######## corr_dispatch_flat ########
**corr_dispatch_flat: gate families picked out**

Bar = 50 um.
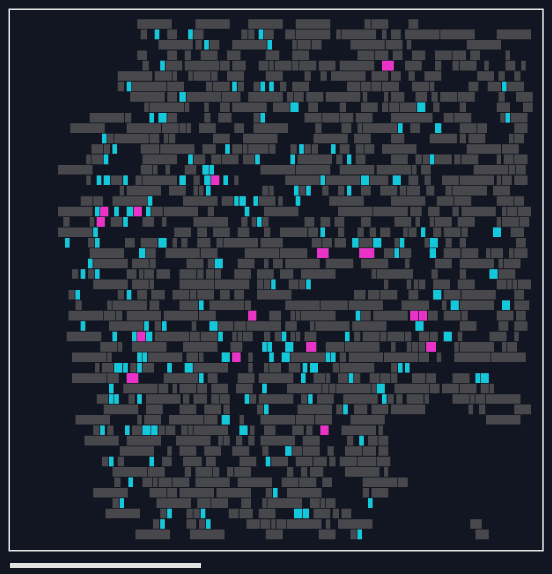

<file path="config.mk">
export PLATFORM = sky130hd
export DESIGN_NAME = corr_dispatch_flat
export DESIGN_NICKNAME = d
export VERILOG_FILES = /design/src/rtl/corr_pkg.sv /design/src/rtl/corr_dispatch_if.sv /design/src/rtl/corr_peak_sel.sv /design/src/rtl/corr_dispatch.sv /design/src/flat_wrapper.sv
export SDC_FILE = /design/constraint.sdc
export NUM_CORES = 1
export LEC_CHECK = 0
export CAP_MARGIN = 25
export CORE_AREA = 2 2 137 139
export CTS_CLUSTER_SIZE = 10
export DETAILED_ROUTE_END_ITERATION = 16
export DIE_AREA = 0 0 139 141
export DONT_BUFFER_PORTS = 1
export SETUP_SLACK_MARGIN = 0.2
export SLEW_MARGIN = 25
export SYNTH_ARGS = -nofsm -noshare
export SYNTH_HDL_FRONTEND = slang
export SYNTH_SLANG_ARGS = --single-unit
</file>
<file path="constraint.sdc">
create_clock -name iCLK -period 5.5 [get_ports iCLK]
set_clock_uncertainty 0.2 [all_clocks]
set_input_delay 0.55 -clock iCLK [delete_from_list [all_inputs] [get_ports iCLK]]
set_output_delay 0.55 -clock iCLK [all_outputs]
set_load 0.1 [all_outputs]
</file>
<file path="src/rtl/corr_pkg.sv">
// ----------------------------------------------------------------------------
// corr_pkg : shared width defaults, FSM encoding and raster-order compare
// Rev 1.0
// ----------------------------------------------------------------------------
`default_nettype none

package corr_pkg;

  localparam int CORR_W_DEF  = 16;
  localparam int COORD_W_DEF = 13;

  localparam logic [1:0] c_idle     = 2'd0;
  localparam logic [1:0] c_dispatch = 2'd1;
  localparam logic [1:0] c_drain    = 2'd2;
  localparam logic [1:0] c_report   = 2'd3;

  // (ya*H+xa) < (yb*H+xb) holds exactly when this does, since x < H always.
  function automatic logic raster_before(input logic [31:0] xa, input logic [31:0] ya,
                                         input logic [31:0] xb, input logic [31:0] yb);
    return (ya < yb) || ((ya == yb) && (xa < xb));
  endfunction

endpackage

`default_nettype wire

</file>
<file path="src/rtl/corr_dispatch_if.sv">
// ----------------------------------------------------------------------------
// corr_dispatch_if : start/position/done/result bundle to the engine array
// Rev 1.0
// ----------------------------------------------------------------------------
`default_nettype none

interface corr_dispatch_if
  import corr_pkg::*;
#(
  parameter int NUM_ENG = 2,
  parameter int CORR_W  = CORR_W_DEF,
  parameter int COORD_W = COORD_W_DEF
);

  logic [NUM_ENG-1:0]         start;
  logic [NUM_ENG*COORD_W-1:0] x;
  logic [NUM_ENG*COORD_W-1:0] y;
  logic [NUM_ENG-1:0]         done;
  logic [NUM_ENG*CORR_W-1:0]  corr;

  modport master (output start, x, y, input done, corr);
  modport slave  (input start, x, y, output done, corr);

endinterface

`default_nettype wire

</file>
<file path="src/rtl/corr_peak_sel.sv">
// ----------------------------------------------------------------------------
// corr_peak_sel : NUM_ENG-way max of qualified results plus the current peak,
//                 ties resolved toward the earlier raster position
// Rev 1.0
// ----------------------------------------------------------------------------
`default_nettype none

module corr_peak_sel
  import corr_pkg::*;
#(
  parameter int NUM_ENG = 2,
  parameter int CORR_W  = CORR_W_DEF,
  parameter int COORD_W = COORD_W_DEF
) (
  input  logic [NUM_ENG-1:0]         cand_vld,
  input  logic [NUM_ENG*CORR_W-1:0]  cand_corr,
  input  logic [NUM_ENG*COORD_W-1:0] cand_x,
  input  logic [NUM_ENG*COORD_W-1:0] cand_y,
  input  logic                       cur_vld,
  input  logic [CORR_W-1:0]          cur_corr,
  input  logic [COORD_W-1:0]         cur_x,
  input  logic [COORD_W-1:0]         cur_y,
  output logic [CORR_W-1:0]          win_corr,
  output logic [COORD_W-1:0]         win_x,
  output logic [COORD_W-1:0]         win_y,
  output logic                       update
);

  logic                w_best_vld;
  logic [CORR_W-1:0]   w_c;
  logic [COORD_W-1:0]  w_x;
  logic [COORD_W-1:0]  w_y;

  always_comb begin
    w_best_vld = cur_vld;
    win_corr   = cur_corr;
    win_x      = cur_x;
    win_y      = cur_y;
    update     = 1'b0;
    w_c        = '0;
    w_x        = '0;
    w_y        = '0;
    for (int i = 0; i < NUM_ENG; i++) begin
      w_c = cand_corr[i*CORR_W +: CORR_W];
      w_x = cand_x[i*COORD_W +: COORD_W];
      w_y = cand_y[i*COORD_W +: COORD_W];
      if (cand_vld[i] &&
          (!w_best_vld || (w_c > win_corr) ||
           ((w_c == win_corr) && raster_before(32'(w_x), 32'(w_y), 32'(win_x), 32'(win_y))))) begin
        w_best_vld = 1'b1;
        win_corr   = w_c;
        win_x      = w_x;
        win_y      = w_y;
        update     = 1'b1;
      end
    end
  end

endmodule

`default_nettype wire

</file>
<file path="src/rtl/corr_dispatch.sv">
// ----------------------------------------------------------------------------
// corr_dispatch : hands raster-ordered candidates to idle engines, keeps the
//                 peak. Define CORR_THRESH_EN for iThresh qualify + oFound.
// Rev 1.0
// ----------------------------------------------------------------------------
`default_nettype none

module corr_dispatch
  import corr_pkg::*;
#(
  parameter int NUM_ENG = 2,
  parameter int H_RES   = 640,
  parameter int V_RES   = 480,
  parameter int CORR_W  = CORR_W_DEF,
  parameter int COORD_W = COORD_W_DEF
) (
  input  logic               iCLK,
  input  logic               iRST,
  input  logic               iFrameDone,
  corr_dispatch_if.master    eng,
`ifdef CORR_THRESH_EN
  input  logic [CORR_W-1:0]  iThresh,
  output logic               oFound,
`endif
  output logic               oBusy,
  output logic [COORD_W-1:0] oXresult,
  output logic [COORD_W-1:0] oYresult,
  output logic [CORR_W-1:0]  oPeakCorr,
  output logic               oResultValid
);

  localparam int                 CNT_W    = $clog2(NUM_ENG + 1);
  localparam logic [COORD_W-1:0] c_x_last = COORD_W'(H_RES - 1);
  localparam logic [COORD_W-1:0] c_y_last = COORD_W'(V_RES - 1);

  logic [1:0]                 r_state;
  logic [NUM_ENG-1:0]         r_idle;
  logic [NUM_ENG-1:0]         r_start;
  logic [NUM_ENG*COORD_W-1:0] r_x;
  logic [NUM_ENG*COORD_W-1:0] r_y;
  logic [COORD_W-1:0]         r_pos_x;
  logic [COORD_W-1:0]         r_pos_y;
  logic [CNT_W-1:0]           r_out;
  logic                       r_peak_vld;
  logic [CORR_W-1:0]          r_peak_corr;
  logic [COORD_W-1:0]         r_peak_x;
  logic [COORD_W-1:0]         r_peak_y;

  logic [NUM_ENG-1:0] w_acc;
  logic [NUM_ENG-1:0] w_free;
  logic [NUM_ENG-1:0] w_pass;
  logic [NUM_ENG-1:0] w_cand;
  logic [NUM_ENG-1:0] w_grant;
  logic               w_launch;
  logic               w_disp_en;
  logic               w_disp;
  logic               w_last;
  logic [COORD_W-1:0] w_cur_x;
  logic [COORD_W-1:0] w_cur_y;
  logic [CNT_W-1:0]   w_n_acc;
  logic [CORR_W-1:0]  w_win_corr;
  logic [COORD_W-1:0] w_win_x;
  logic [COORD_W-1:0] w_win_y;
  logic               w_upd;

  // Done from an engine we never started is dropped here and nowhere else.
  assign w_acc  = eng.done & ~r_idle;
  assign w_free = r_idle | w_acc;

  // Dispatch decisions are registered, so the launch edge itself issues (0,0).
  assign w_launch  = (r_state == c_idle) && iFrameDone;
  assign w_disp_en = w_launch || (r_state == c_dispatch);
  assign w_cur_x   = w_launch ? '0 : r_pos_x;
  assign w_cur_y   = w_launch ? '0 : r_pos_y;
  assign w_last    = (w_cur_x == c_x_last) && (w_cur_y == c_y_last);
  assign w_disp    = |w_grant;

  always_comb begin
    w_grant = '0;
    for (int i = 0; i < NUM_ENG; i++) begin
      if (w_disp_en && w_free[i] && (w_grant == '0)) w_grant[i] = 1'b1;
    end
  end

  always_comb begin
    w_n_acc = '0;
    for (int i = 0; i < NUM_ENG; i++) w_n_acc = w_n_acc + CNT_W'(w_acc[i]);
  end

`ifdef CORR_THRESH_EN
  always_comb begin
    w_pass = '0;
    for (int i = 0; i < NUM_ENG; i++) w_pass[i] = (eng.corr[i*CORR_W +: CORR_W] >= iThresh);
  end
`else
  assign w_pass = '1;
`endif

  assign w_cand = w_acc & w_pass;

  corr_peak_sel #(
    .NUM_ENG (NUM_ENG),
    .CORR_W  (CORR_W),
    .COORD_W (COORD_W)
  ) u_peak_sel (
    .cand_vld  (w_cand),
    .cand_corr (eng.corr),
    .cand_x    (r_x),
    .cand_y    (r_y),
    .cur_vld   (r_peak_vld),
    .cur_corr  (r_peak_corr),
    .cur_x     (r_peak_x),
    .cur_y     (r_peak_y),
    .win_corr  (w_win_corr),
    .win_x     (w_win_x),
    .win_y     (w_win_y),
    .update    (w_upd)
  );

  always_ff @(posedge iCLK or posedge iRST) begin
    if (iRST) begin
      r_state     <= c_idle;
      r_idle      <= '1;
      r_start     <= '0;
      r_x         <= '0;
      r_y         <= '0;
      r_pos_x     <= '0;
      r_pos_y     <= '0;
      r_out       <= '0;
      r_peak_vld  <= 1'b0;
      r_peak_corr <= '0;
      r_peak_x    <= '0;
      r_peak_y    <= '0;
    end else begin
      r_start <= w_grant;
      r_idle  <= w_free & ~w_grant;
      r_out   <= r_out + CNT_W'(w_disp) - w_n_acc;

      for (int i = 0; i < NUM_ENG; i++) begin
        if (w_grant[i]) begin
          r_x[i*COORD_W +: COORD_W] <= w_cur_x;
          r_y[i*COORD_W +: COORD_W] <= w_cur_y;
        end
      end

      if (w_launch) begin
        r_pos_x <= '0;
        r_pos_y <= '0;
      end
      if (w_disp && !w_last) begin
        if (w_cur_x == c_x_last) begin
          r_pos_x <= '0;
          r_pos_y <= w_cur_y + 1'b1;
        end else begin
          r_pos_x <= w_cur_x + 1'b1;
          r_pos_y <= w_cur_y;
        end
      end

      if (w_launch) begin
        r_peak_vld  <= 1'b0;
        r_peak_corr <= '0;
        r_peak_x    <= '0;
        r_peak_y    <= '0;
      end else if (w_upd) begin
        r_peak_vld  <= 1'b1;
        r_peak_corr <= w_win_corr;
        r_peak_x    <= w_win_x;
        r_peak_y    <= w_win_y;
      end

      case (r_state)
        c_idle:     if (w_launch) r_state <= w_last ? c_drain : c_dispatch;
        c_dispatch: if (w_disp && w_last) r_state <= c_drain;
        c_drain:    if (r_out == '0) r_state <= c_report;
        c_report:   r_state <= c_idle;
        default:    r_state <= c_idle;
      endcase
    end
  end

`ifdef CORR_THRESH_EN
  // The peak only ever loads from qualifying results, so its valid bit is the answer.
  always_ff @(posedge iCLK or posedge iRST) begin
    if (iRST) begin
      oFound <= 1'b0;
    end else if (w_launch) begin
      oFound <= 1'b0;
    end else if ((r_state == c_drain) && (r_out == '0)) begin
      oFound <= r_peak_vld;
    end
  end
`endif

  assign eng.start    = r_start;
  assign eng.x        = r_x;
  assign eng.y        = r_y;
  assign oBusy        = (r_state == c_dispatch) || (r_state == c_drain);
  assign oResultValid = (r_state == c_report);
  assign oXresult     = r_peak_x;
  assign oYresult     = r_peak_y;
  assign oPeakCorr    = r_peak_corr;

endmodule

`default_nettype wire
</file>
<file path="src/flat_wrapper.sv">
// flat-port wrapper written by rule: the top's interface ports become plain ports
module corr_dispatch_flat import corr_pkg::*;
#(
  parameter int NUM_ENG = 2,
  parameter int H_RES   = 640,
  parameter int V_RES   = 480,
  parameter int CORR_W  = CORR_W_DEF,
  parameter int COORD_W = COORD_W_DEF
)
  (iCLK, iRST, iFrameDone, oBusy, oXresult, oYresult, oPeakCorr, oResultValid, eng_start, eng_x, eng_y, eng_done, eng_corr);
  corr_dispatch_if #(.NUM_ENG(NUM_ENG), .CORR_W(CORR_W), .COORD_W(COORD_W)) eng_i ();
  input  logic iCLK;
  input  logic iRST;
  input  logic iFrameDone;
  output logic oBusy;
  output logic [COORD_W-1:0] oXresult;
  output logic [COORD_W-1:0] oYresult;
  output logic [CORR_W-1:0] oPeakCorr;
  output logic oResultValid;
  output wire logic [$bits(eng_i.start)-1:0] eng_start;
  output wire logic [$bits(eng_i.x)-1:0] eng_x;
  output wire logic [$bits(eng_i.y)-1:0] eng_y;
  input wire logic [$bits(eng_i.done)-1:0] eng_done;
  input wire logic [$bits(eng_i.corr)-1:0] eng_corr;
  assign eng_start = eng_i.start;
  assign eng_x = eng_i.x;
  assign eng_y = eng_i.y;
  assign eng_i.done = eng_done;
  assign eng_i.corr = eng_corr;
  corr_dispatch #(.NUM_ENG(NUM_ENG), .H_RES(H_RES), .V_RES(V_RES), .CORR_W(CORR_W), .COORD_W(COORD_W)) u_core (.iCLK(iCLK), .iRST(iRST), .iFrameDone(iFrameDone), .eng(eng_i), .oBusy(oBusy), .oXresult(oXresult), .oYresult(oYresult), .oPeakCorr(oPeakCorr), .oResultValid(oResultValid));
endmodule
</file>
######## run_sequencer ########
File: config.mk
export PLATFORM = sky130hd
export DESIGN_NAME = run_sequencer
export DESIGN_NICKNAME = d
export VERILOG_FILES = /design/src/rtl/proc_pkg.sv /design/src/rtl/run_sequencer_mem_port_mux.sv /design/src/rtl/run_sequencer.sv
export SDC_FILE = /design/constraint.sdc
export NUM_CORES = 1
export LEC_CHECK = 0
export ABC_CLOCK_PERIOD_IN_PS = 1850
export CORE_ASPECT_RATIO = 1.25
export CORE_MARGIN = 4
export CORE_UTILIZATION = 34
export DETAILED_ROUTE_END_ITERATION = 8
export GPL_ROUTABILITY_DRIVEN = 0
export MAX_ROUTING_LAYER = met4
export PLACE_DENSITY = 0.76
export SLEW_MARGIN = 20
export SYNTH_ARGS = -nofsm -noshare
export SYNTH_HDL_FRONTEND = slang
export SYNTH_HIERARCHICAL = 1
export SYNTH_SLANG_ARGS = --single-unit
File: constraint.sdc
create_clock -name clk_i -period 1.85 [get_ports clk_i]
set_input_delay 0.2775 -clock clk_i [delete_from_list [all_inputs] [get_ports clk_i]]
set_output_delay 0.2775 -clock clk_i [all_outputs]
set_load 0.005 [all_outputs]
File: src/rtl/proc_pkg.sv
// Shared types and defaults for the single-cycle core's run control.
package proc_pkg;

   typedef enum logic [1:0] {S_IDLE, S_INIT, S_RUN, S_DONE} run_state_t;
   typedef enum logic {OWN_HOST, OWN_CORE} mem_owner_t;

   localparam int unsigned HALT_PC_DEF = 128;

endpackage

File: src/rtl/run_sequencer_mem_port_mux.sv
// Combinational dat_mem port mux between host and core; core writes gated by core_en.
module mem_port_mux
   import proc_pkg::*;
#(
   parameter int unsigned AW = 8
) (
   input  mem_owner_t    owner_i,
   input  logic          core_en_i,
   input  logic          host_we_i,
   input  logic [AW-1:0] host_addr_i,
   input  logic [7:0]    host_din_i,
   input  logic          core_we_i,
   input  logic [AW-1:0] core_addr_i,
   input  logic [7:0]    core_din_i,
   output logic          mem_we_o,
   output logic [AW-1:0] mem_addr_o,
   output logic [7:0]    mem_din_o
);

   always_comb begin
      if (owner_i == OWN_CORE) begin
         mem_we_o   = core_we_i & core_en_i;
         mem_addr_o = core_addr_i;
         mem_din_o  = core_din_i;
      end else begin
         mem_we_o   = host_we_i;
         mem_addr_o = host_addr_i;
         mem_din_o  = host_din_i;
      end
   end

endmodule

File: src/rtl/run_sequencer.sv
// Sequences one program run: start pulse, core reset/enable, halt/timeout detection and
// dat_mem port ownership.
module run_sequencer
   import proc_pkg::*;
#(
   parameter int unsigned D       = 12,
   parameter int unsigned AW      = 8,
   parameter int unsigned CW      = 16,
   parameter int unsigned HALT_PC = HALT_PC_DEF,
   parameter int unsigned MAX_CYC = 60000
) (
   input  logic          clk_i,
   input  logic          reset_i,
   input  logic          req_i,
   input  logic          host_we_i,
   input  logic [AW-1:0] host_addr_i,
   input  logic [7:0]    host_din_i,
   input  logic          core_we_i,
   input  logic [AW-1:0] core_addr_i,
   input  logic [7:0]    core_din_i,
   input  logic [D-1:0]  prog_ctr_i,
   output logic          mem_we_o,
   output logic [AW-1:0] mem_addr_o,
   output logic [7:0]    mem_din_o,
   output logic          core_rst_o,
   output logic          core_en_o,
   output logic          busy_o,
   output logic          done_o,
   output logic          timeout_o,
   output logic          host_err_o,
   output logic [CW-1:0] cycle_cnt_o
);

   if (64'(MAX_CYC) >= (64'd1 << CW)) begin : gen_max_cyc_check
      $error("MAX_CYC must be below 2**CW so cycle_cnt cannot wrap");
   end

   run_state_t    state_q, state_d;
   mem_owner_t    owner_q, owner_d;
   logic          req_q;
   logic [CW-1:0] cnt_q, cnt_d;
   logic          timeout_q, timeout_d;
   logic          core_rst_q, core_rst_d;
   logic          core_en_q, core_en_d;
   logic          busy_q, busy_d;
   logic          done_q, done_d;
   logic          host_err_q, host_err_d;
   logic          start;
   logic          halt;

   assign start = req_i & ~req_q;
   assign halt  = (prog_ctr_i == D'(HALT_PC));

   always_comb begin
      state_d   = state_q;
      cnt_d     = cnt_q;
      timeout_d = timeout_q;
      case (state_q)
         S_IDLE: begin
            if (start) begin
               state_d   = S_INIT;
               cnt_d     = '0;
               timeout_d = 1'b0;
            end
         end
         S_INIT: begin
            state_d   = S_RUN;
            cnt_d     = '0;
            timeout_d = 1'b0;
         end
         S_RUN: begin
            cnt_d = cnt_q + CW'(1);
            // Halt takes priority over a coincident timeout.
            if (halt) begin
               state_d   = S_DONE;
               timeout_d = 1'b0;
            end else if (cnt_q == CW'(MAX_CYC - 1)) begin
               state_d   = S_DONE;
               timeout_d = 1'b1;
            end
         end
         S_DONE: begin
            if (!req_i) begin
               state_d   = S_IDLE;
               timeout_d = 1'b0;
            end
         end
         default: state_d = S_IDLE;
      endcase
   end

   // Control outputs are registered alongside the state they describe.
   always_comb begin
      core_rst_d = (state_d == S_IDLE) || (state_d == S_INIT);
      core_en_d  = (state_d == S_RUN);
      busy_d     = (state_d == S_INIT) || (state_d == S_RUN);
      done_d     = (state_d == S_DONE);
      owner_d    = busy_d ? OWN_CORE : OWN_HOST;
      host_err_d = host_we_i && (owner_q == OWN_CORE);
   end

   // req_q resets high so a req already asserted at reset release cannot start a run.
   always_ff @(posedge clk_i or posedge reset_i) begin
      if (reset_i) begin
         state_q    <= S_IDLE;
         owner_q    <= OWN_HOST;
         req_q      <= 1'b1;
         cnt_q      <= '0;
         timeout_q  <= 1'b0;
         core_rst_q <= 1'b1;
         core_en_q  <= 1'b0;
         busy_q     <= 1'b0;
         done_q     <= 1'b0;
         host_err_q <= 1'b0;
      end else begin
         state_q    <= state_d;
         owner_q    <= owner_d;
         req_q      <= req_i;
         cnt_q      <= cnt_d;
         timeout_q  <= timeout_d;
         core_rst_q <= core_rst_d;
         core_en_q  <= core_en_d;
         busy_q     <= busy_d;
         done_q     <= done_d;
         host_err_q <= host_err_d;
      end
   end

   assign core_rst_o  = core_rst_q;
   assign core_en_o   = core_en_q;
   assign busy_o      = busy_q;
   assign done_o      = done_q;
   assign timeout_o   = timeout_q;
   assign host_err_o  = host_err_q;
   assign cycle_cnt_o = cnt_q;

   mem_port_mux #(
      .AW(AW)
   ) u_mem_port_mux (
      .owner_i    (owner_q),
      .core_en_i  (core_en_q),
      .host_we_i  (host_we_i),
      .host_addr_i(host_addr_i),
      .host_din_i (host_din_i),
      .core_we_i  (core_we_i),
      .core_addr_i(core_addr_i),
      .core_din_i (core_din_i),
      .mem_we_o   (mem_we_o),
      .mem_addr_o (mem_addr_o),
      .mem_din_o  (mem_din_o)
   );

endmodule
**Run_sequencer: local utilization**

The die is cut into 7 by 8 equal tiles; black is low, pale yellow is high, 0 to 100% covered.
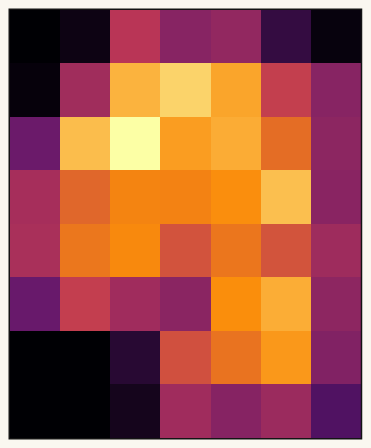
nearly empty tiles: 11%
mean over tiles: 47%
tiles over 75% full: 21%
emptiest ninth of the die: lower left
fullest tile: 100%

==> results.cfg, run_sequencer <==
; physical design summary
[outcome]
outcome = finished, violations left
violations = setup timing

[layout]
fin_util_pct = 62.4

[final_timing]
setup_violations = 3
relSlewSlack_pct = 76.5
fmax_mhz = 521
hold_ws_ns = 0.383
setup_ws_ns = -0.0680

[clock_network]
holdBufCountCts = 0
cts_inserted_buffers = 3

[die]
fp_util_pct = 35.1
rows = 27

[critical_path]
crit_start = cycle_cnt_o[7]
timing.rr.start = cycle_cnt_o[7]
crit_fanout = 3

[synthesis]
synth_chip_area_mm2 = 0.00154
synth_cell_types = 44
[run_sequencer: state kept, by name, summed over array words and instances, names as in the netlist]
signal       cells
done_o           1
cycle_cnt_o     16
host_err_o       1
timeout_o        1
core_rst_o       1
req_q            1
core_en_o        1
busy_o           1
state_q          2
[run_sequencer: cell type report]
class,count,area (um^2)
clock buffer,4,45.0
fill,374,1650
inverter,6,22.5
multi-input combinational,114,888
sequential,25,629
tap,58,72.6
timing repair buffer,116,1080
[run_sequencer: report_power, final]
group | switching (mW) | total [mW] | internal, mW
logic | 0.717 | 1.68 | 0.967
registers | 0.133 | 0.819 | 0.686
clock network | 0.165 | 0.319 | 0.154
total | 1.02 | 2.82 | 1.81
[run_sequencer: cell usage after synthesis (2+ instances only)]
cell      count
a21oi_1       6
a31oi_1       3
a41oi_1       2
and4_1        2
buf_2         2
clkbuf_1      4
dfrtp_1      23
dfstp_2       2
ha_1          3
inv_1         6
mux2_2        8
mux2_4        8
nand2_1      15
nand3_1       8
nand4_1       3
nor2_1        3
nor2b_1       2
nor4_1        3
o21a_1        3
o21ai_0      13
o311ai_0      2
o31ai_1       5
or3_1         3
or4_1         3
xor2_1        2
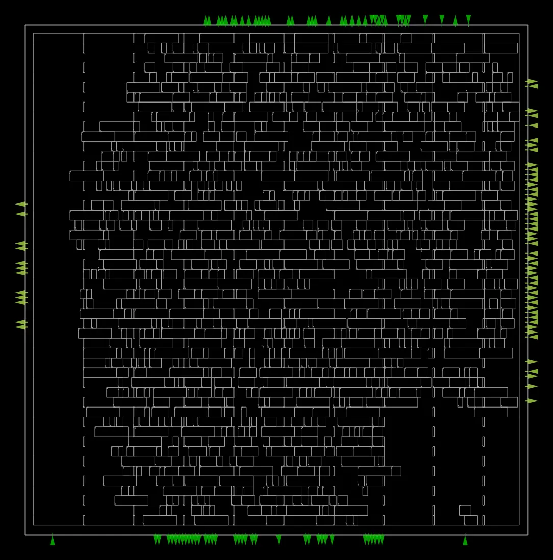
**Above:** corr_dispatch_flat (cell outlines without signal wires).
utilization after layout: 51.8%
row count: 50
Tapcells: 234
sequential portion of the cell area: 34.1%

About 'gate families picked out' of corr_dispatch_flat:
[AND and OR gates] magenta | cells: 16 | most used: and3_1
[NAND gates] cyan | cells: 155 | most used: nand2_1

==> results.cfg, corr_dispatch_flat <==
; physical design summary
[pwr]
p_leak_nw = 4.70
combPwrFrac_pct = 54.8
clock_power_mw = 1.11
p_seq_mw = 1.47
p_sw_share_pct = 50.7

[place]
preCtsSetupSlack_ns = 0.325
dpl-instance-area_mm2 = 0.00886

[critical_path]
r2r-end = u_core.oXresult[5]
slowest_delay_ns = 0.36
critical_path_required_ns = 5.62
crit_fanout = 20
cp.depth = 23

[outcome]
outcome = complete, no violations

[detailed_routing]
highest_layer = met4
wl_met2_um = 10600
wirelength_met1_um = 9540
ant_nets = 0
first_pass_iters = 5

[die]
fp_util_pct = 43.7
core_region_area_mm2 = 0.0183
dieArea_mm2 = 0.0196
die_w_um = 139

[clock_network]
cts_tree = yes
clockBufferDepth = 2
insertion_delay_ns = 0.42
post_cts_buffers = 0

[grt]
grt_pass1_vias = 6506
grt_overflow = 0
grt_pass1_wl_um = 35600
antenna_found_initial = 0

[synthesis]
synth_chip_area_mm2 = 0.00799
yosys_cells = 831
fp_nets = 959
postSynthCellCount = 831
most_common_cell = dfrtp_1
synth_flops = 129

[layout]
fin_cells = 1150
nFillCells = 1703
final_layout_size_suffix_gt1_share_pct = 19.2
antenna_cells = 0
seq_area_mm2 = 0.00323

[final_timing]
hold_ws_ns = 0.0679
fin_crit_ns = 5.07
tightestPinTransition_ns = 1.08
==> corr_dispatch_flat: state kept, by name, indices dropped and copies added, names as in the netlist <==
| signal | count |
|---|---|
| u_core.r_pos_y | 13 |
| u_core.r_state | 2 |
| u_core.r_out | 2 |
| u_core.r_peak_vld | 1 |
| u_core.eng.x | 26 |
| u_core.eng.y | 26 |
| u_core.r_idle | 2 |
| u_core.oYresult | 13 |
| u_core.oXresult | 13 |
| u_core.eng.start | 2 |
| u_core.r_pos_x | 13 |
| u_core.oPeakCorr | 16 |
==> corr_dispatch_flat: area by class of cell <==
type,count,area share (%)
Multi-Input combinational cell,603,46.2
Sequential cell,129,34.1
Timing Repair Buffer,93,8.06
Clock buffer,28,5.67
Tap cell,234,3.09
Inverter,59,2.39
Clock inverter,4,0.476
==> corr_dispatch_flat: worst min path at each step <==
stage,from,to,slack [ns],depth (start not counted)
floorplan,u_core.r_out[0],u_core.r_out[0],0.27,1
global placement,u_core.r_out[0],u_core.r_out[0],0.29,1
detailed placement,u_core.r_idle[1],u_core.r_idle[1],0.30,2
CTS,eng_done[1],u_core.r_idle[1],0.05,2
global route,eng_done[1],u_core.r_idle[1],0.09,2
finish,eng_done[1],u_core.r_idle[1],0.07,2

######## alu_issue ########
**alu_issue: met3 routing**

Bar = 50 um.
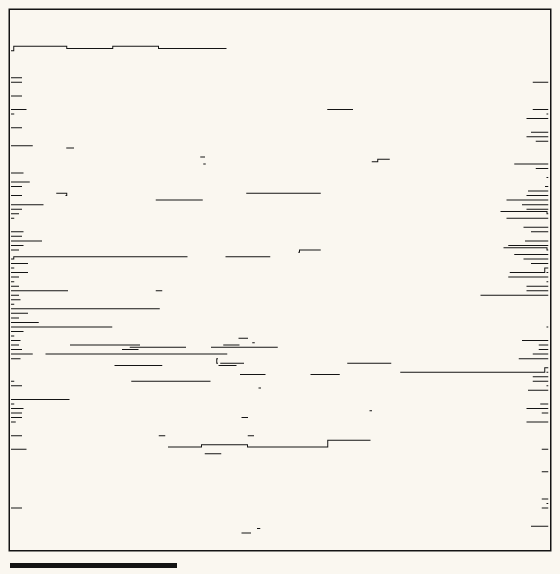

--- src/rtl/alu_issue.sv ---
// Registered RV32I decode/issue stage feeding ALU operands and controls over valid/ready.
// Latency: 1 cycle from accept to o_valid; sustains 1 instruction/cycle when i_ready=1.
// Backpressure: a two-entry OUT/SKID buffer absorbs a stall; o_ready = SKID empty (registered state only).
//
// Ports: i_clk/i_rst_n (async active-low); upstream i_valid/o_ready with i_inst, i_pc,
// i_rs1_data, i_rs2_data; downstream o_valid/i_ready with o_opsel, o_sub, o_unsigned,
// o_arith, o_op1, o_op2, o_branch, o_br_funct3, o_br_offset, o_illegal.
// Optional feature: define ALU_ISSUE_BRANCH_EN to decode opcode 1100011 as a conditional branch.
module alu_issue (
    input  logic        i_clk,
    input  logic        i_rst_n,
    input  logic        i_valid,
    output logic        o_ready,
    input  logic [31:0] i_inst,
    input  logic [31:0] i_pc,
    input  logic [31:0] i_rs1_data,
    input  logic [31:0] i_rs2_data,
    output logic        o_valid,
    input  logic        i_ready,
    output logic [2:0]  o_opsel,
    output logic        o_sub,
    output logic        o_unsigned,
    output logic        o_arith,
    output logic [31:0] o_op1,
    output logic [31:0] o_op2,
    output logic        o_branch,
    output logic [2:0]  o_br_funct3,
    output logic [31:0] o_br_offset,
    output logic        o_illegal
);

    typedef struct packed {
        logic [2:0]  opsel;
        logic        sub;
        logic        uns;
        logic        arith;
        logic [31:0] op1;
        logic [31:0] op2;
        logic        branch;
        logic [2:0]  br_funct3;
        logic [31:0] br_offset;
        logic        illegal;
    } dec_t;

    typedef enum logic [1:0] {ST_EMPTY, ST_ONE, ST_TWO} state_t;

    state_t state_q, state_d;
    dec_t   out_q, out_d;
    dec_t   skid_q, skid_d;
    dec_t   dec;
    logic   ill;

    logic [6:0]  opcode;
    logic [2:0]  funct3;
    logic [6:0]  funct7;
    logic [31:0] imm_i;

    assign opcode = i_inst[6:0];
    assign funct3 = i_inst[14:12];
    assign funct7 = i_inst[31:25];
    assign imm_i  = {{20{i_inst[31]}}, i_inst[31:20]};

    // Register-index fields are resolved upstream; only their data arrives here.
    logic unused_fields;
    assign unused_fields = ^{i_inst[19:15], i_inst[11:7]};

    always_comb begin
        dec = '0;
        ill = 1'b0;
        case (opcode)
            7'b0110011: begin
                dec.opsel = funct3;
                dec.op1   = i_rs1_data;
                dec.op2   = i_rs2_data;
                dec.sub   = (funct3 == 3'b000) & funct7[5];
                dec.arith = (funct3 == 3'b101) & funct7[5];
                dec.uns   = (funct3 == 3'b011);
                if (!((funct7 == 7'b0000000) ||
                      ((funct7 == 7'b0100000) && ((funct3 == 3'b000) || (funct3 == 3'b101)))))
                    ill = 1'b1;
            end
            7'b0010011: begin
                dec.opsel = funct3;
                dec.op1   = i_rs1_data;
                dec.op2   = imm_i;
                dec.uns   = (funct3 == 3'b011);
                if (funct3 == 3'b001) begin
                    dec.op2 = {27'd0, i_inst[24:20]};
                    if (funct7 != 7'b0000000) ill = 1'b1;
                end else if (funct3 == 3'b101) begin
                    dec.op2   = {27'd0, i_inst[24:20]};
                    dec.arith = i_inst[30];
                    if ((funct7 != 7'b0000000) && (funct7 != 7'b0100000)) ill = 1'b1;
                end
            end
            7'b0110111: begin
                dec.op2 = {i_inst[31:12], 12'd0};
            end
            7'b0010111: begin
                dec.op1 = i_pc;
                dec.op2 = {i_inst[31:12], 12'd0};
            end
`ifdef ALU_ISSUE_BRANCH_EN
            7'b1100011: begin
                // The ALU only produces eq/slt here; the branch unit applies funct3.
                dec.opsel     = 3'b010;
                dec.op1       = i_rs1_data;
                dec.op2       = i_rs2_data;
                dec.uns       = funct3[1];
                dec.branch    = 1'b1;
                dec.br_funct3 = funct3;
                dec.br_offset = {{19{i_inst[31]}}, i_inst[31], i_inst[7],
                                 i_inst[30:25], i_inst[11:8], 1'b0};
                if (funct3[2:1] == 2'b01) ill = 1'b1;
            end
`endif
            default: ill = 1'b1;
        endcase
        // Illegal encodings still issue, but with every ALU control zeroed.
        if (ill) begin
            dec         = '0;
            dec.illegal = 1'b1;
        end
    end

    logic accept, drain;
    assign o_ready = (state_q != ST_TWO);
    assign o_valid = (state_q != ST_EMPTY);
    assign accept  = i_valid & o_ready;
    assign drain   = o_valid & i_ready;

    always_comb begin
        state_d = state_q;
        out_d   = out_q;
        skid_d  = skid_q;
        case (state_q)
            ST_EMPTY: begin
                if (accept) begin
                    out_d   = dec;
                    state_d = ST_ONE;
                end
            end
            ST_ONE: begin
                if (accept && drain) begin
                    out_d = dec;
                end else if (drain) begin
                    out_d   = '0;
                    state_d = ST_EMPTY;
                end else if (accept) begin
                    skid_d  = dec;
                    state_d = ST_TWO;
                end
            end
            ST_TWO: begin
                // o_ready is low here, so no accept can coincide with the drain.
                if (drain) begin
                    out_d   = skid_q;
                    skid_d  = '0;
                    state_d = ST_ONE;
                end
            end
            default: begin
                state_d = ST_EMPTY;
                out_d   = '0;
                skid_d  = '0;
            end
        endcase
    end

    always_ff @(posedge i_clk or negedge i_rst_n) begin
        if (!i_rst_n) begin
            state_q <= ST_EMPTY;
            out_q   <= '0;
            skid_q  <= '0;
        end else begin
            state_q <= state_d;
            out_q   <= out_d;
            skid_q  <= skid_d;
        end
    end

    assign o_opsel     = out_q.opsel;
    assign o_sub       = out_q.sub;
    assign o_unsigned  = out_q.uns;
    assign o_arith     = out_q.arith;
    assign o_op1       = out_q.op1;
    assign o_op2       = out_q.op2;
    assign o_branch    = out_q.branch;
    assign o_br_funct3 = out_q.br_funct3;
    assign o_br_offset = out_q.br_offset;
    assign o_illegal   = out_q.illegal;

endmodule

--- config.mk ---
export PLATFORM = sky130hd
export DESIGN_NAME = alu_issue
export DESIGN_NICKNAME = d
export VERILOG_FILES = /design/src/rtl/alu_issue.sv
export SDC_FILE = /design/constraint.sdc
export NUM_CORES = 1
export LEC_CHECK = 0
export ABC_AREA = 1
export ABC_CLOCK_PERIOD_IN_PS = 2550
export CELL_PAD_IN_SITES_DETAIL_PLACEMENT = 1
export CELL_PAD_IN_SITES_GLOBAL_PLACEMENT = 1
export CORE_MARGIN = 1.5
export CORE_UTILIZATION = 30
export DETAILED_ROUTE_END_ITERATION = 10
export PLACE_DENSITY_LB_ADDON = 0.15
export RECOVER_POWER = 100
export SKIP_CTS_REPAIR_TIMING = 1
export SLEW_MARGIN = 20
export SYNTH_ARGS = -nofsm -noshare
export SYNTH_HDL_FRONTEND = slang
export SYNTH_SLANG_ARGS = --single-unit
--- constraint.sdc ---
create_clock -name i_clk -period 2.55 [get_ports i_clk]
set_input_delay 0.765 -clock i_clk [delete_from_list [all_inputs] [get_ports i_clk]]
set_output_delay 0.765 -clock i_clk [all_outputs]
set_load 0.1 [all_outputs]
######## gnn_mac_scheduler_flat ########
File: src/rtl/gnn_pkg.sv
// Shared constants, state encoding and feature-slice helper for the GNN MAC scheduler.
package gnn_pkg;
    localparam int NODES = 4;
    localparam int FEATS = 4;
    localparam int XW    = 5;
    localparam int AW    = XW + 2;
    localparam int OW    = 17;

    typedef logic [2:0] sched_state_t;
    localparam sched_state_t ST_IDLE  = 3'd0;
    localparam sched_state_t ST_AGGR  = 3'd1;
    localparam sched_state_t ST_ISSUE = 3'd2;
    localparam sched_state_t ST_WAIT  = 3'd3;
    localparam sched_state_t ST_STORE = 3'd4;
    localparam sched_state_t ST_DONE  = 3'd5;

    typedef logic [NODES*FEATS*XW-1:0] feat_vec_t;

    function automatic logic [XW-1:0] feat_of(input feat_vec_t f, input int node, input int k);
        return f[(node*FEATS+k)*XW +: XW];
    endfunction
endpackage

File: src/rtl/gnn_mac_scheduler_if.sv
// Bundle between the scheduler and the shared MAC datapath.
interface gnn_mac_scheduler_if;
    import gnn_pkg::*;

    // mac_in_ready is a one-cycle issue strobe qualifying mac_x0..3; the MAC answers with
    // independent one-cycle result strobes, no back-pressure, accepted only while waiting.
    logic [AW-1:0] mac_x0;
    logic [AW-1:0] mac_x1;
    logic [AW-1:0] mac_x2;
    logic [AW-1:0] mac_x3;
    logic          mac_in_ready;
    logic [OW-1:0] mac_out0;
    logic [OW-1:0] mac_out1;
    logic          mac_out0_ready;
    logic          mac_out1_ready;

    modport master (
        output mac_x0, mac_x1, mac_x2, mac_x3, mac_in_ready,
        input  mac_out0, mac_out1, mac_out0_ready, mac_out1_ready
    );

    modport slave (
        input  mac_x0, mac_x1, mac_x2, mac_x3, mac_in_ready,
        output mac_out0, mac_out1, mac_out0_ready, mac_out1_ready
    );
endinterface

File: src/rtl/gnn_aggr.sv
// Combinational neighbour sum for one adjacency row over the snapshot features.
module gnn_aggr
    import gnn_pkg::*;
(
    input  feat_vec_t                  feats,
    input  logic [NODES-1:0]           row,
    output logic [FEATS-1:0][AW-1:0]   aggr
);
    // Four 5-bit terms peak at 124, so AW bits never overflow.
    always_comb begin
        aggr = '0;
        for (int k = 0; k < FEATS; k++) begin
            for (int j = 0; j < NODES; j++) begin
                if (row[j]) aggr[k] = aggr[k] + AW'(feat_of(feats, j, k));
            end
        end
    end
endmodule

File: src/rtl/gnn_mac_scheduler.sv
// Time-multiplexes one MAC across the graph nodes: aggregate, issue, wait for both
// result strobes, store per-node results, then pulse done.
module gnn_mac_scheduler
    import gnn_pkg::*;
#(
    parameter int TIMEOUT = 64
) (
    input  logic                   clk,
    input  logic                   rst,
    input  logic                   start,
    input  feat_vec_t              feat_in,
    input  logic [NODES*NODES-1:0] adj,
    gnn_mac_scheduler_if.master    mac,
    output logic [OW-1:0]          out0_node0,
    output logic [OW-1:0]          out0_node1,
    output logic [OW-1:0]          out0_node2,
    output logic [OW-1:0]          out0_node3,
    output logic [OW-1:0]          out1_node0,
    output logic [OW-1:0]          out1_node1,
    output logic [OW-1:0]          out1_node2,
    output logic [OW-1:0]          out1_node3,
    output logic                   out10_ready_node0,
    output logic                   out10_ready_node1,
    output logic                   out10_ready_node2,
    output logic                   out10_ready_node3,
    output logic                   out11_ready_node0,
    output logic                   out11_ready_node1,
    output logic                   out11_ready_node2,
    output logic                   out11_ready_node3,
    output logic                   busy,
    output logic                   done,
    output logic                   err,
    output sched_state_t           state
);
    localparam int TW = $clog2(TIMEOUT) + 1;
    localparam int NW = $clog2(NODES);

    feat_vec_t                feat_q;
    logic [NODES*NODES-1:0]   adj_q;
    logic [NW-1:0]            n;
    logic [OW-1:0]            hold0;
    logic [OW-1:0]            hold1;
    logic                     got0;
    logic                     got1;
    logic                     store_en;
    logic [TW-1:0]            timer;
    logic [OW-1:0]            res0 [NODES];
    logic [OW-1:0]            res1 [NODES];
    logic [NODES-1:0]         rdy0;
    logic [NODES-1:0]         rdy1;
    logic [NODES-1:0]         row;
    logic [FEATS-1:0][AW-1:0] aggr;
    logic                     got0_nxt;
    logic                     got1_nxt;

    always_comb begin
        row      = adj_q[int'(n)*NODES +: NODES];
        got0_nxt = got0 | mac.mac_out0_ready;
        got1_nxt = got1 | mac.mac_out1_ready;
    end

    gnn_aggr u_aggr (
        .feats (feat_q),
        .row   (row),
        .aggr  (aggr)
    );

    always_ff @(posedge clk) begin
        if (rst) begin
            state            <= ST_IDLE;
            feat_q           <= '0;
            adj_q            <= '0;
            n                <= '0;
            hold0            <= '0;
            hold1            <= '0;
            got0             <= 1'b0;
            got1             <= 1'b0;
            store_en         <= 1'b0;
            timer            <= '0;
            res0             <= '{default: '0};
            res1             <= '{default: '0};
            rdy0             <= '0;
            rdy1             <= '0;
            busy             <= 1'b0;
            done             <= 1'b0;
            err              <= 1'b0;
            mac.mac_x0       <= '0;
            mac.mac_x1       <= '0;
            mac.mac_x2       <= '0;
            mac.mac_x3       <= '0;
            mac.mac_in_ready <= 1'b0;
        end else begin
            mac.mac_in_ready <= 1'b0;
            done             <= 1'b0;
            case (state)
                ST_IDLE: begin
                    if (start) begin
                        feat_q <= feat_in;
                        adj_q  <= adj;
                        res0   <= '{default: '0};
                        res1   <= '{default: '0};
                        rdy0   <= '0;
                        rdy1   <= '0;
                        err    <= 1'b0;
                        busy   <= 1'b1;
                        n      <= '0;
                        state  <= ST_AGGR;
                    end
                end
                ST_AGGR: begin
                    mac.mac_x0       <= aggr[0];
                    mac.mac_x1       <= aggr[1];
                    mac.mac_x2       <= aggr[2];
                    mac.mac_x3       <= aggr[3];
                    mac.mac_in_ready <= 1'b1;
                    state            <= ST_ISSUE;
                end
                ST_ISSUE: state <= ST_WAIT;
                ST_WAIT: begin
                    if (mac.mac_out0_ready) hold0 <= mac.mac_out0;
                    if (mac.mac_out1_ready) hold1 <= mac.mac_out1;
                    got0 <= got0_nxt;
                    got1 <= got1_nxt;
                    // A pair completing on the last allowed cycle still wins over the timeout.
                    if (got0_nxt && got1_nxt) begin
                        store_en <= 1'b1;
                        state    <= ST_STORE;
                    end else if (timer == TW'(TIMEOUT - 1)) begin
                        store_en <= 1'b0;
                        err      <= 1'b1;
                        state    <= ST_STORE;
                    end else begin
                        timer <= timer + 1'b1;
                    end
                end
                ST_STORE: begin
                    if (store_en) begin
                        res0[n] <= hold0;
                        res1[n] <= hold1;
                        rdy0[n] <= 1'b1;
                        rdy1[n] <= 1'b1;
                    end
                    got0  <= 1'b0;
                    got1  <= 1'b0;
                    timer <= '0;
                    if (n == NW'(NODES - 1)) begin
                        done  <= 1'b1;
                        state <= ST_DONE;
                    end else begin
                        n     <= n + 1'b1;
                        state <= ST_AGGR;
                    end
                end
                ST_DONE: begin
                    busy  <= 1'b0;
                    state <= ST_IDLE;
                end
                default: state <= ST_IDLE;
            endcase
        end
    end

    assign out0_node0        = res0[0];
    assign out0_node1        = res0[1];
    assign out0_node2        = res0[2];
    assign out0_node3        = res0[3];
    assign out1_node0        = res1[0];
    assign out1_node1        = res1[1];
    assign out1_node2        = res1[2];
    assign out1_node3        = res1[3];
    assign out10_ready_node0 = rdy0[0];
    assign out10_ready_node1 = rdy0[1];
    assign out10_ready_node2 = rdy0[2];
    assign out10_ready_node3 = rdy0[3];
    assign out11_ready_node0 = rdy1[0];
    assign out11_ready_node1 = rdy1[1];
    assign out11_ready_node2 = rdy1[2];
    assign out11_ready_node3 = rdy1[3];
endmodule

File: src/flat_wrapper.sv
// flat-port wrapper written by rule: the top's interface ports become plain ports
module gnn_mac_scheduler_flat import gnn_pkg::*;
#(
    parameter int TIMEOUT = 64
)
  (clk, rst, start, feat_in, adj, out0_node0, out0_node1, out0_node2, out0_node3, out1_node0, out1_node1, out1_node2, out1_node3, out10_ready_node0, out10_ready_node1, out10_ready_node2, out10_ready_node3, out11_ready_node0, out11_ready_node1, out11_ready_node2, out11_ready_node3, busy, done, err, state, mac_mac_x0, mac_mac_x1, mac_mac_x2, mac_mac_x3, mac_mac_in_ready, mac_mac_out0, mac_mac_out1, mac_mac_out0_ready, mac_mac_out1_ready);
  gnn_mac_scheduler_if mac_i ();
  input  logic clk;
  input  logic rst;
  input  logic start;
  input  feat_vec_t feat_in;
  input  logic [NODES*NODES-1:0] adj;
  output logic [OW-1:0] out0_node0;
  output logic [OW-1:0] out0_node1;
  output logic [OW-1:0] out0_node2;
  output logic [OW-1:0] out0_node3;
  output logic [OW-1:0] out1_node0;
  output logic [OW-1:0] out1_node1;
  output logic [OW-1:0] out1_node2;
  output logic [OW-1:0] out1_node3;
  output logic out10_ready_node0;
  output logic out10_ready_node1;
  output logic out10_ready_node2;
  output logic out10_ready_node3;
  output logic out11_ready_node0;
  output logic out11_ready_node1;
  output logic out11_ready_node2;
  output logic out11_ready_node3;
  output logic busy;
  output logic done;
  output logic err;
  output sched_state_t state;
  output wire logic [$bits(mac_i.mac_x0)-1:0] mac_mac_x0;
  output wire logic [$bits(mac_i.mac_x1)-1:0] mac_mac_x1;
  output wire logic [$bits(mac_i.mac_x2)-1:0] mac_mac_x2;
  output wire logic [$bits(mac_i.mac_x3)-1:0] mac_mac_x3;
  output wire logic [$bits(mac_i.mac_in_ready)-1:0] mac_mac_in_ready;
  input wire logic [$bits(mac_i.mac_out0)-1:0] mac_mac_out0;
  input wire logic [$bits(mac_i.mac_out1)-1:0] mac_mac_out1;
  input wire logic [$bits(mac_i.mac_out0_ready)-1:0] mac_mac_out0_ready;
  input wire logic [$bits(mac_i.mac_out1_ready)-1:0] mac_mac_out1_ready;
  assign mac_mac_x0 = mac_i.mac_x0;
  assign mac_mac_x1 = mac_i.mac_x1;
  assign mac_mac_x2 = mac_i.mac_x2;
  assign mac_mac_x3 = mac_i.mac_x3;
  assign mac_mac_in_ready = mac_i.mac_in_ready;
  assign mac_i.mac_out0 = mac_mac_out0;
  assign mac_i.mac_out1 = mac_mac_out1;
  assign mac_i.mac_out0_ready = mac_mac_out0_ready;
  assign mac_i.mac_out1_ready = mac_mac_out1_ready;
  gnn_mac_scheduler #(.TIMEOUT(TIMEOUT)) u_core (.clk(clk), .rst(rst), .start(start), .feat_in(feat_in), .adj(adj), .mac(mac_i), .out0_node0(out0_node0), .out0_node1(out0_node1), .out0_node2(out0_node2), .out0_node3(out0_node3), .out1_node0(out1_node0), .out1_node1(out1_node1), .out1_node2(out1_node2), .out1_node3(out1_node3), .out10_ready_node0(out10_ready_node0), .out10_ready_node1(out10_ready_node1), .out10_ready_node2(out10_ready_node2), .out10_ready_node3(out10_ready_node3), .out11_ready_node0(out11_ready_node0), .out11_ready_node1(out11_ready_node1), .out11_ready_node2(out11_ready_node2), .out11_ready_node3(out11_ready_node3), .busy(busy), .done(done), .err(err), .state(state));
endmodule
File: config.mk
export PLATFORM = sky130hd
export DESIGN_NAME = gnn_mac_scheduler_flat
export DESIGN_NICKNAME = d
export VERILOG_FILES = /design/src/rtl/gnn_pkg.sv /design/src/rtl/gnn_mac_scheduler_if.sv /design/src/rtl/gnn_aggr.sv /design/src/rtl/gnn_mac_scheduler.sv /design/src/flat_wrapper.sv
export SDC_FILE = /design/constraint.sdc
export NUM_CORES = 1
export LEC_CHECK = 0
export CAP_MARGIN = 20
export CELL_PAD_IN_SITES_DETAIL_PLACEMENT = 1
export CELL_PAD_IN_SITES_GLOBAL_PLACEMENT = 2
export CORE_UTILIZATION = 30
export DETAILED_ROUTE_END_ITERATION = 16
export PLACE_DENSITY_LB_ADDON = 0.1
export SETUP_SLACK_MARGIN = 0.5
export SLEW_MARGIN = 0
export SYNTH_ARGS = -nofsm -noshare
export SYNTH_HDL_FRONTEND = slang
export SYNTH_SLANG_ARGS = --single-unit
File: constraint.sdc
create_clock -name clk -period 7.1 [get_ports clk]
set_clock_uncertainty 0.2 [all_clocks]
set_input_delay 1.065 -clock clk [delete_from_list [all_inputs] [get_ports clk]]
set_output_delay 1.065 -clock clk [all_outputs]
set_load 0.005 [all_outputs]
######## spdif_tx ########
**src/rtl/spdif_pkg.sv**
```systemverilog
// Shared constants, subframe word layout and parity helper for the S/PDIF transmitter.
package spdif_pkg;

   localparam logic [7:0] PRE_B = 8'b00010111;
   localparam logic [7:0] PRE_M = 8'b00011101;
   localparam logic [7:0] PRE_W = 8'b00011011;

   localparam int SUBFRAME_CELLS   = 64;
   localparam int FRAME_CELLS      = 128;
   localparam int FRAMES_PER_BLOCK = 192;

   typedef enum logic [1:0] {
      PRE_SEL_B,
      PRE_SEL_M,
      PRE_SEL_W
   } pre_sel_e;

   // One bit per 2-cell slot; slot 31 (P) is the MSB, slots 0..3 carry the preamble.
   typedef struct packed {
      logic        p;
      logic        c;
      logic        u;
      logic        v;
      logic [23:0] aud;
      logic [3:0]  pre;
   } sf_word_t;

   function automatic logic parity28(input logic [27:0] d);
      return ^d;
   endfunction

endpackage

```
**src/rtl/spdif_bmc_enc.sv**
```systemverilog
// Biphase-mark line encoder: emits one cell per strobe from the preamble select and subframe word.
module spdif_bmc_enc
   import spdif_pkg::*;
(
   input  logic       clk,
   input  logic       rst,
   input  logic       cell_stb,
   input  logic [5:0] cell_idx,
   input  sf_word_t   sf_word,
   input  pre_sel_e   pre_sel,
   output logic       signal
);

   logic        sig_q, sig_d;
   logic        inv_q, inv_d;
   logic        inv;
   logic [7:0]  pre;
   logic [31:0] w;

   assign w = sf_word;

   always_comb begin
      sig_d = sig_q;
      inv_d = inv_q;
      inv   = inv_q;
      case (pre_sel)
         PRE_SEL_B: pre = PRE_B;
         PRE_SEL_M: pre = PRE_M;
         default:   pre = PRE_W;
      endcase
      if (cell_stb) begin
         if (cell_idx < 6'd8) begin
            // Preamble polarity is fixed by the line level just before its first cell.
            if (cell_idx == 6'd0) begin
               inv   = ~sig_q;
               inv_d = ~sig_q;
            end
            sig_d = pre[3'd7 - cell_idx[2:0]] ^ inv;
         end else if (!cell_idx[0]) begin
            sig_d = ~sig_q;
         end else begin
            sig_d = w[cell_idx[5:1]] ? ~sig_q : sig_q;
         end
      end
   end

   always_ff @(posedge clk or posedge rst) begin
      if (rst) begin
         sig_q <= 1'b0;
         inv_q <= 1'b0;
      end else begin
         sig_q <= sig_d;
         inv_q <= inv_d;
      end
   end

   assign signal = sig_q;

endmodule

```
**src/rtl/spdif_tx.sv**
```systemverilog
// S/PDIF consumer transmitter: cell timing, frame/block counting, sample handshake and subframe assembly.
module spdif_tx
   import spdif_pkg::*;
#(
   parameter int CELL_DIV = 2,
   parameter int CS_BITS  = 32
) (
   input  logic        clk,
   input  logic        rst,
   input  logic [23:0] lch,
   input  logic [23:0] rch,
   input  logic        sample_valid,
   output logic        sample_ack,
   output logic        underrun,
   input  logic [31:0] cs_word,
   input  logic        user_bit,
   output logic        signal
);

   localparam int         DW     = (CELL_DIV > 1) ? $clog2(CELL_DIV) : 1;
   localparam logic [7:0] CS_LIM = (CS_BITS < 32) ? 8'(CS_BITS) : 8'd32;

   logic [DW-1:0] div_q, div_d;
   logic [6:0]    cell_q, cell_d;
   logic [7:0]    frame_q, frame_d;
   logic [23:0]   hl_q, hl_d;
   logic [23:0]   hr_q, hr_d;
   logic          v_q, v_d;
   logic          u_q, u_d;
   logic [31:0]   cs_q, cs_d;

   logic          stb;
   logic          left_start;
   logic          c_bit;
   sf_word_t      sf;
   pre_sel_e      pre_sel;

   always_comb begin
      stb        = (div_q == DW'(CELL_DIV - 1));
      left_start = stb && (cell_q == 7'd0);
      div_d      = stb ? '0 : div_q + 1'b1;
      cell_d     = cell_q;
      frame_d    = frame_q;
      hl_d       = hl_q;
      hr_d       = hr_q;
      v_d        = v_q;
      u_d        = u_q;
      cs_d       = cs_q;
      if (stb) begin
         cell_d = cell_q + 7'd1;
         if (cell_q == 7'(FRAME_CELLS - 1))
            frame_d = (frame_q == 8'(FRAMES_PER_BLOCK - 1)) ? 8'd0 : frame_q + 8'd1;
         if (cell_q[5:0] == 6'd0)
            u_d = user_bit;
      end
      // Both channels come from this one latch, so the right subframe never sees the ports.
      if (left_start) begin
         if (sample_valid) begin
            hl_d = lch;
            hr_d = rch;
            v_d  = 1'b0;
         end else begin
            hl_d = '0;
            hr_d = '0;
            v_d  = 1'b1;
         end
         if (frame_q == 8'd0)
            cs_d = cs_word;
      end
   end

   always_comb begin
      c_bit = 1'b0;
      if (frame_q < CS_LIM)
         c_bit = cs_q[frame_q[4:0]];
      sf     = '0;
      sf.aud = cell_q[6] ? hr_q : hl_q;
      sf.v   = v_q;
      sf.u   = u_q;
      sf.c   = c_bit;
      sf.p   = parity28({1'b0, sf.c, sf.u, sf.v, sf.aud});
      if (cell_q[6])
         pre_sel = PRE_SEL_W;
      else if (frame_q == 8'd0)
         pre_sel = PRE_SEL_B;
      else
         pre_sel = PRE_SEL_M;
   end

   assign sample_ack = left_start &  sample_valid & ~rst;
   assign underrun   = left_start & ~sample_valid & ~rst;

   always_ff @(posedge clk or posedge rst) begin
      if (rst) begin
         div_q   <= '0;
         cell_q  <= '0;
         frame_q <= '0;
         hl_q    <= '0;
         hr_q    <= '0;
         v_q     <= 1'b0;
         u_q     <= 1'b0;
         cs_q    <= '0;
      end else begin
         div_q   <= div_d;
         cell_q  <= cell_d;
         frame_q <= frame_d;
         hl_q    <= hl_d;
         hr_q    <= hr_d;
         v_q     <= v_d;
         u_q     <= u_d;
         cs_q    <= cs_d;
      end
   end

   spdif_bmc_enc u_enc (
      .clk      (clk),
      .rst      (rst),
      .cell_stb (stb),
      .cell_idx (cell_q[5:0]),
      .sf_word  (sf),
      .pre_sel  (pre_sel),
      .signal   (signal)
   );

endmodule

```
**config.mk**
```make
export PLATFORM = sky130hd
export DESIGN_NAME = spdif_tx
export DESIGN_NICKNAME = d
export VERILOG_FILES = /design/src/rtl/spdif_pkg.sv /design/src/rtl/spdif_bmc_enc.sv /design/src/rtl/spdif_tx.sv
export SDC_FILE = /design/constraint.sdc
export NUM_CORES = 1
export LEC_CHECK = 0
export ABC_AREA = 1
export CAP_MARGIN = 20
export CORE_MARGIN = 4
export CORE_UTILIZATION = 40
export CTS_BUF_LIST = sky130_fd_sc_hd__clkbuf_8
export CTS_CLUSTER_SIZE = 10
export DETAILED_ROUTE_END_ITERATION = 8
export SYNTH_ARGS = -nofsm -noshare
export SYNTH_HDL_FRONTEND = slang
export SYNTH_SLANG_ARGS = --single-unit
```
**constraint.sdc**
```tcl
create_clock -name clk -period 4.8 [get_ports clk]
set_clock_uncertainty 0.15 [all_clocks]
set_input_delay 0.48 -clock clk [delete_from_list [all_inputs] [get_ports clk]]
set_output_delay 0.48 -clock clk [all_outputs]
set_load 0.005 [all_outputs]
```
######## sync_fifo_ctrl ########
### src/rtl/sync_fifo_ctrl.sv
// rtl/sync_fifo_ctrl.sv - single-clock FIFO with pointers, occupancy count and status flags
//
// Purpose: storage array plus read/write pointer management for a FIFO whose
// producer and consumer share one clock. Full/empty come from the occupancy
// count, so the pointers carry no extra wrap bit.
//
// Ports:
//   clk          - clock, all state updates on rising edge
//   rst_n        - asynchronous active-low reset
//   winc, wdata  - write request and write data
//   rinc         - read request
//   clr_err      - synchronous clear of the sticky overflow/underflow flags
//   rdata        - registered read data, held when no read is accepted
//   rvalid       - one-cycle strobe, rdata updated by the previous edge
//   wfull        - FIFO full (registered)
//   rempty       - FIFO empty (registered)
//   almost_full  - count >= AFULL_LVL (registered)
//   almost_empty - count <= AEMPTY_LVL (registered)
//   count        - occupancy, 0..DEPTH
//   overflow     - sticky, write attempted while full
//   underflow    - sticky, read attempted while empty
module sync_fifo_ctrl #(
  parameter int DATASIZE   = 8,
  parameter int ADDRSIZE   = 4,
  parameter int AFULL_LVL  = 12,
  parameter int AEMPTY_LVL = 2
) (
  input  logic                clk,
  input  logic                rst_n,
  input  logic                winc,
  input  logic [DATASIZE-1:0] wdata,
  input  logic                rinc,
  input  logic                clr_err,
  output logic [DATASIZE-1:0] rdata,
  output logic                rvalid,
  output logic                wfull,
  output logic                rempty,
  output logic                almost_full,
  output logic                almost_empty,
  output logic [ADDRSIZE:0]   count,
  output logic                overflow,
  output logic                underflow
);

  localparam int DEPTH = 1 << ADDRSIZE;
  localparam logic [ADDRSIZE:0] DEPTH_C  = (ADDRSIZE+1)'(DEPTH);
  localparam logic [ADDRSIZE:0] AFULL_C  = (ADDRSIZE+1)'(AFULL_LVL);
  localparam logic [ADDRSIZE:0] AEMPTY_C = (ADDRSIZE+1)'(AEMPTY_LVL);

  logic [DATASIZE-1:0] mem_q [DEPTH];

  logic [ADDRSIZE-1:0] wptr_q, rptr_q;
  logic [ADDRSIZE:0]   count_q, count_d;
  logic [DATASIZE-1:0] rdata_q;
  logic                rvalid_q;
  logic                wfull_q, rempty_q, afull_q, aempty_q;
  logic                wfull_d, rempty_d, afull_d, aempty_d;
  logic                overflow_q, overflow_d;
  logic                underflow_q, underflow_d;
  logic                wr_en, rd_en;

  // Acceptance uses the registered flags, so a read on a full FIFO frees a
  // slot only for the following cycle, and a write on an empty FIFO cannot
  // be read back in the same cycle.
  assign wr_en = winc && !wfull_q;
  assign rd_en = rinc && !rempty_q;

  always_comb begin
    count_d = count_q;
    case ({wr_en, rd_en})
      2'b10:   count_d = count_q + 1'b1;
      2'b01:   count_d = count_q - 1'b1;
      default: count_d = count_q;
    endcase
    wfull_d  = (count_d == DEPTH_C);
    rempty_d = (count_d == '0);
    afull_d  = (count_d >= AFULL_C);
    aempty_d = (count_d <= AEMPTY_C);
    // A fresh error event outranks a clear in the same cycle.
    overflow_d  = (overflow_q && !clr_err) || (winc && wfull_q);
    underflow_d = (underflow_q && !clr_err) || (rinc && rempty_q);
  end

  // Storage is deliberately not reset.
  always_ff @(posedge clk) begin
    if (wr_en) begin
      mem_q[wptr_q] <= wdata;
    end
  end

  always_ff @(posedge clk or negedge rst_n) begin
    if (!rst_n) begin
      wptr_q      <= '0;
      rptr_q      <= '0;
      count_q     <= '0;
      rdata_q     <= '0;
      rvalid_q    <= 1'b0;
      wfull_q     <= 1'b0;
      rempty_q    <= 1'b1;
      afull_q     <= 1'b0;
      aempty_q    <= 1'b1;
      overflow_q  <= 1'b0;
      underflow_q <= 1'b0;
    end else begin
      if (wr_en) begin
        wptr_q <= wptr_q + 1'b1;
      end
      if (rd_en) begin
        rdata_q <= mem_q[rptr_q];
        rptr_q  <= rptr_q + 1'b1;
      end
      rvalid_q    <= rd_en;
      count_q     <= count_d;
      wfull_q     <= wfull_d;
      rempty_q    <= rempty_d;
      afull_q     <= afull_d;
      aempty_q    <= aempty_d;
      overflow_q  <= overflow_d;
      underflow_q <= underflow_d;
    end
  end

  assign rdata        = rdata_q;
  assign rvalid       = rvalid_q;
  assign wfull        = wfull_q;
  assign rempty       = rempty_q;
  assign almost_full  = afull_q;
  assign almost_empty = aempty_q;
  assign count        = count_q;
  assign overflow     = overflow_q;
  assign underflow    = underflow_q;

endmodule

### config.mk
export PLATFORM = sky130hd
export DESIGN_NAME = sync_fifo_ctrl
export DESIGN_NICKNAME = d
export VERILOG_FILES = /design/src/rtl/sync_fifo_ctrl.sv
export SDC_FILE = /design/constraint.sdc
export NUM_CORES = 1
export LEC_CHECK = 0
export ABC_AREA = 0
export CORE_MARGIN = 2
export CORE_UTILIZATION = 40
export CTS_CLUSTER_SIZE = 10
export DETAILED_ROUTE_END_ITERATION = 6
export HOLD_SLACK_MARGIN = 0.03
export SLEW_MARGIN = 20
export SYNTH_ARGS = -nofsm -noshare
export SYNTH_HDL_FRONTEND = slang
export SYNTH_SLANG_ARGS = --single-unit
### constraint.sdc
create_clock -name clk -period 2.98 [get_ports clk]
set_clock_uncertainty 0.2 [all_clocks]
set_input_delay 0.298 -clock clk [delete_from_list [all_inputs] [get_ports clk]]
set_output_delay 0.298 -clock clk [all_outputs]
set_load 0.005 [all_outputs]

==> screenshots <==
Port wiring.
picture 1
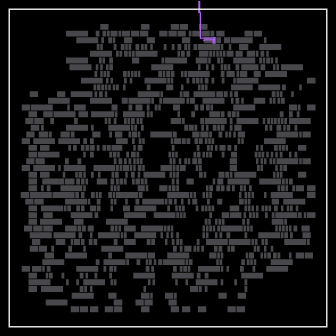
picture 2
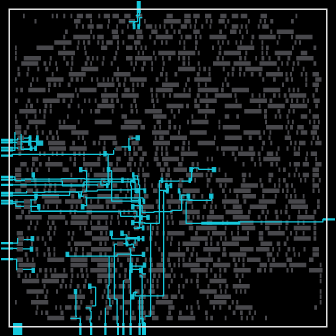
picture 3
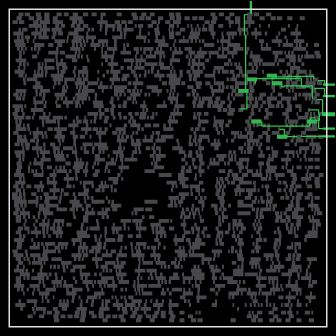
picture 4
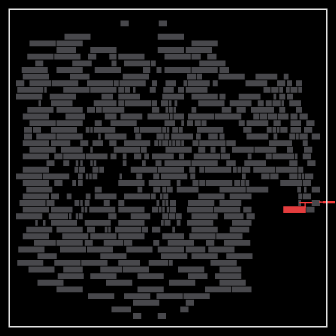
alu_issue is picture 2.
gnn_mac_scheduler_flat is picture 3.
spdif_tx is picture 1.
sync_fifo_ctrl is picture 4.
The one with the most cells is picture 3.
The one with the fewest cells is picture 4.

**gnn_mac_scheduler_flat: gate families picked out**

Bar = 50 um.
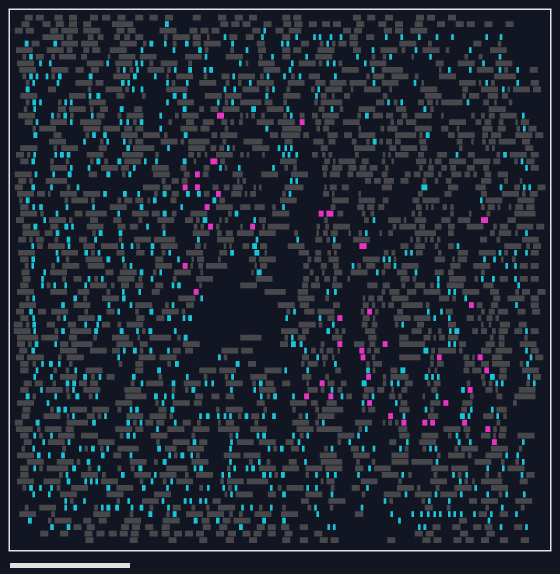
[NAND gates] cyan | cells: 614 | most used: nand2_1 | where: spread over the die
[AND and OR gates] magenta | cells: 40 | most used: and2_1

==> results.cfg, gnn_mac_scheduler_flat <==
; physical design summary
[outcome]
outcome = complete, no violations

[pwr]
p_sw_share_pct = 26.5
clock_power_mw = 2.03
combPwrFrac_pct = 10.8
p_int_mw = 3.25

[synthesis]
synth.top_cell.area_share_pct = 43.1
yosys_cells = 1871
yosys.area.top_type = dfxtp_1
synth_warnings = 0
most_common_cell = nand2_1
synth_flops = 321
ys_seq_share_pct = 43.1
top_cells_by_count = nand2_1, a21oi_1, dfxtp_1

[place]
hpwlAfterDp_um = 38900
io_buffer_count = 313
dpl.cell_count = 2732

[final_timing]
tightestPinTransition_ns = 1.04
hold_ws_ns = 0.252
slew_viol_final = 0
setup_violations = 0
fin_setup_tns_ns = 0
setup_ws_ns = 1.12
relSlewSlack_pct = 30.5
fin_crit_ns = 5.98

[critical_path]
r2r-end = u_core.mac.mac_x2[6]
crit_fanout = 22
slowest_stage = mux4_2
critPathArrivalTime_ns = 6.26
slowest_delay_ns = 0.67
regToRegSetupSlack_ns = 1.12

[detailed_routing]
dr_wl_met3_um = 3060
drt_iter0_markers = 551
vias = 14255

[run]
drv_cap = 0
openroad.warnings = 35

[grt]
grt_overflow = 0
antenna_found_initial = 4
grt_pass1_vias = 14981

[clock_network]
cts_sinks = 321
post_cts_buffers = 0
cts_tree = yes

[layout]
fin_util_pct = 40.5

[die]
rows = 81
die_h_um = 225

[hold_path]
hold_end = u_core.out0_node3[5]
-- gnn_mac_scheduler_flat: cell usage in the layout (no fill, tap or decap), types with 9 or more instances in the layout --
cell type        instances
nand2_1                451
a21oi_1                322
dfxtp_1                321
clkdlybuf4s50_1        312
nand3_1                150
nor2_1                  70
ha_1                    65
clkbuf_16               41
o21ai_0                 33
a211oi_1                26
a21o_1                  25
xnor2_1                 25
xor2_1                  20
buf_4                   20
and2_1                  19
o21ai_1                 19
mux2_2                  16
clkbuf_1                15
inv_1                   14
o211ai_1                12
and3_1                  10
nand2b_1                 9
nor2b_1                  9
o21a_1                   9
-- gnn_mac_scheduler_flat: layout make-up --
class	instances	area (um^2)
well taps	664	831
inverters	14	52.6
diodes	1	2.50
clock inverters	8	108
multi-input cells	1400	7910
repair buffers	333	3290
fillers	5810	29100
clock buffers	64	1190
flip-flops and latches	321	6430
-- gnn_mac_scheduler_flat: logic make-up after synthesis --
logic type | Yosys count | synth area share, %
buffers and inverters | 150 | 3.97
multiplexers | 28 | 2.28
adder cells (fa/ha/maj) | 73 | 6.54
XOR/XNOR | 45 | 2.65
AND/OR/NAND/NOR | 753 | 21.7
flip-flops | 321 | 43.1
AND-OR/OR-AND | 501 | 19.7
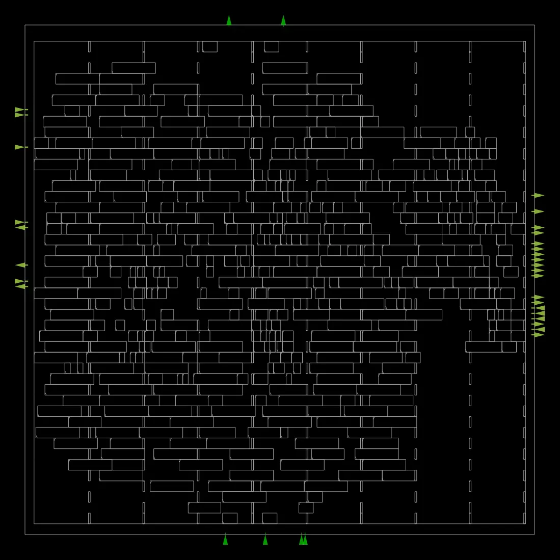
**Above:** sync_fifo_ctrl (cell outlines without signal wires).
sequential portion of the cell area: 60.3%
Core ar.: 0.0153 mm^2

==> results.cfg, sync_fifo_ctrl <==
; physical design summary
[layout]
seq_area_mm2 = 0.00455
nets = 456
buffers = 66
logic_gate_count = 187

[pwr]
p_sw_share_pct = 30.7
powerComb_mw = 2.17
p_int_mw = 4.96

[place]
dpl-instance-area_mm2 = 0.00700
hpwlAfterDp_um = 8760

[final_timing]
rsz0062_at_grt = no

[outcome]
outcome = complete, no violations

[critical_path]
slowest_stage = dfstp_2

[clock_network]
clockBufferDepth = 2
insertion_delay_ns = 0.41
htree_levels = 4

[detailed_routing]
vias = 3373

[synthesis]
fp_nets = 392
sync_fifo_ctrl: layer usage:
metal  GRT usage (%)  vias up  wire (um)
met1            20.7     1709       5500
li1                -     1553          -
met4            4.67        0        167
met2            27.4       98       6340
met5               0        -          0
met3            5.08       13        762
sync_fifo_ctrl: final timing paths:
kind | start | end | slack [ns]
hold reg to reg | rdata[4] | rdata[4] | 0.31
min in group clk | clr_err | overflow | 0.29
setup / recovery | rempty | almost_empty | 0.22
hold / removal | rst_n | rvalid | 0.22
setup reg to reg | rempty | almost_empty | 0.22
max in group asynchronous | rst_n | wptr_q[2] | 1.70
sync_fifo_ctrl: registers in the layout, summed over array words and instances, names as in the netlist, 4 cells and up:
signal  cells
count       5
wptr_q      4
mem_q     128
rdata       8
rptr_q      4
sync_fifo_ctrl: kinds of logic after synthesis:
group | Yosys count | share of synthesized area [%]
AOI/OAI and AO/OA | 46 | 4.79
xor gates and xnor gates | 11 | 1.54
adders and majority gates | 8 | 1.60
buffers and inverters | 28 | 2.25
DFF | 156 | 72.5
muxes | 45 | 11.2
and+or+nand+nor | 77 | 6.18
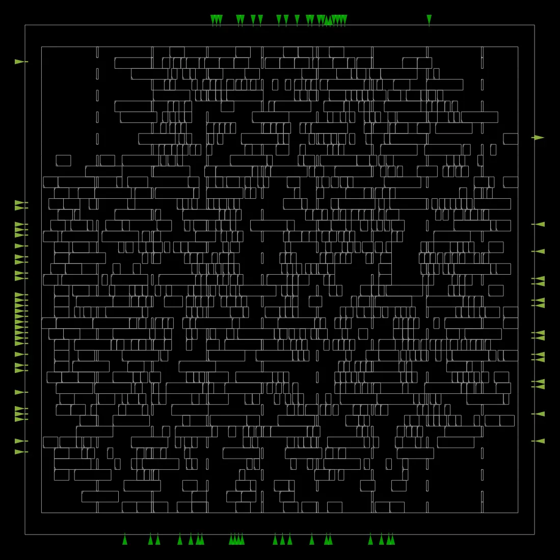
**Above:** spdif_tx (cell outlines without signal wires).
row count: 43
sequential portion of the cell area: 36.6%
Post-Layout Cell Count: 1,045
utilization after layout: 48.9%
count of sequential standard cells: 100

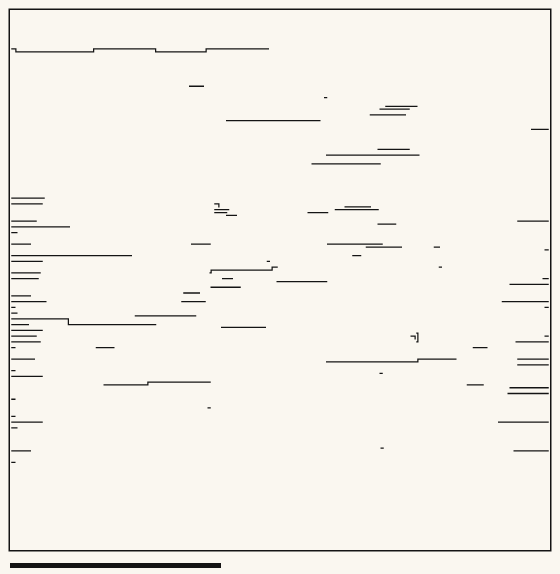
**Above:** spdif_tx (met3 routing).
Bar = 50 um.
wire length on this layer: 649 um
longest straight run: 28.3 um
nets with wire on the layer: 74

==> results.cfg, spdif_tx <==
; physical design summary
[outcome]
outcome = complete, no violations

[layout]
final_layout_size_suffix_gt1_share_pct = 6.36

[grt]
met1_usage_pct = 23.1
met2_usage_pct = 30.5
groute.usage.overall_pct = 18.1
grt_overflow = 0

[pwr]
ir_drop_v = 0.000164
p_seq_uw = 898
powerComb_uw = 214
powerDensity_mw_per_mm2 = 242
switchingPower_uw = 451
pwr-share-clk_pct = 32.7
p_seq_share_pct = 54.3
p_sw_share_pct = 27.3
combPwrFrac_pct = 12.9

[final_timing]
fmax_mhz = 299
slew_viol_final = 0
rsz0062_at_grt = no
hold_ws_ns = 0.341
fin_crit_ns = 3.35
relSlewSlack_pct = 40.7

[synthesis]
ys_seq_share_pct = 43.5
synth.top_cell.area_share_pct = 43.5
synth_chip_area_mm2 = 0.00575
topCombFamilyByArea = simple AND/OR/NAND/NOR gates
yosys_cells = 795
post_synth.cell_area_avg_um2 = 7.23
ys_sh_mux_pct = 3.70
fp_nets = 883
synthAoiAreaFrac_pct = 13.7
top_cells_by_count = nand2_1, dfrtp_1, inv_1
simple_gate_area_share_pct = 25.9

[critical_path]
cp_top_family = buffers and inverters
worstSetupStartpointType = flop
crit_start = cell_q[1]
crit_fanout = 15
crit_top_cell = nand2_1
r2r-end = cs_q[8]

[clock_network]
holdBufCountCts = 0
clockBufferDepth = 2
path_clk_slew_ns = 0.10
post_cts_buffers = 0

[place]
io_buffer_count = 86
preCtsSetupSlack_ns = 1.65

[die]
die_w_um = 128
num_io_pins = 87

[detailed_routing]
route.detailed.drc = 0
wl_met2_um = 6850
wirelength_um = 14000
first_pass_iters = 5

[run]
openroad.warnings = 28
## spdif_tx: worst max-delay path by stage
| stage | to | slack (ns) | cells after the start |
|---|---|---|---|
| global route | sample_ack | 1.23 | 9 |
| CTS | sample_ack | 1.43 | 9 |
| floorplan | cell_q[0] | 1.55 | 1 |
| detailed placement | cs_q[8] | 1.65 | 10 |
| finish | sample_ack | 1.45 | 9 |
| global placement | cs_q[18] | 1.74 | 10 |
## spdif_tx: layout make-up
| type | count | area, um^2 |
|---|---|---|
| Fill cell | 1414 | 7140 |
| Multi-Input combinational cell | 558 | 2640 |
| Sequential cell | 100 | 2500 |
| Timing Repair Buffer | 91 | 911 |
| Inverter | 100 | 378 |
| Tap cell | 180 | 225 |
| Clock buffer | 10 | 138 |
| Clock inverter | 6 | 53.8 |
## spdif_tx: registers in the layout, summed over array words and instances, names as in the netlist
| name | cells |
|---|---|
| hl_q | 24 |
| hr_q | 24 |
| u_enc.signal | 1 |
| div_q | 1 |
| u_q | 1 |
| cs_q | 32 |
| v_q | 1 |
| frame_q | 8 |
| cell_q | 7 |
| u_enc.inv_q | 1 |
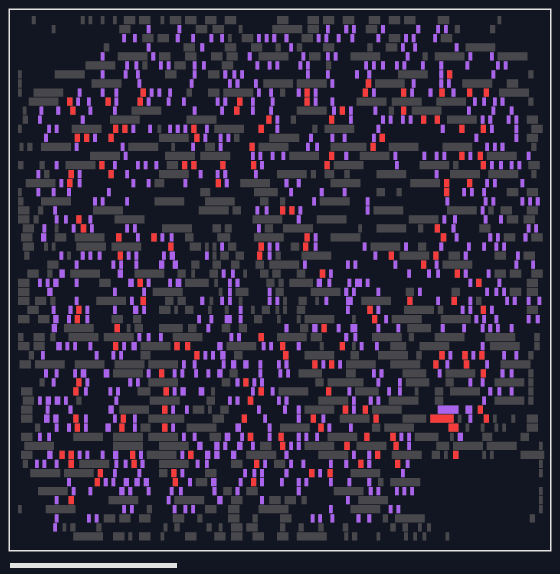
**Above:** alu_issue (gate families picked out).
Bar = 50 um.
[inverting AOI/OAI gates] red | cells: 149 | most used: o21ai_1 | where: spread over the die
[NAND gates] purple | cells: 640 | most used: nand2_1 | where: spread over the die

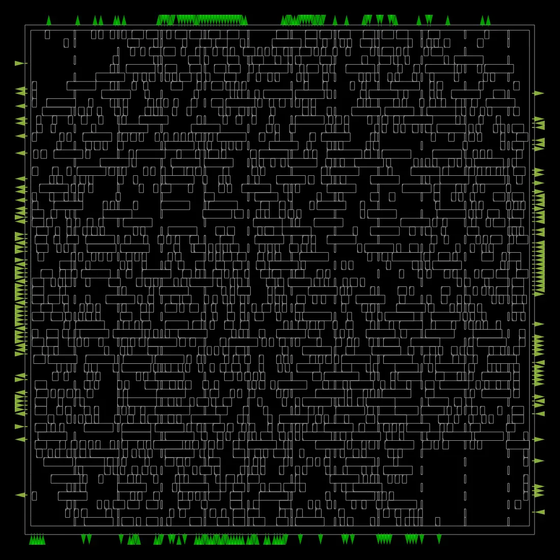
**Above:** alu_issue (cell outlines without signal wires).
sequential portion of the cell area: 34.3%
FILL cells: 3,149

## Picture notes: 'met3 routing' of alu_issue
nets with wire on the layer: 126
longest straight run: 54.3 um
share of all routed wire: 4.1%
wire length on this layer: 1,090 um

==> results.cfg, alu_issue <==
; physical design summary
[clock_network]
cts_tree = yes
htree_levels = 4
cts_inserted_buffers = 17

[pwr]
clock_power_mw = 2.68

[layout]
area_growth_pct = 38.1
final-clk-cell-share_pct = 5.91

[detailed_routing]
vias = 7758
route.detailed.drc = 0

[hold_path]
min_from = o_op1[30]

[outcome]
violations = capacitance limit, slew limit
outcome = finished, violations left

[die]
core_region_area_mm2 = 0.0250
die_w_um = 162

[place]
preCtsSetupSlack_ns = -0.308
hpwlAfterDp_um = 18400
io_buffer_count = 199

[grt]
grt_pass1_vias = 8054
groute.usage.overall_pct = 21.4

[synthesis]
top_cells_by_count = nand2_1, dfrtp_1, o21ai_1
ys_sh_adder_pct = 0

[final_timing]
slew_viol_final = 57
relSlewSlack_pct = -7.92
fin_setup_tns_ns = 0

[critical_path]
r2r_cells = 9
critical_path_class = input port to flop
endpoint_kind = flop

[run]
drv_cap = 1
==> alu_issue: worst max-delay path, stage by stage <==
cell and delay, ns:
clkdlybuf4s50_1 0.46, nor2_1 0.12, nand3_1 0.17, nor2_4 0.18
buf_4 0.14, nand2_1 0.06, nor2_1 0.19, nor2_4 0.07
buf_4 0.21, nand2_1 0.13, nor2_1 0.05, nand2_1 0.09
nand2_1 0.05
==> alu_issue: per-layer routing <==
layer	share of wire [%]	vias up	wire length, um	GRT usage (%)
li1	-	3776	-	-
met1	47	3791	12600	28.4
met2	48	166	12900	36.0
met3	4.0	23	1090	3.88
met4	1.2	2	315	5.21
met5	0.067	-	18	0
==> alu_issue: worst max path at each step <==
stage | start | end | slack [ns] | depth (start not counted)
finish | i_inst[3] | skid_q[102] | 0.15 | 13
global route | i_rst_n | o_op2[19] | -0.02 | 2
CTS | i_inst[2] | o_op1[25] | 0.15 | 14
detailed placement | i_inst[3] | o_op1[3] | -0.31 | 13
global placement | i_inst[2] | o_op1[28] | -0.27 | 14
floorplan | i_inst[3] | o_op2[29] | 0.50 | 12


==> layout pictures side by side <==
Met3 routing.
(a)
Bar = 50 um.
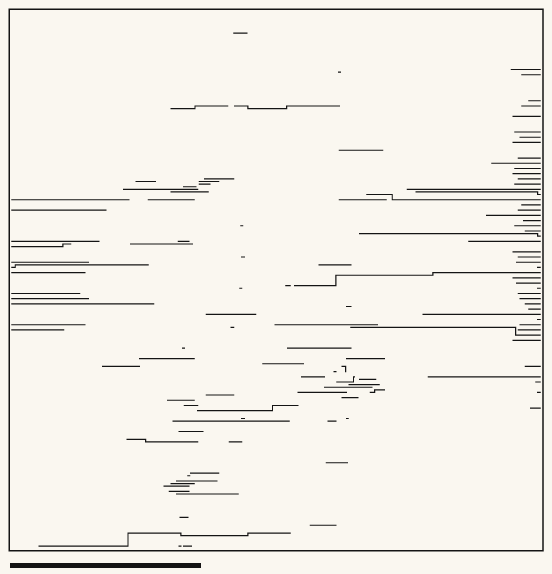
(b)
Bar = 20 um.
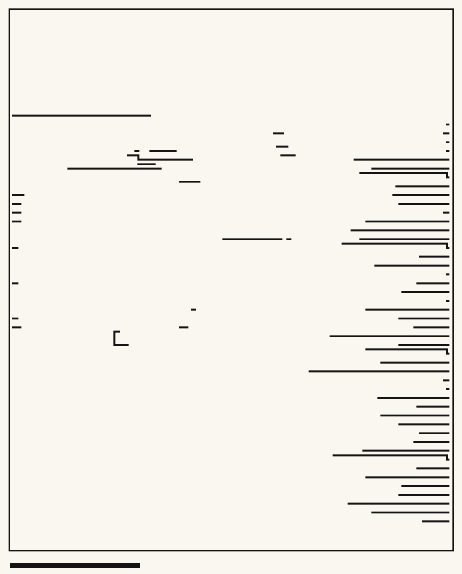
(c)
Bar = 50 um.
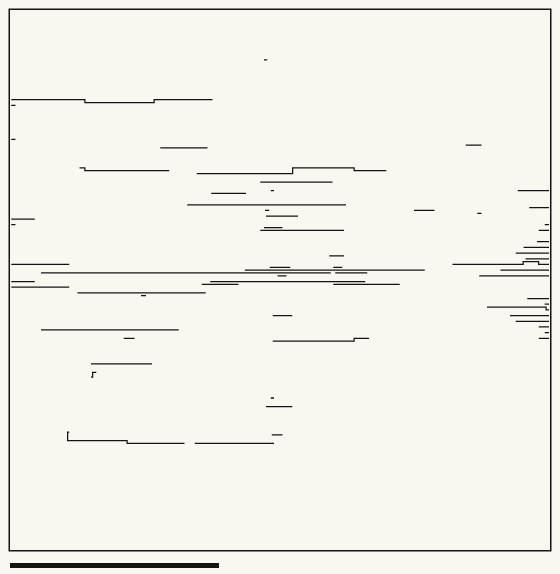
(d)
Bar = 50 um.
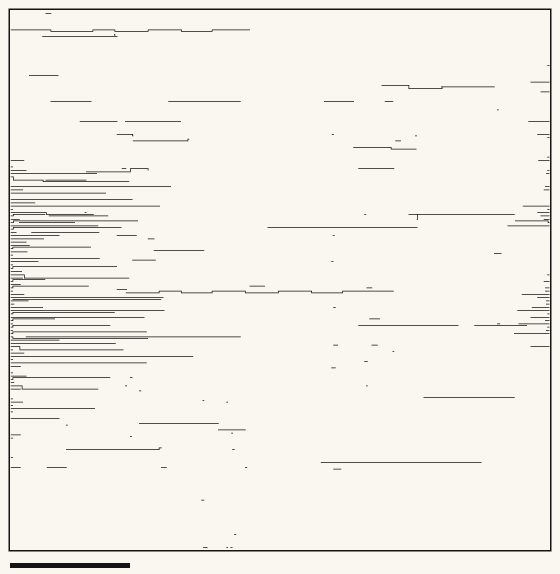
(a): corr_dispatch_flat
(c): sync_fifo_ctrl
(b): run_sequencer
(d): gnn_mac_scheduler_flat

Key to (a):
main direction: horizontal
wire length on this layer: 1,420 um
nets with wire on the layer: 97


==> notes/layouts.md <==
Pictures saved along the way, in no particular order.

Gate families picked out.
panel A
Bar = 50 um.
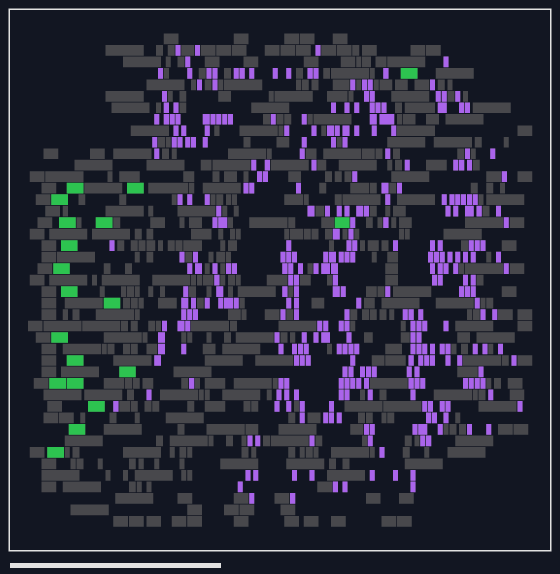
panel B
Bar = 20 um.
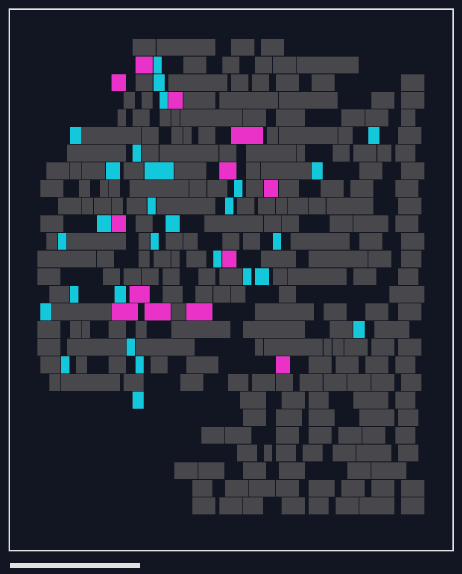
panel C
Bar = 50 um.
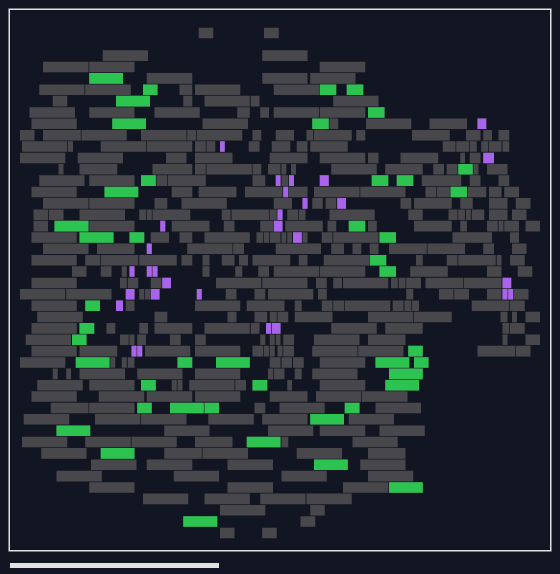
run_sequencer: panel B
sync_fifo_ctrl: panel C
spdif_tx: panel A
- fewest cells: panel B
- most cells: panel A

Key to panel A:
[NAND gates] purple | cells: 332 | most used: nand2_1
[multiplexers] green | cells: 19 | most used: mux2_2 | where: middle left

Power figures rest on the tool's default switching activity, not on a simulated workload.
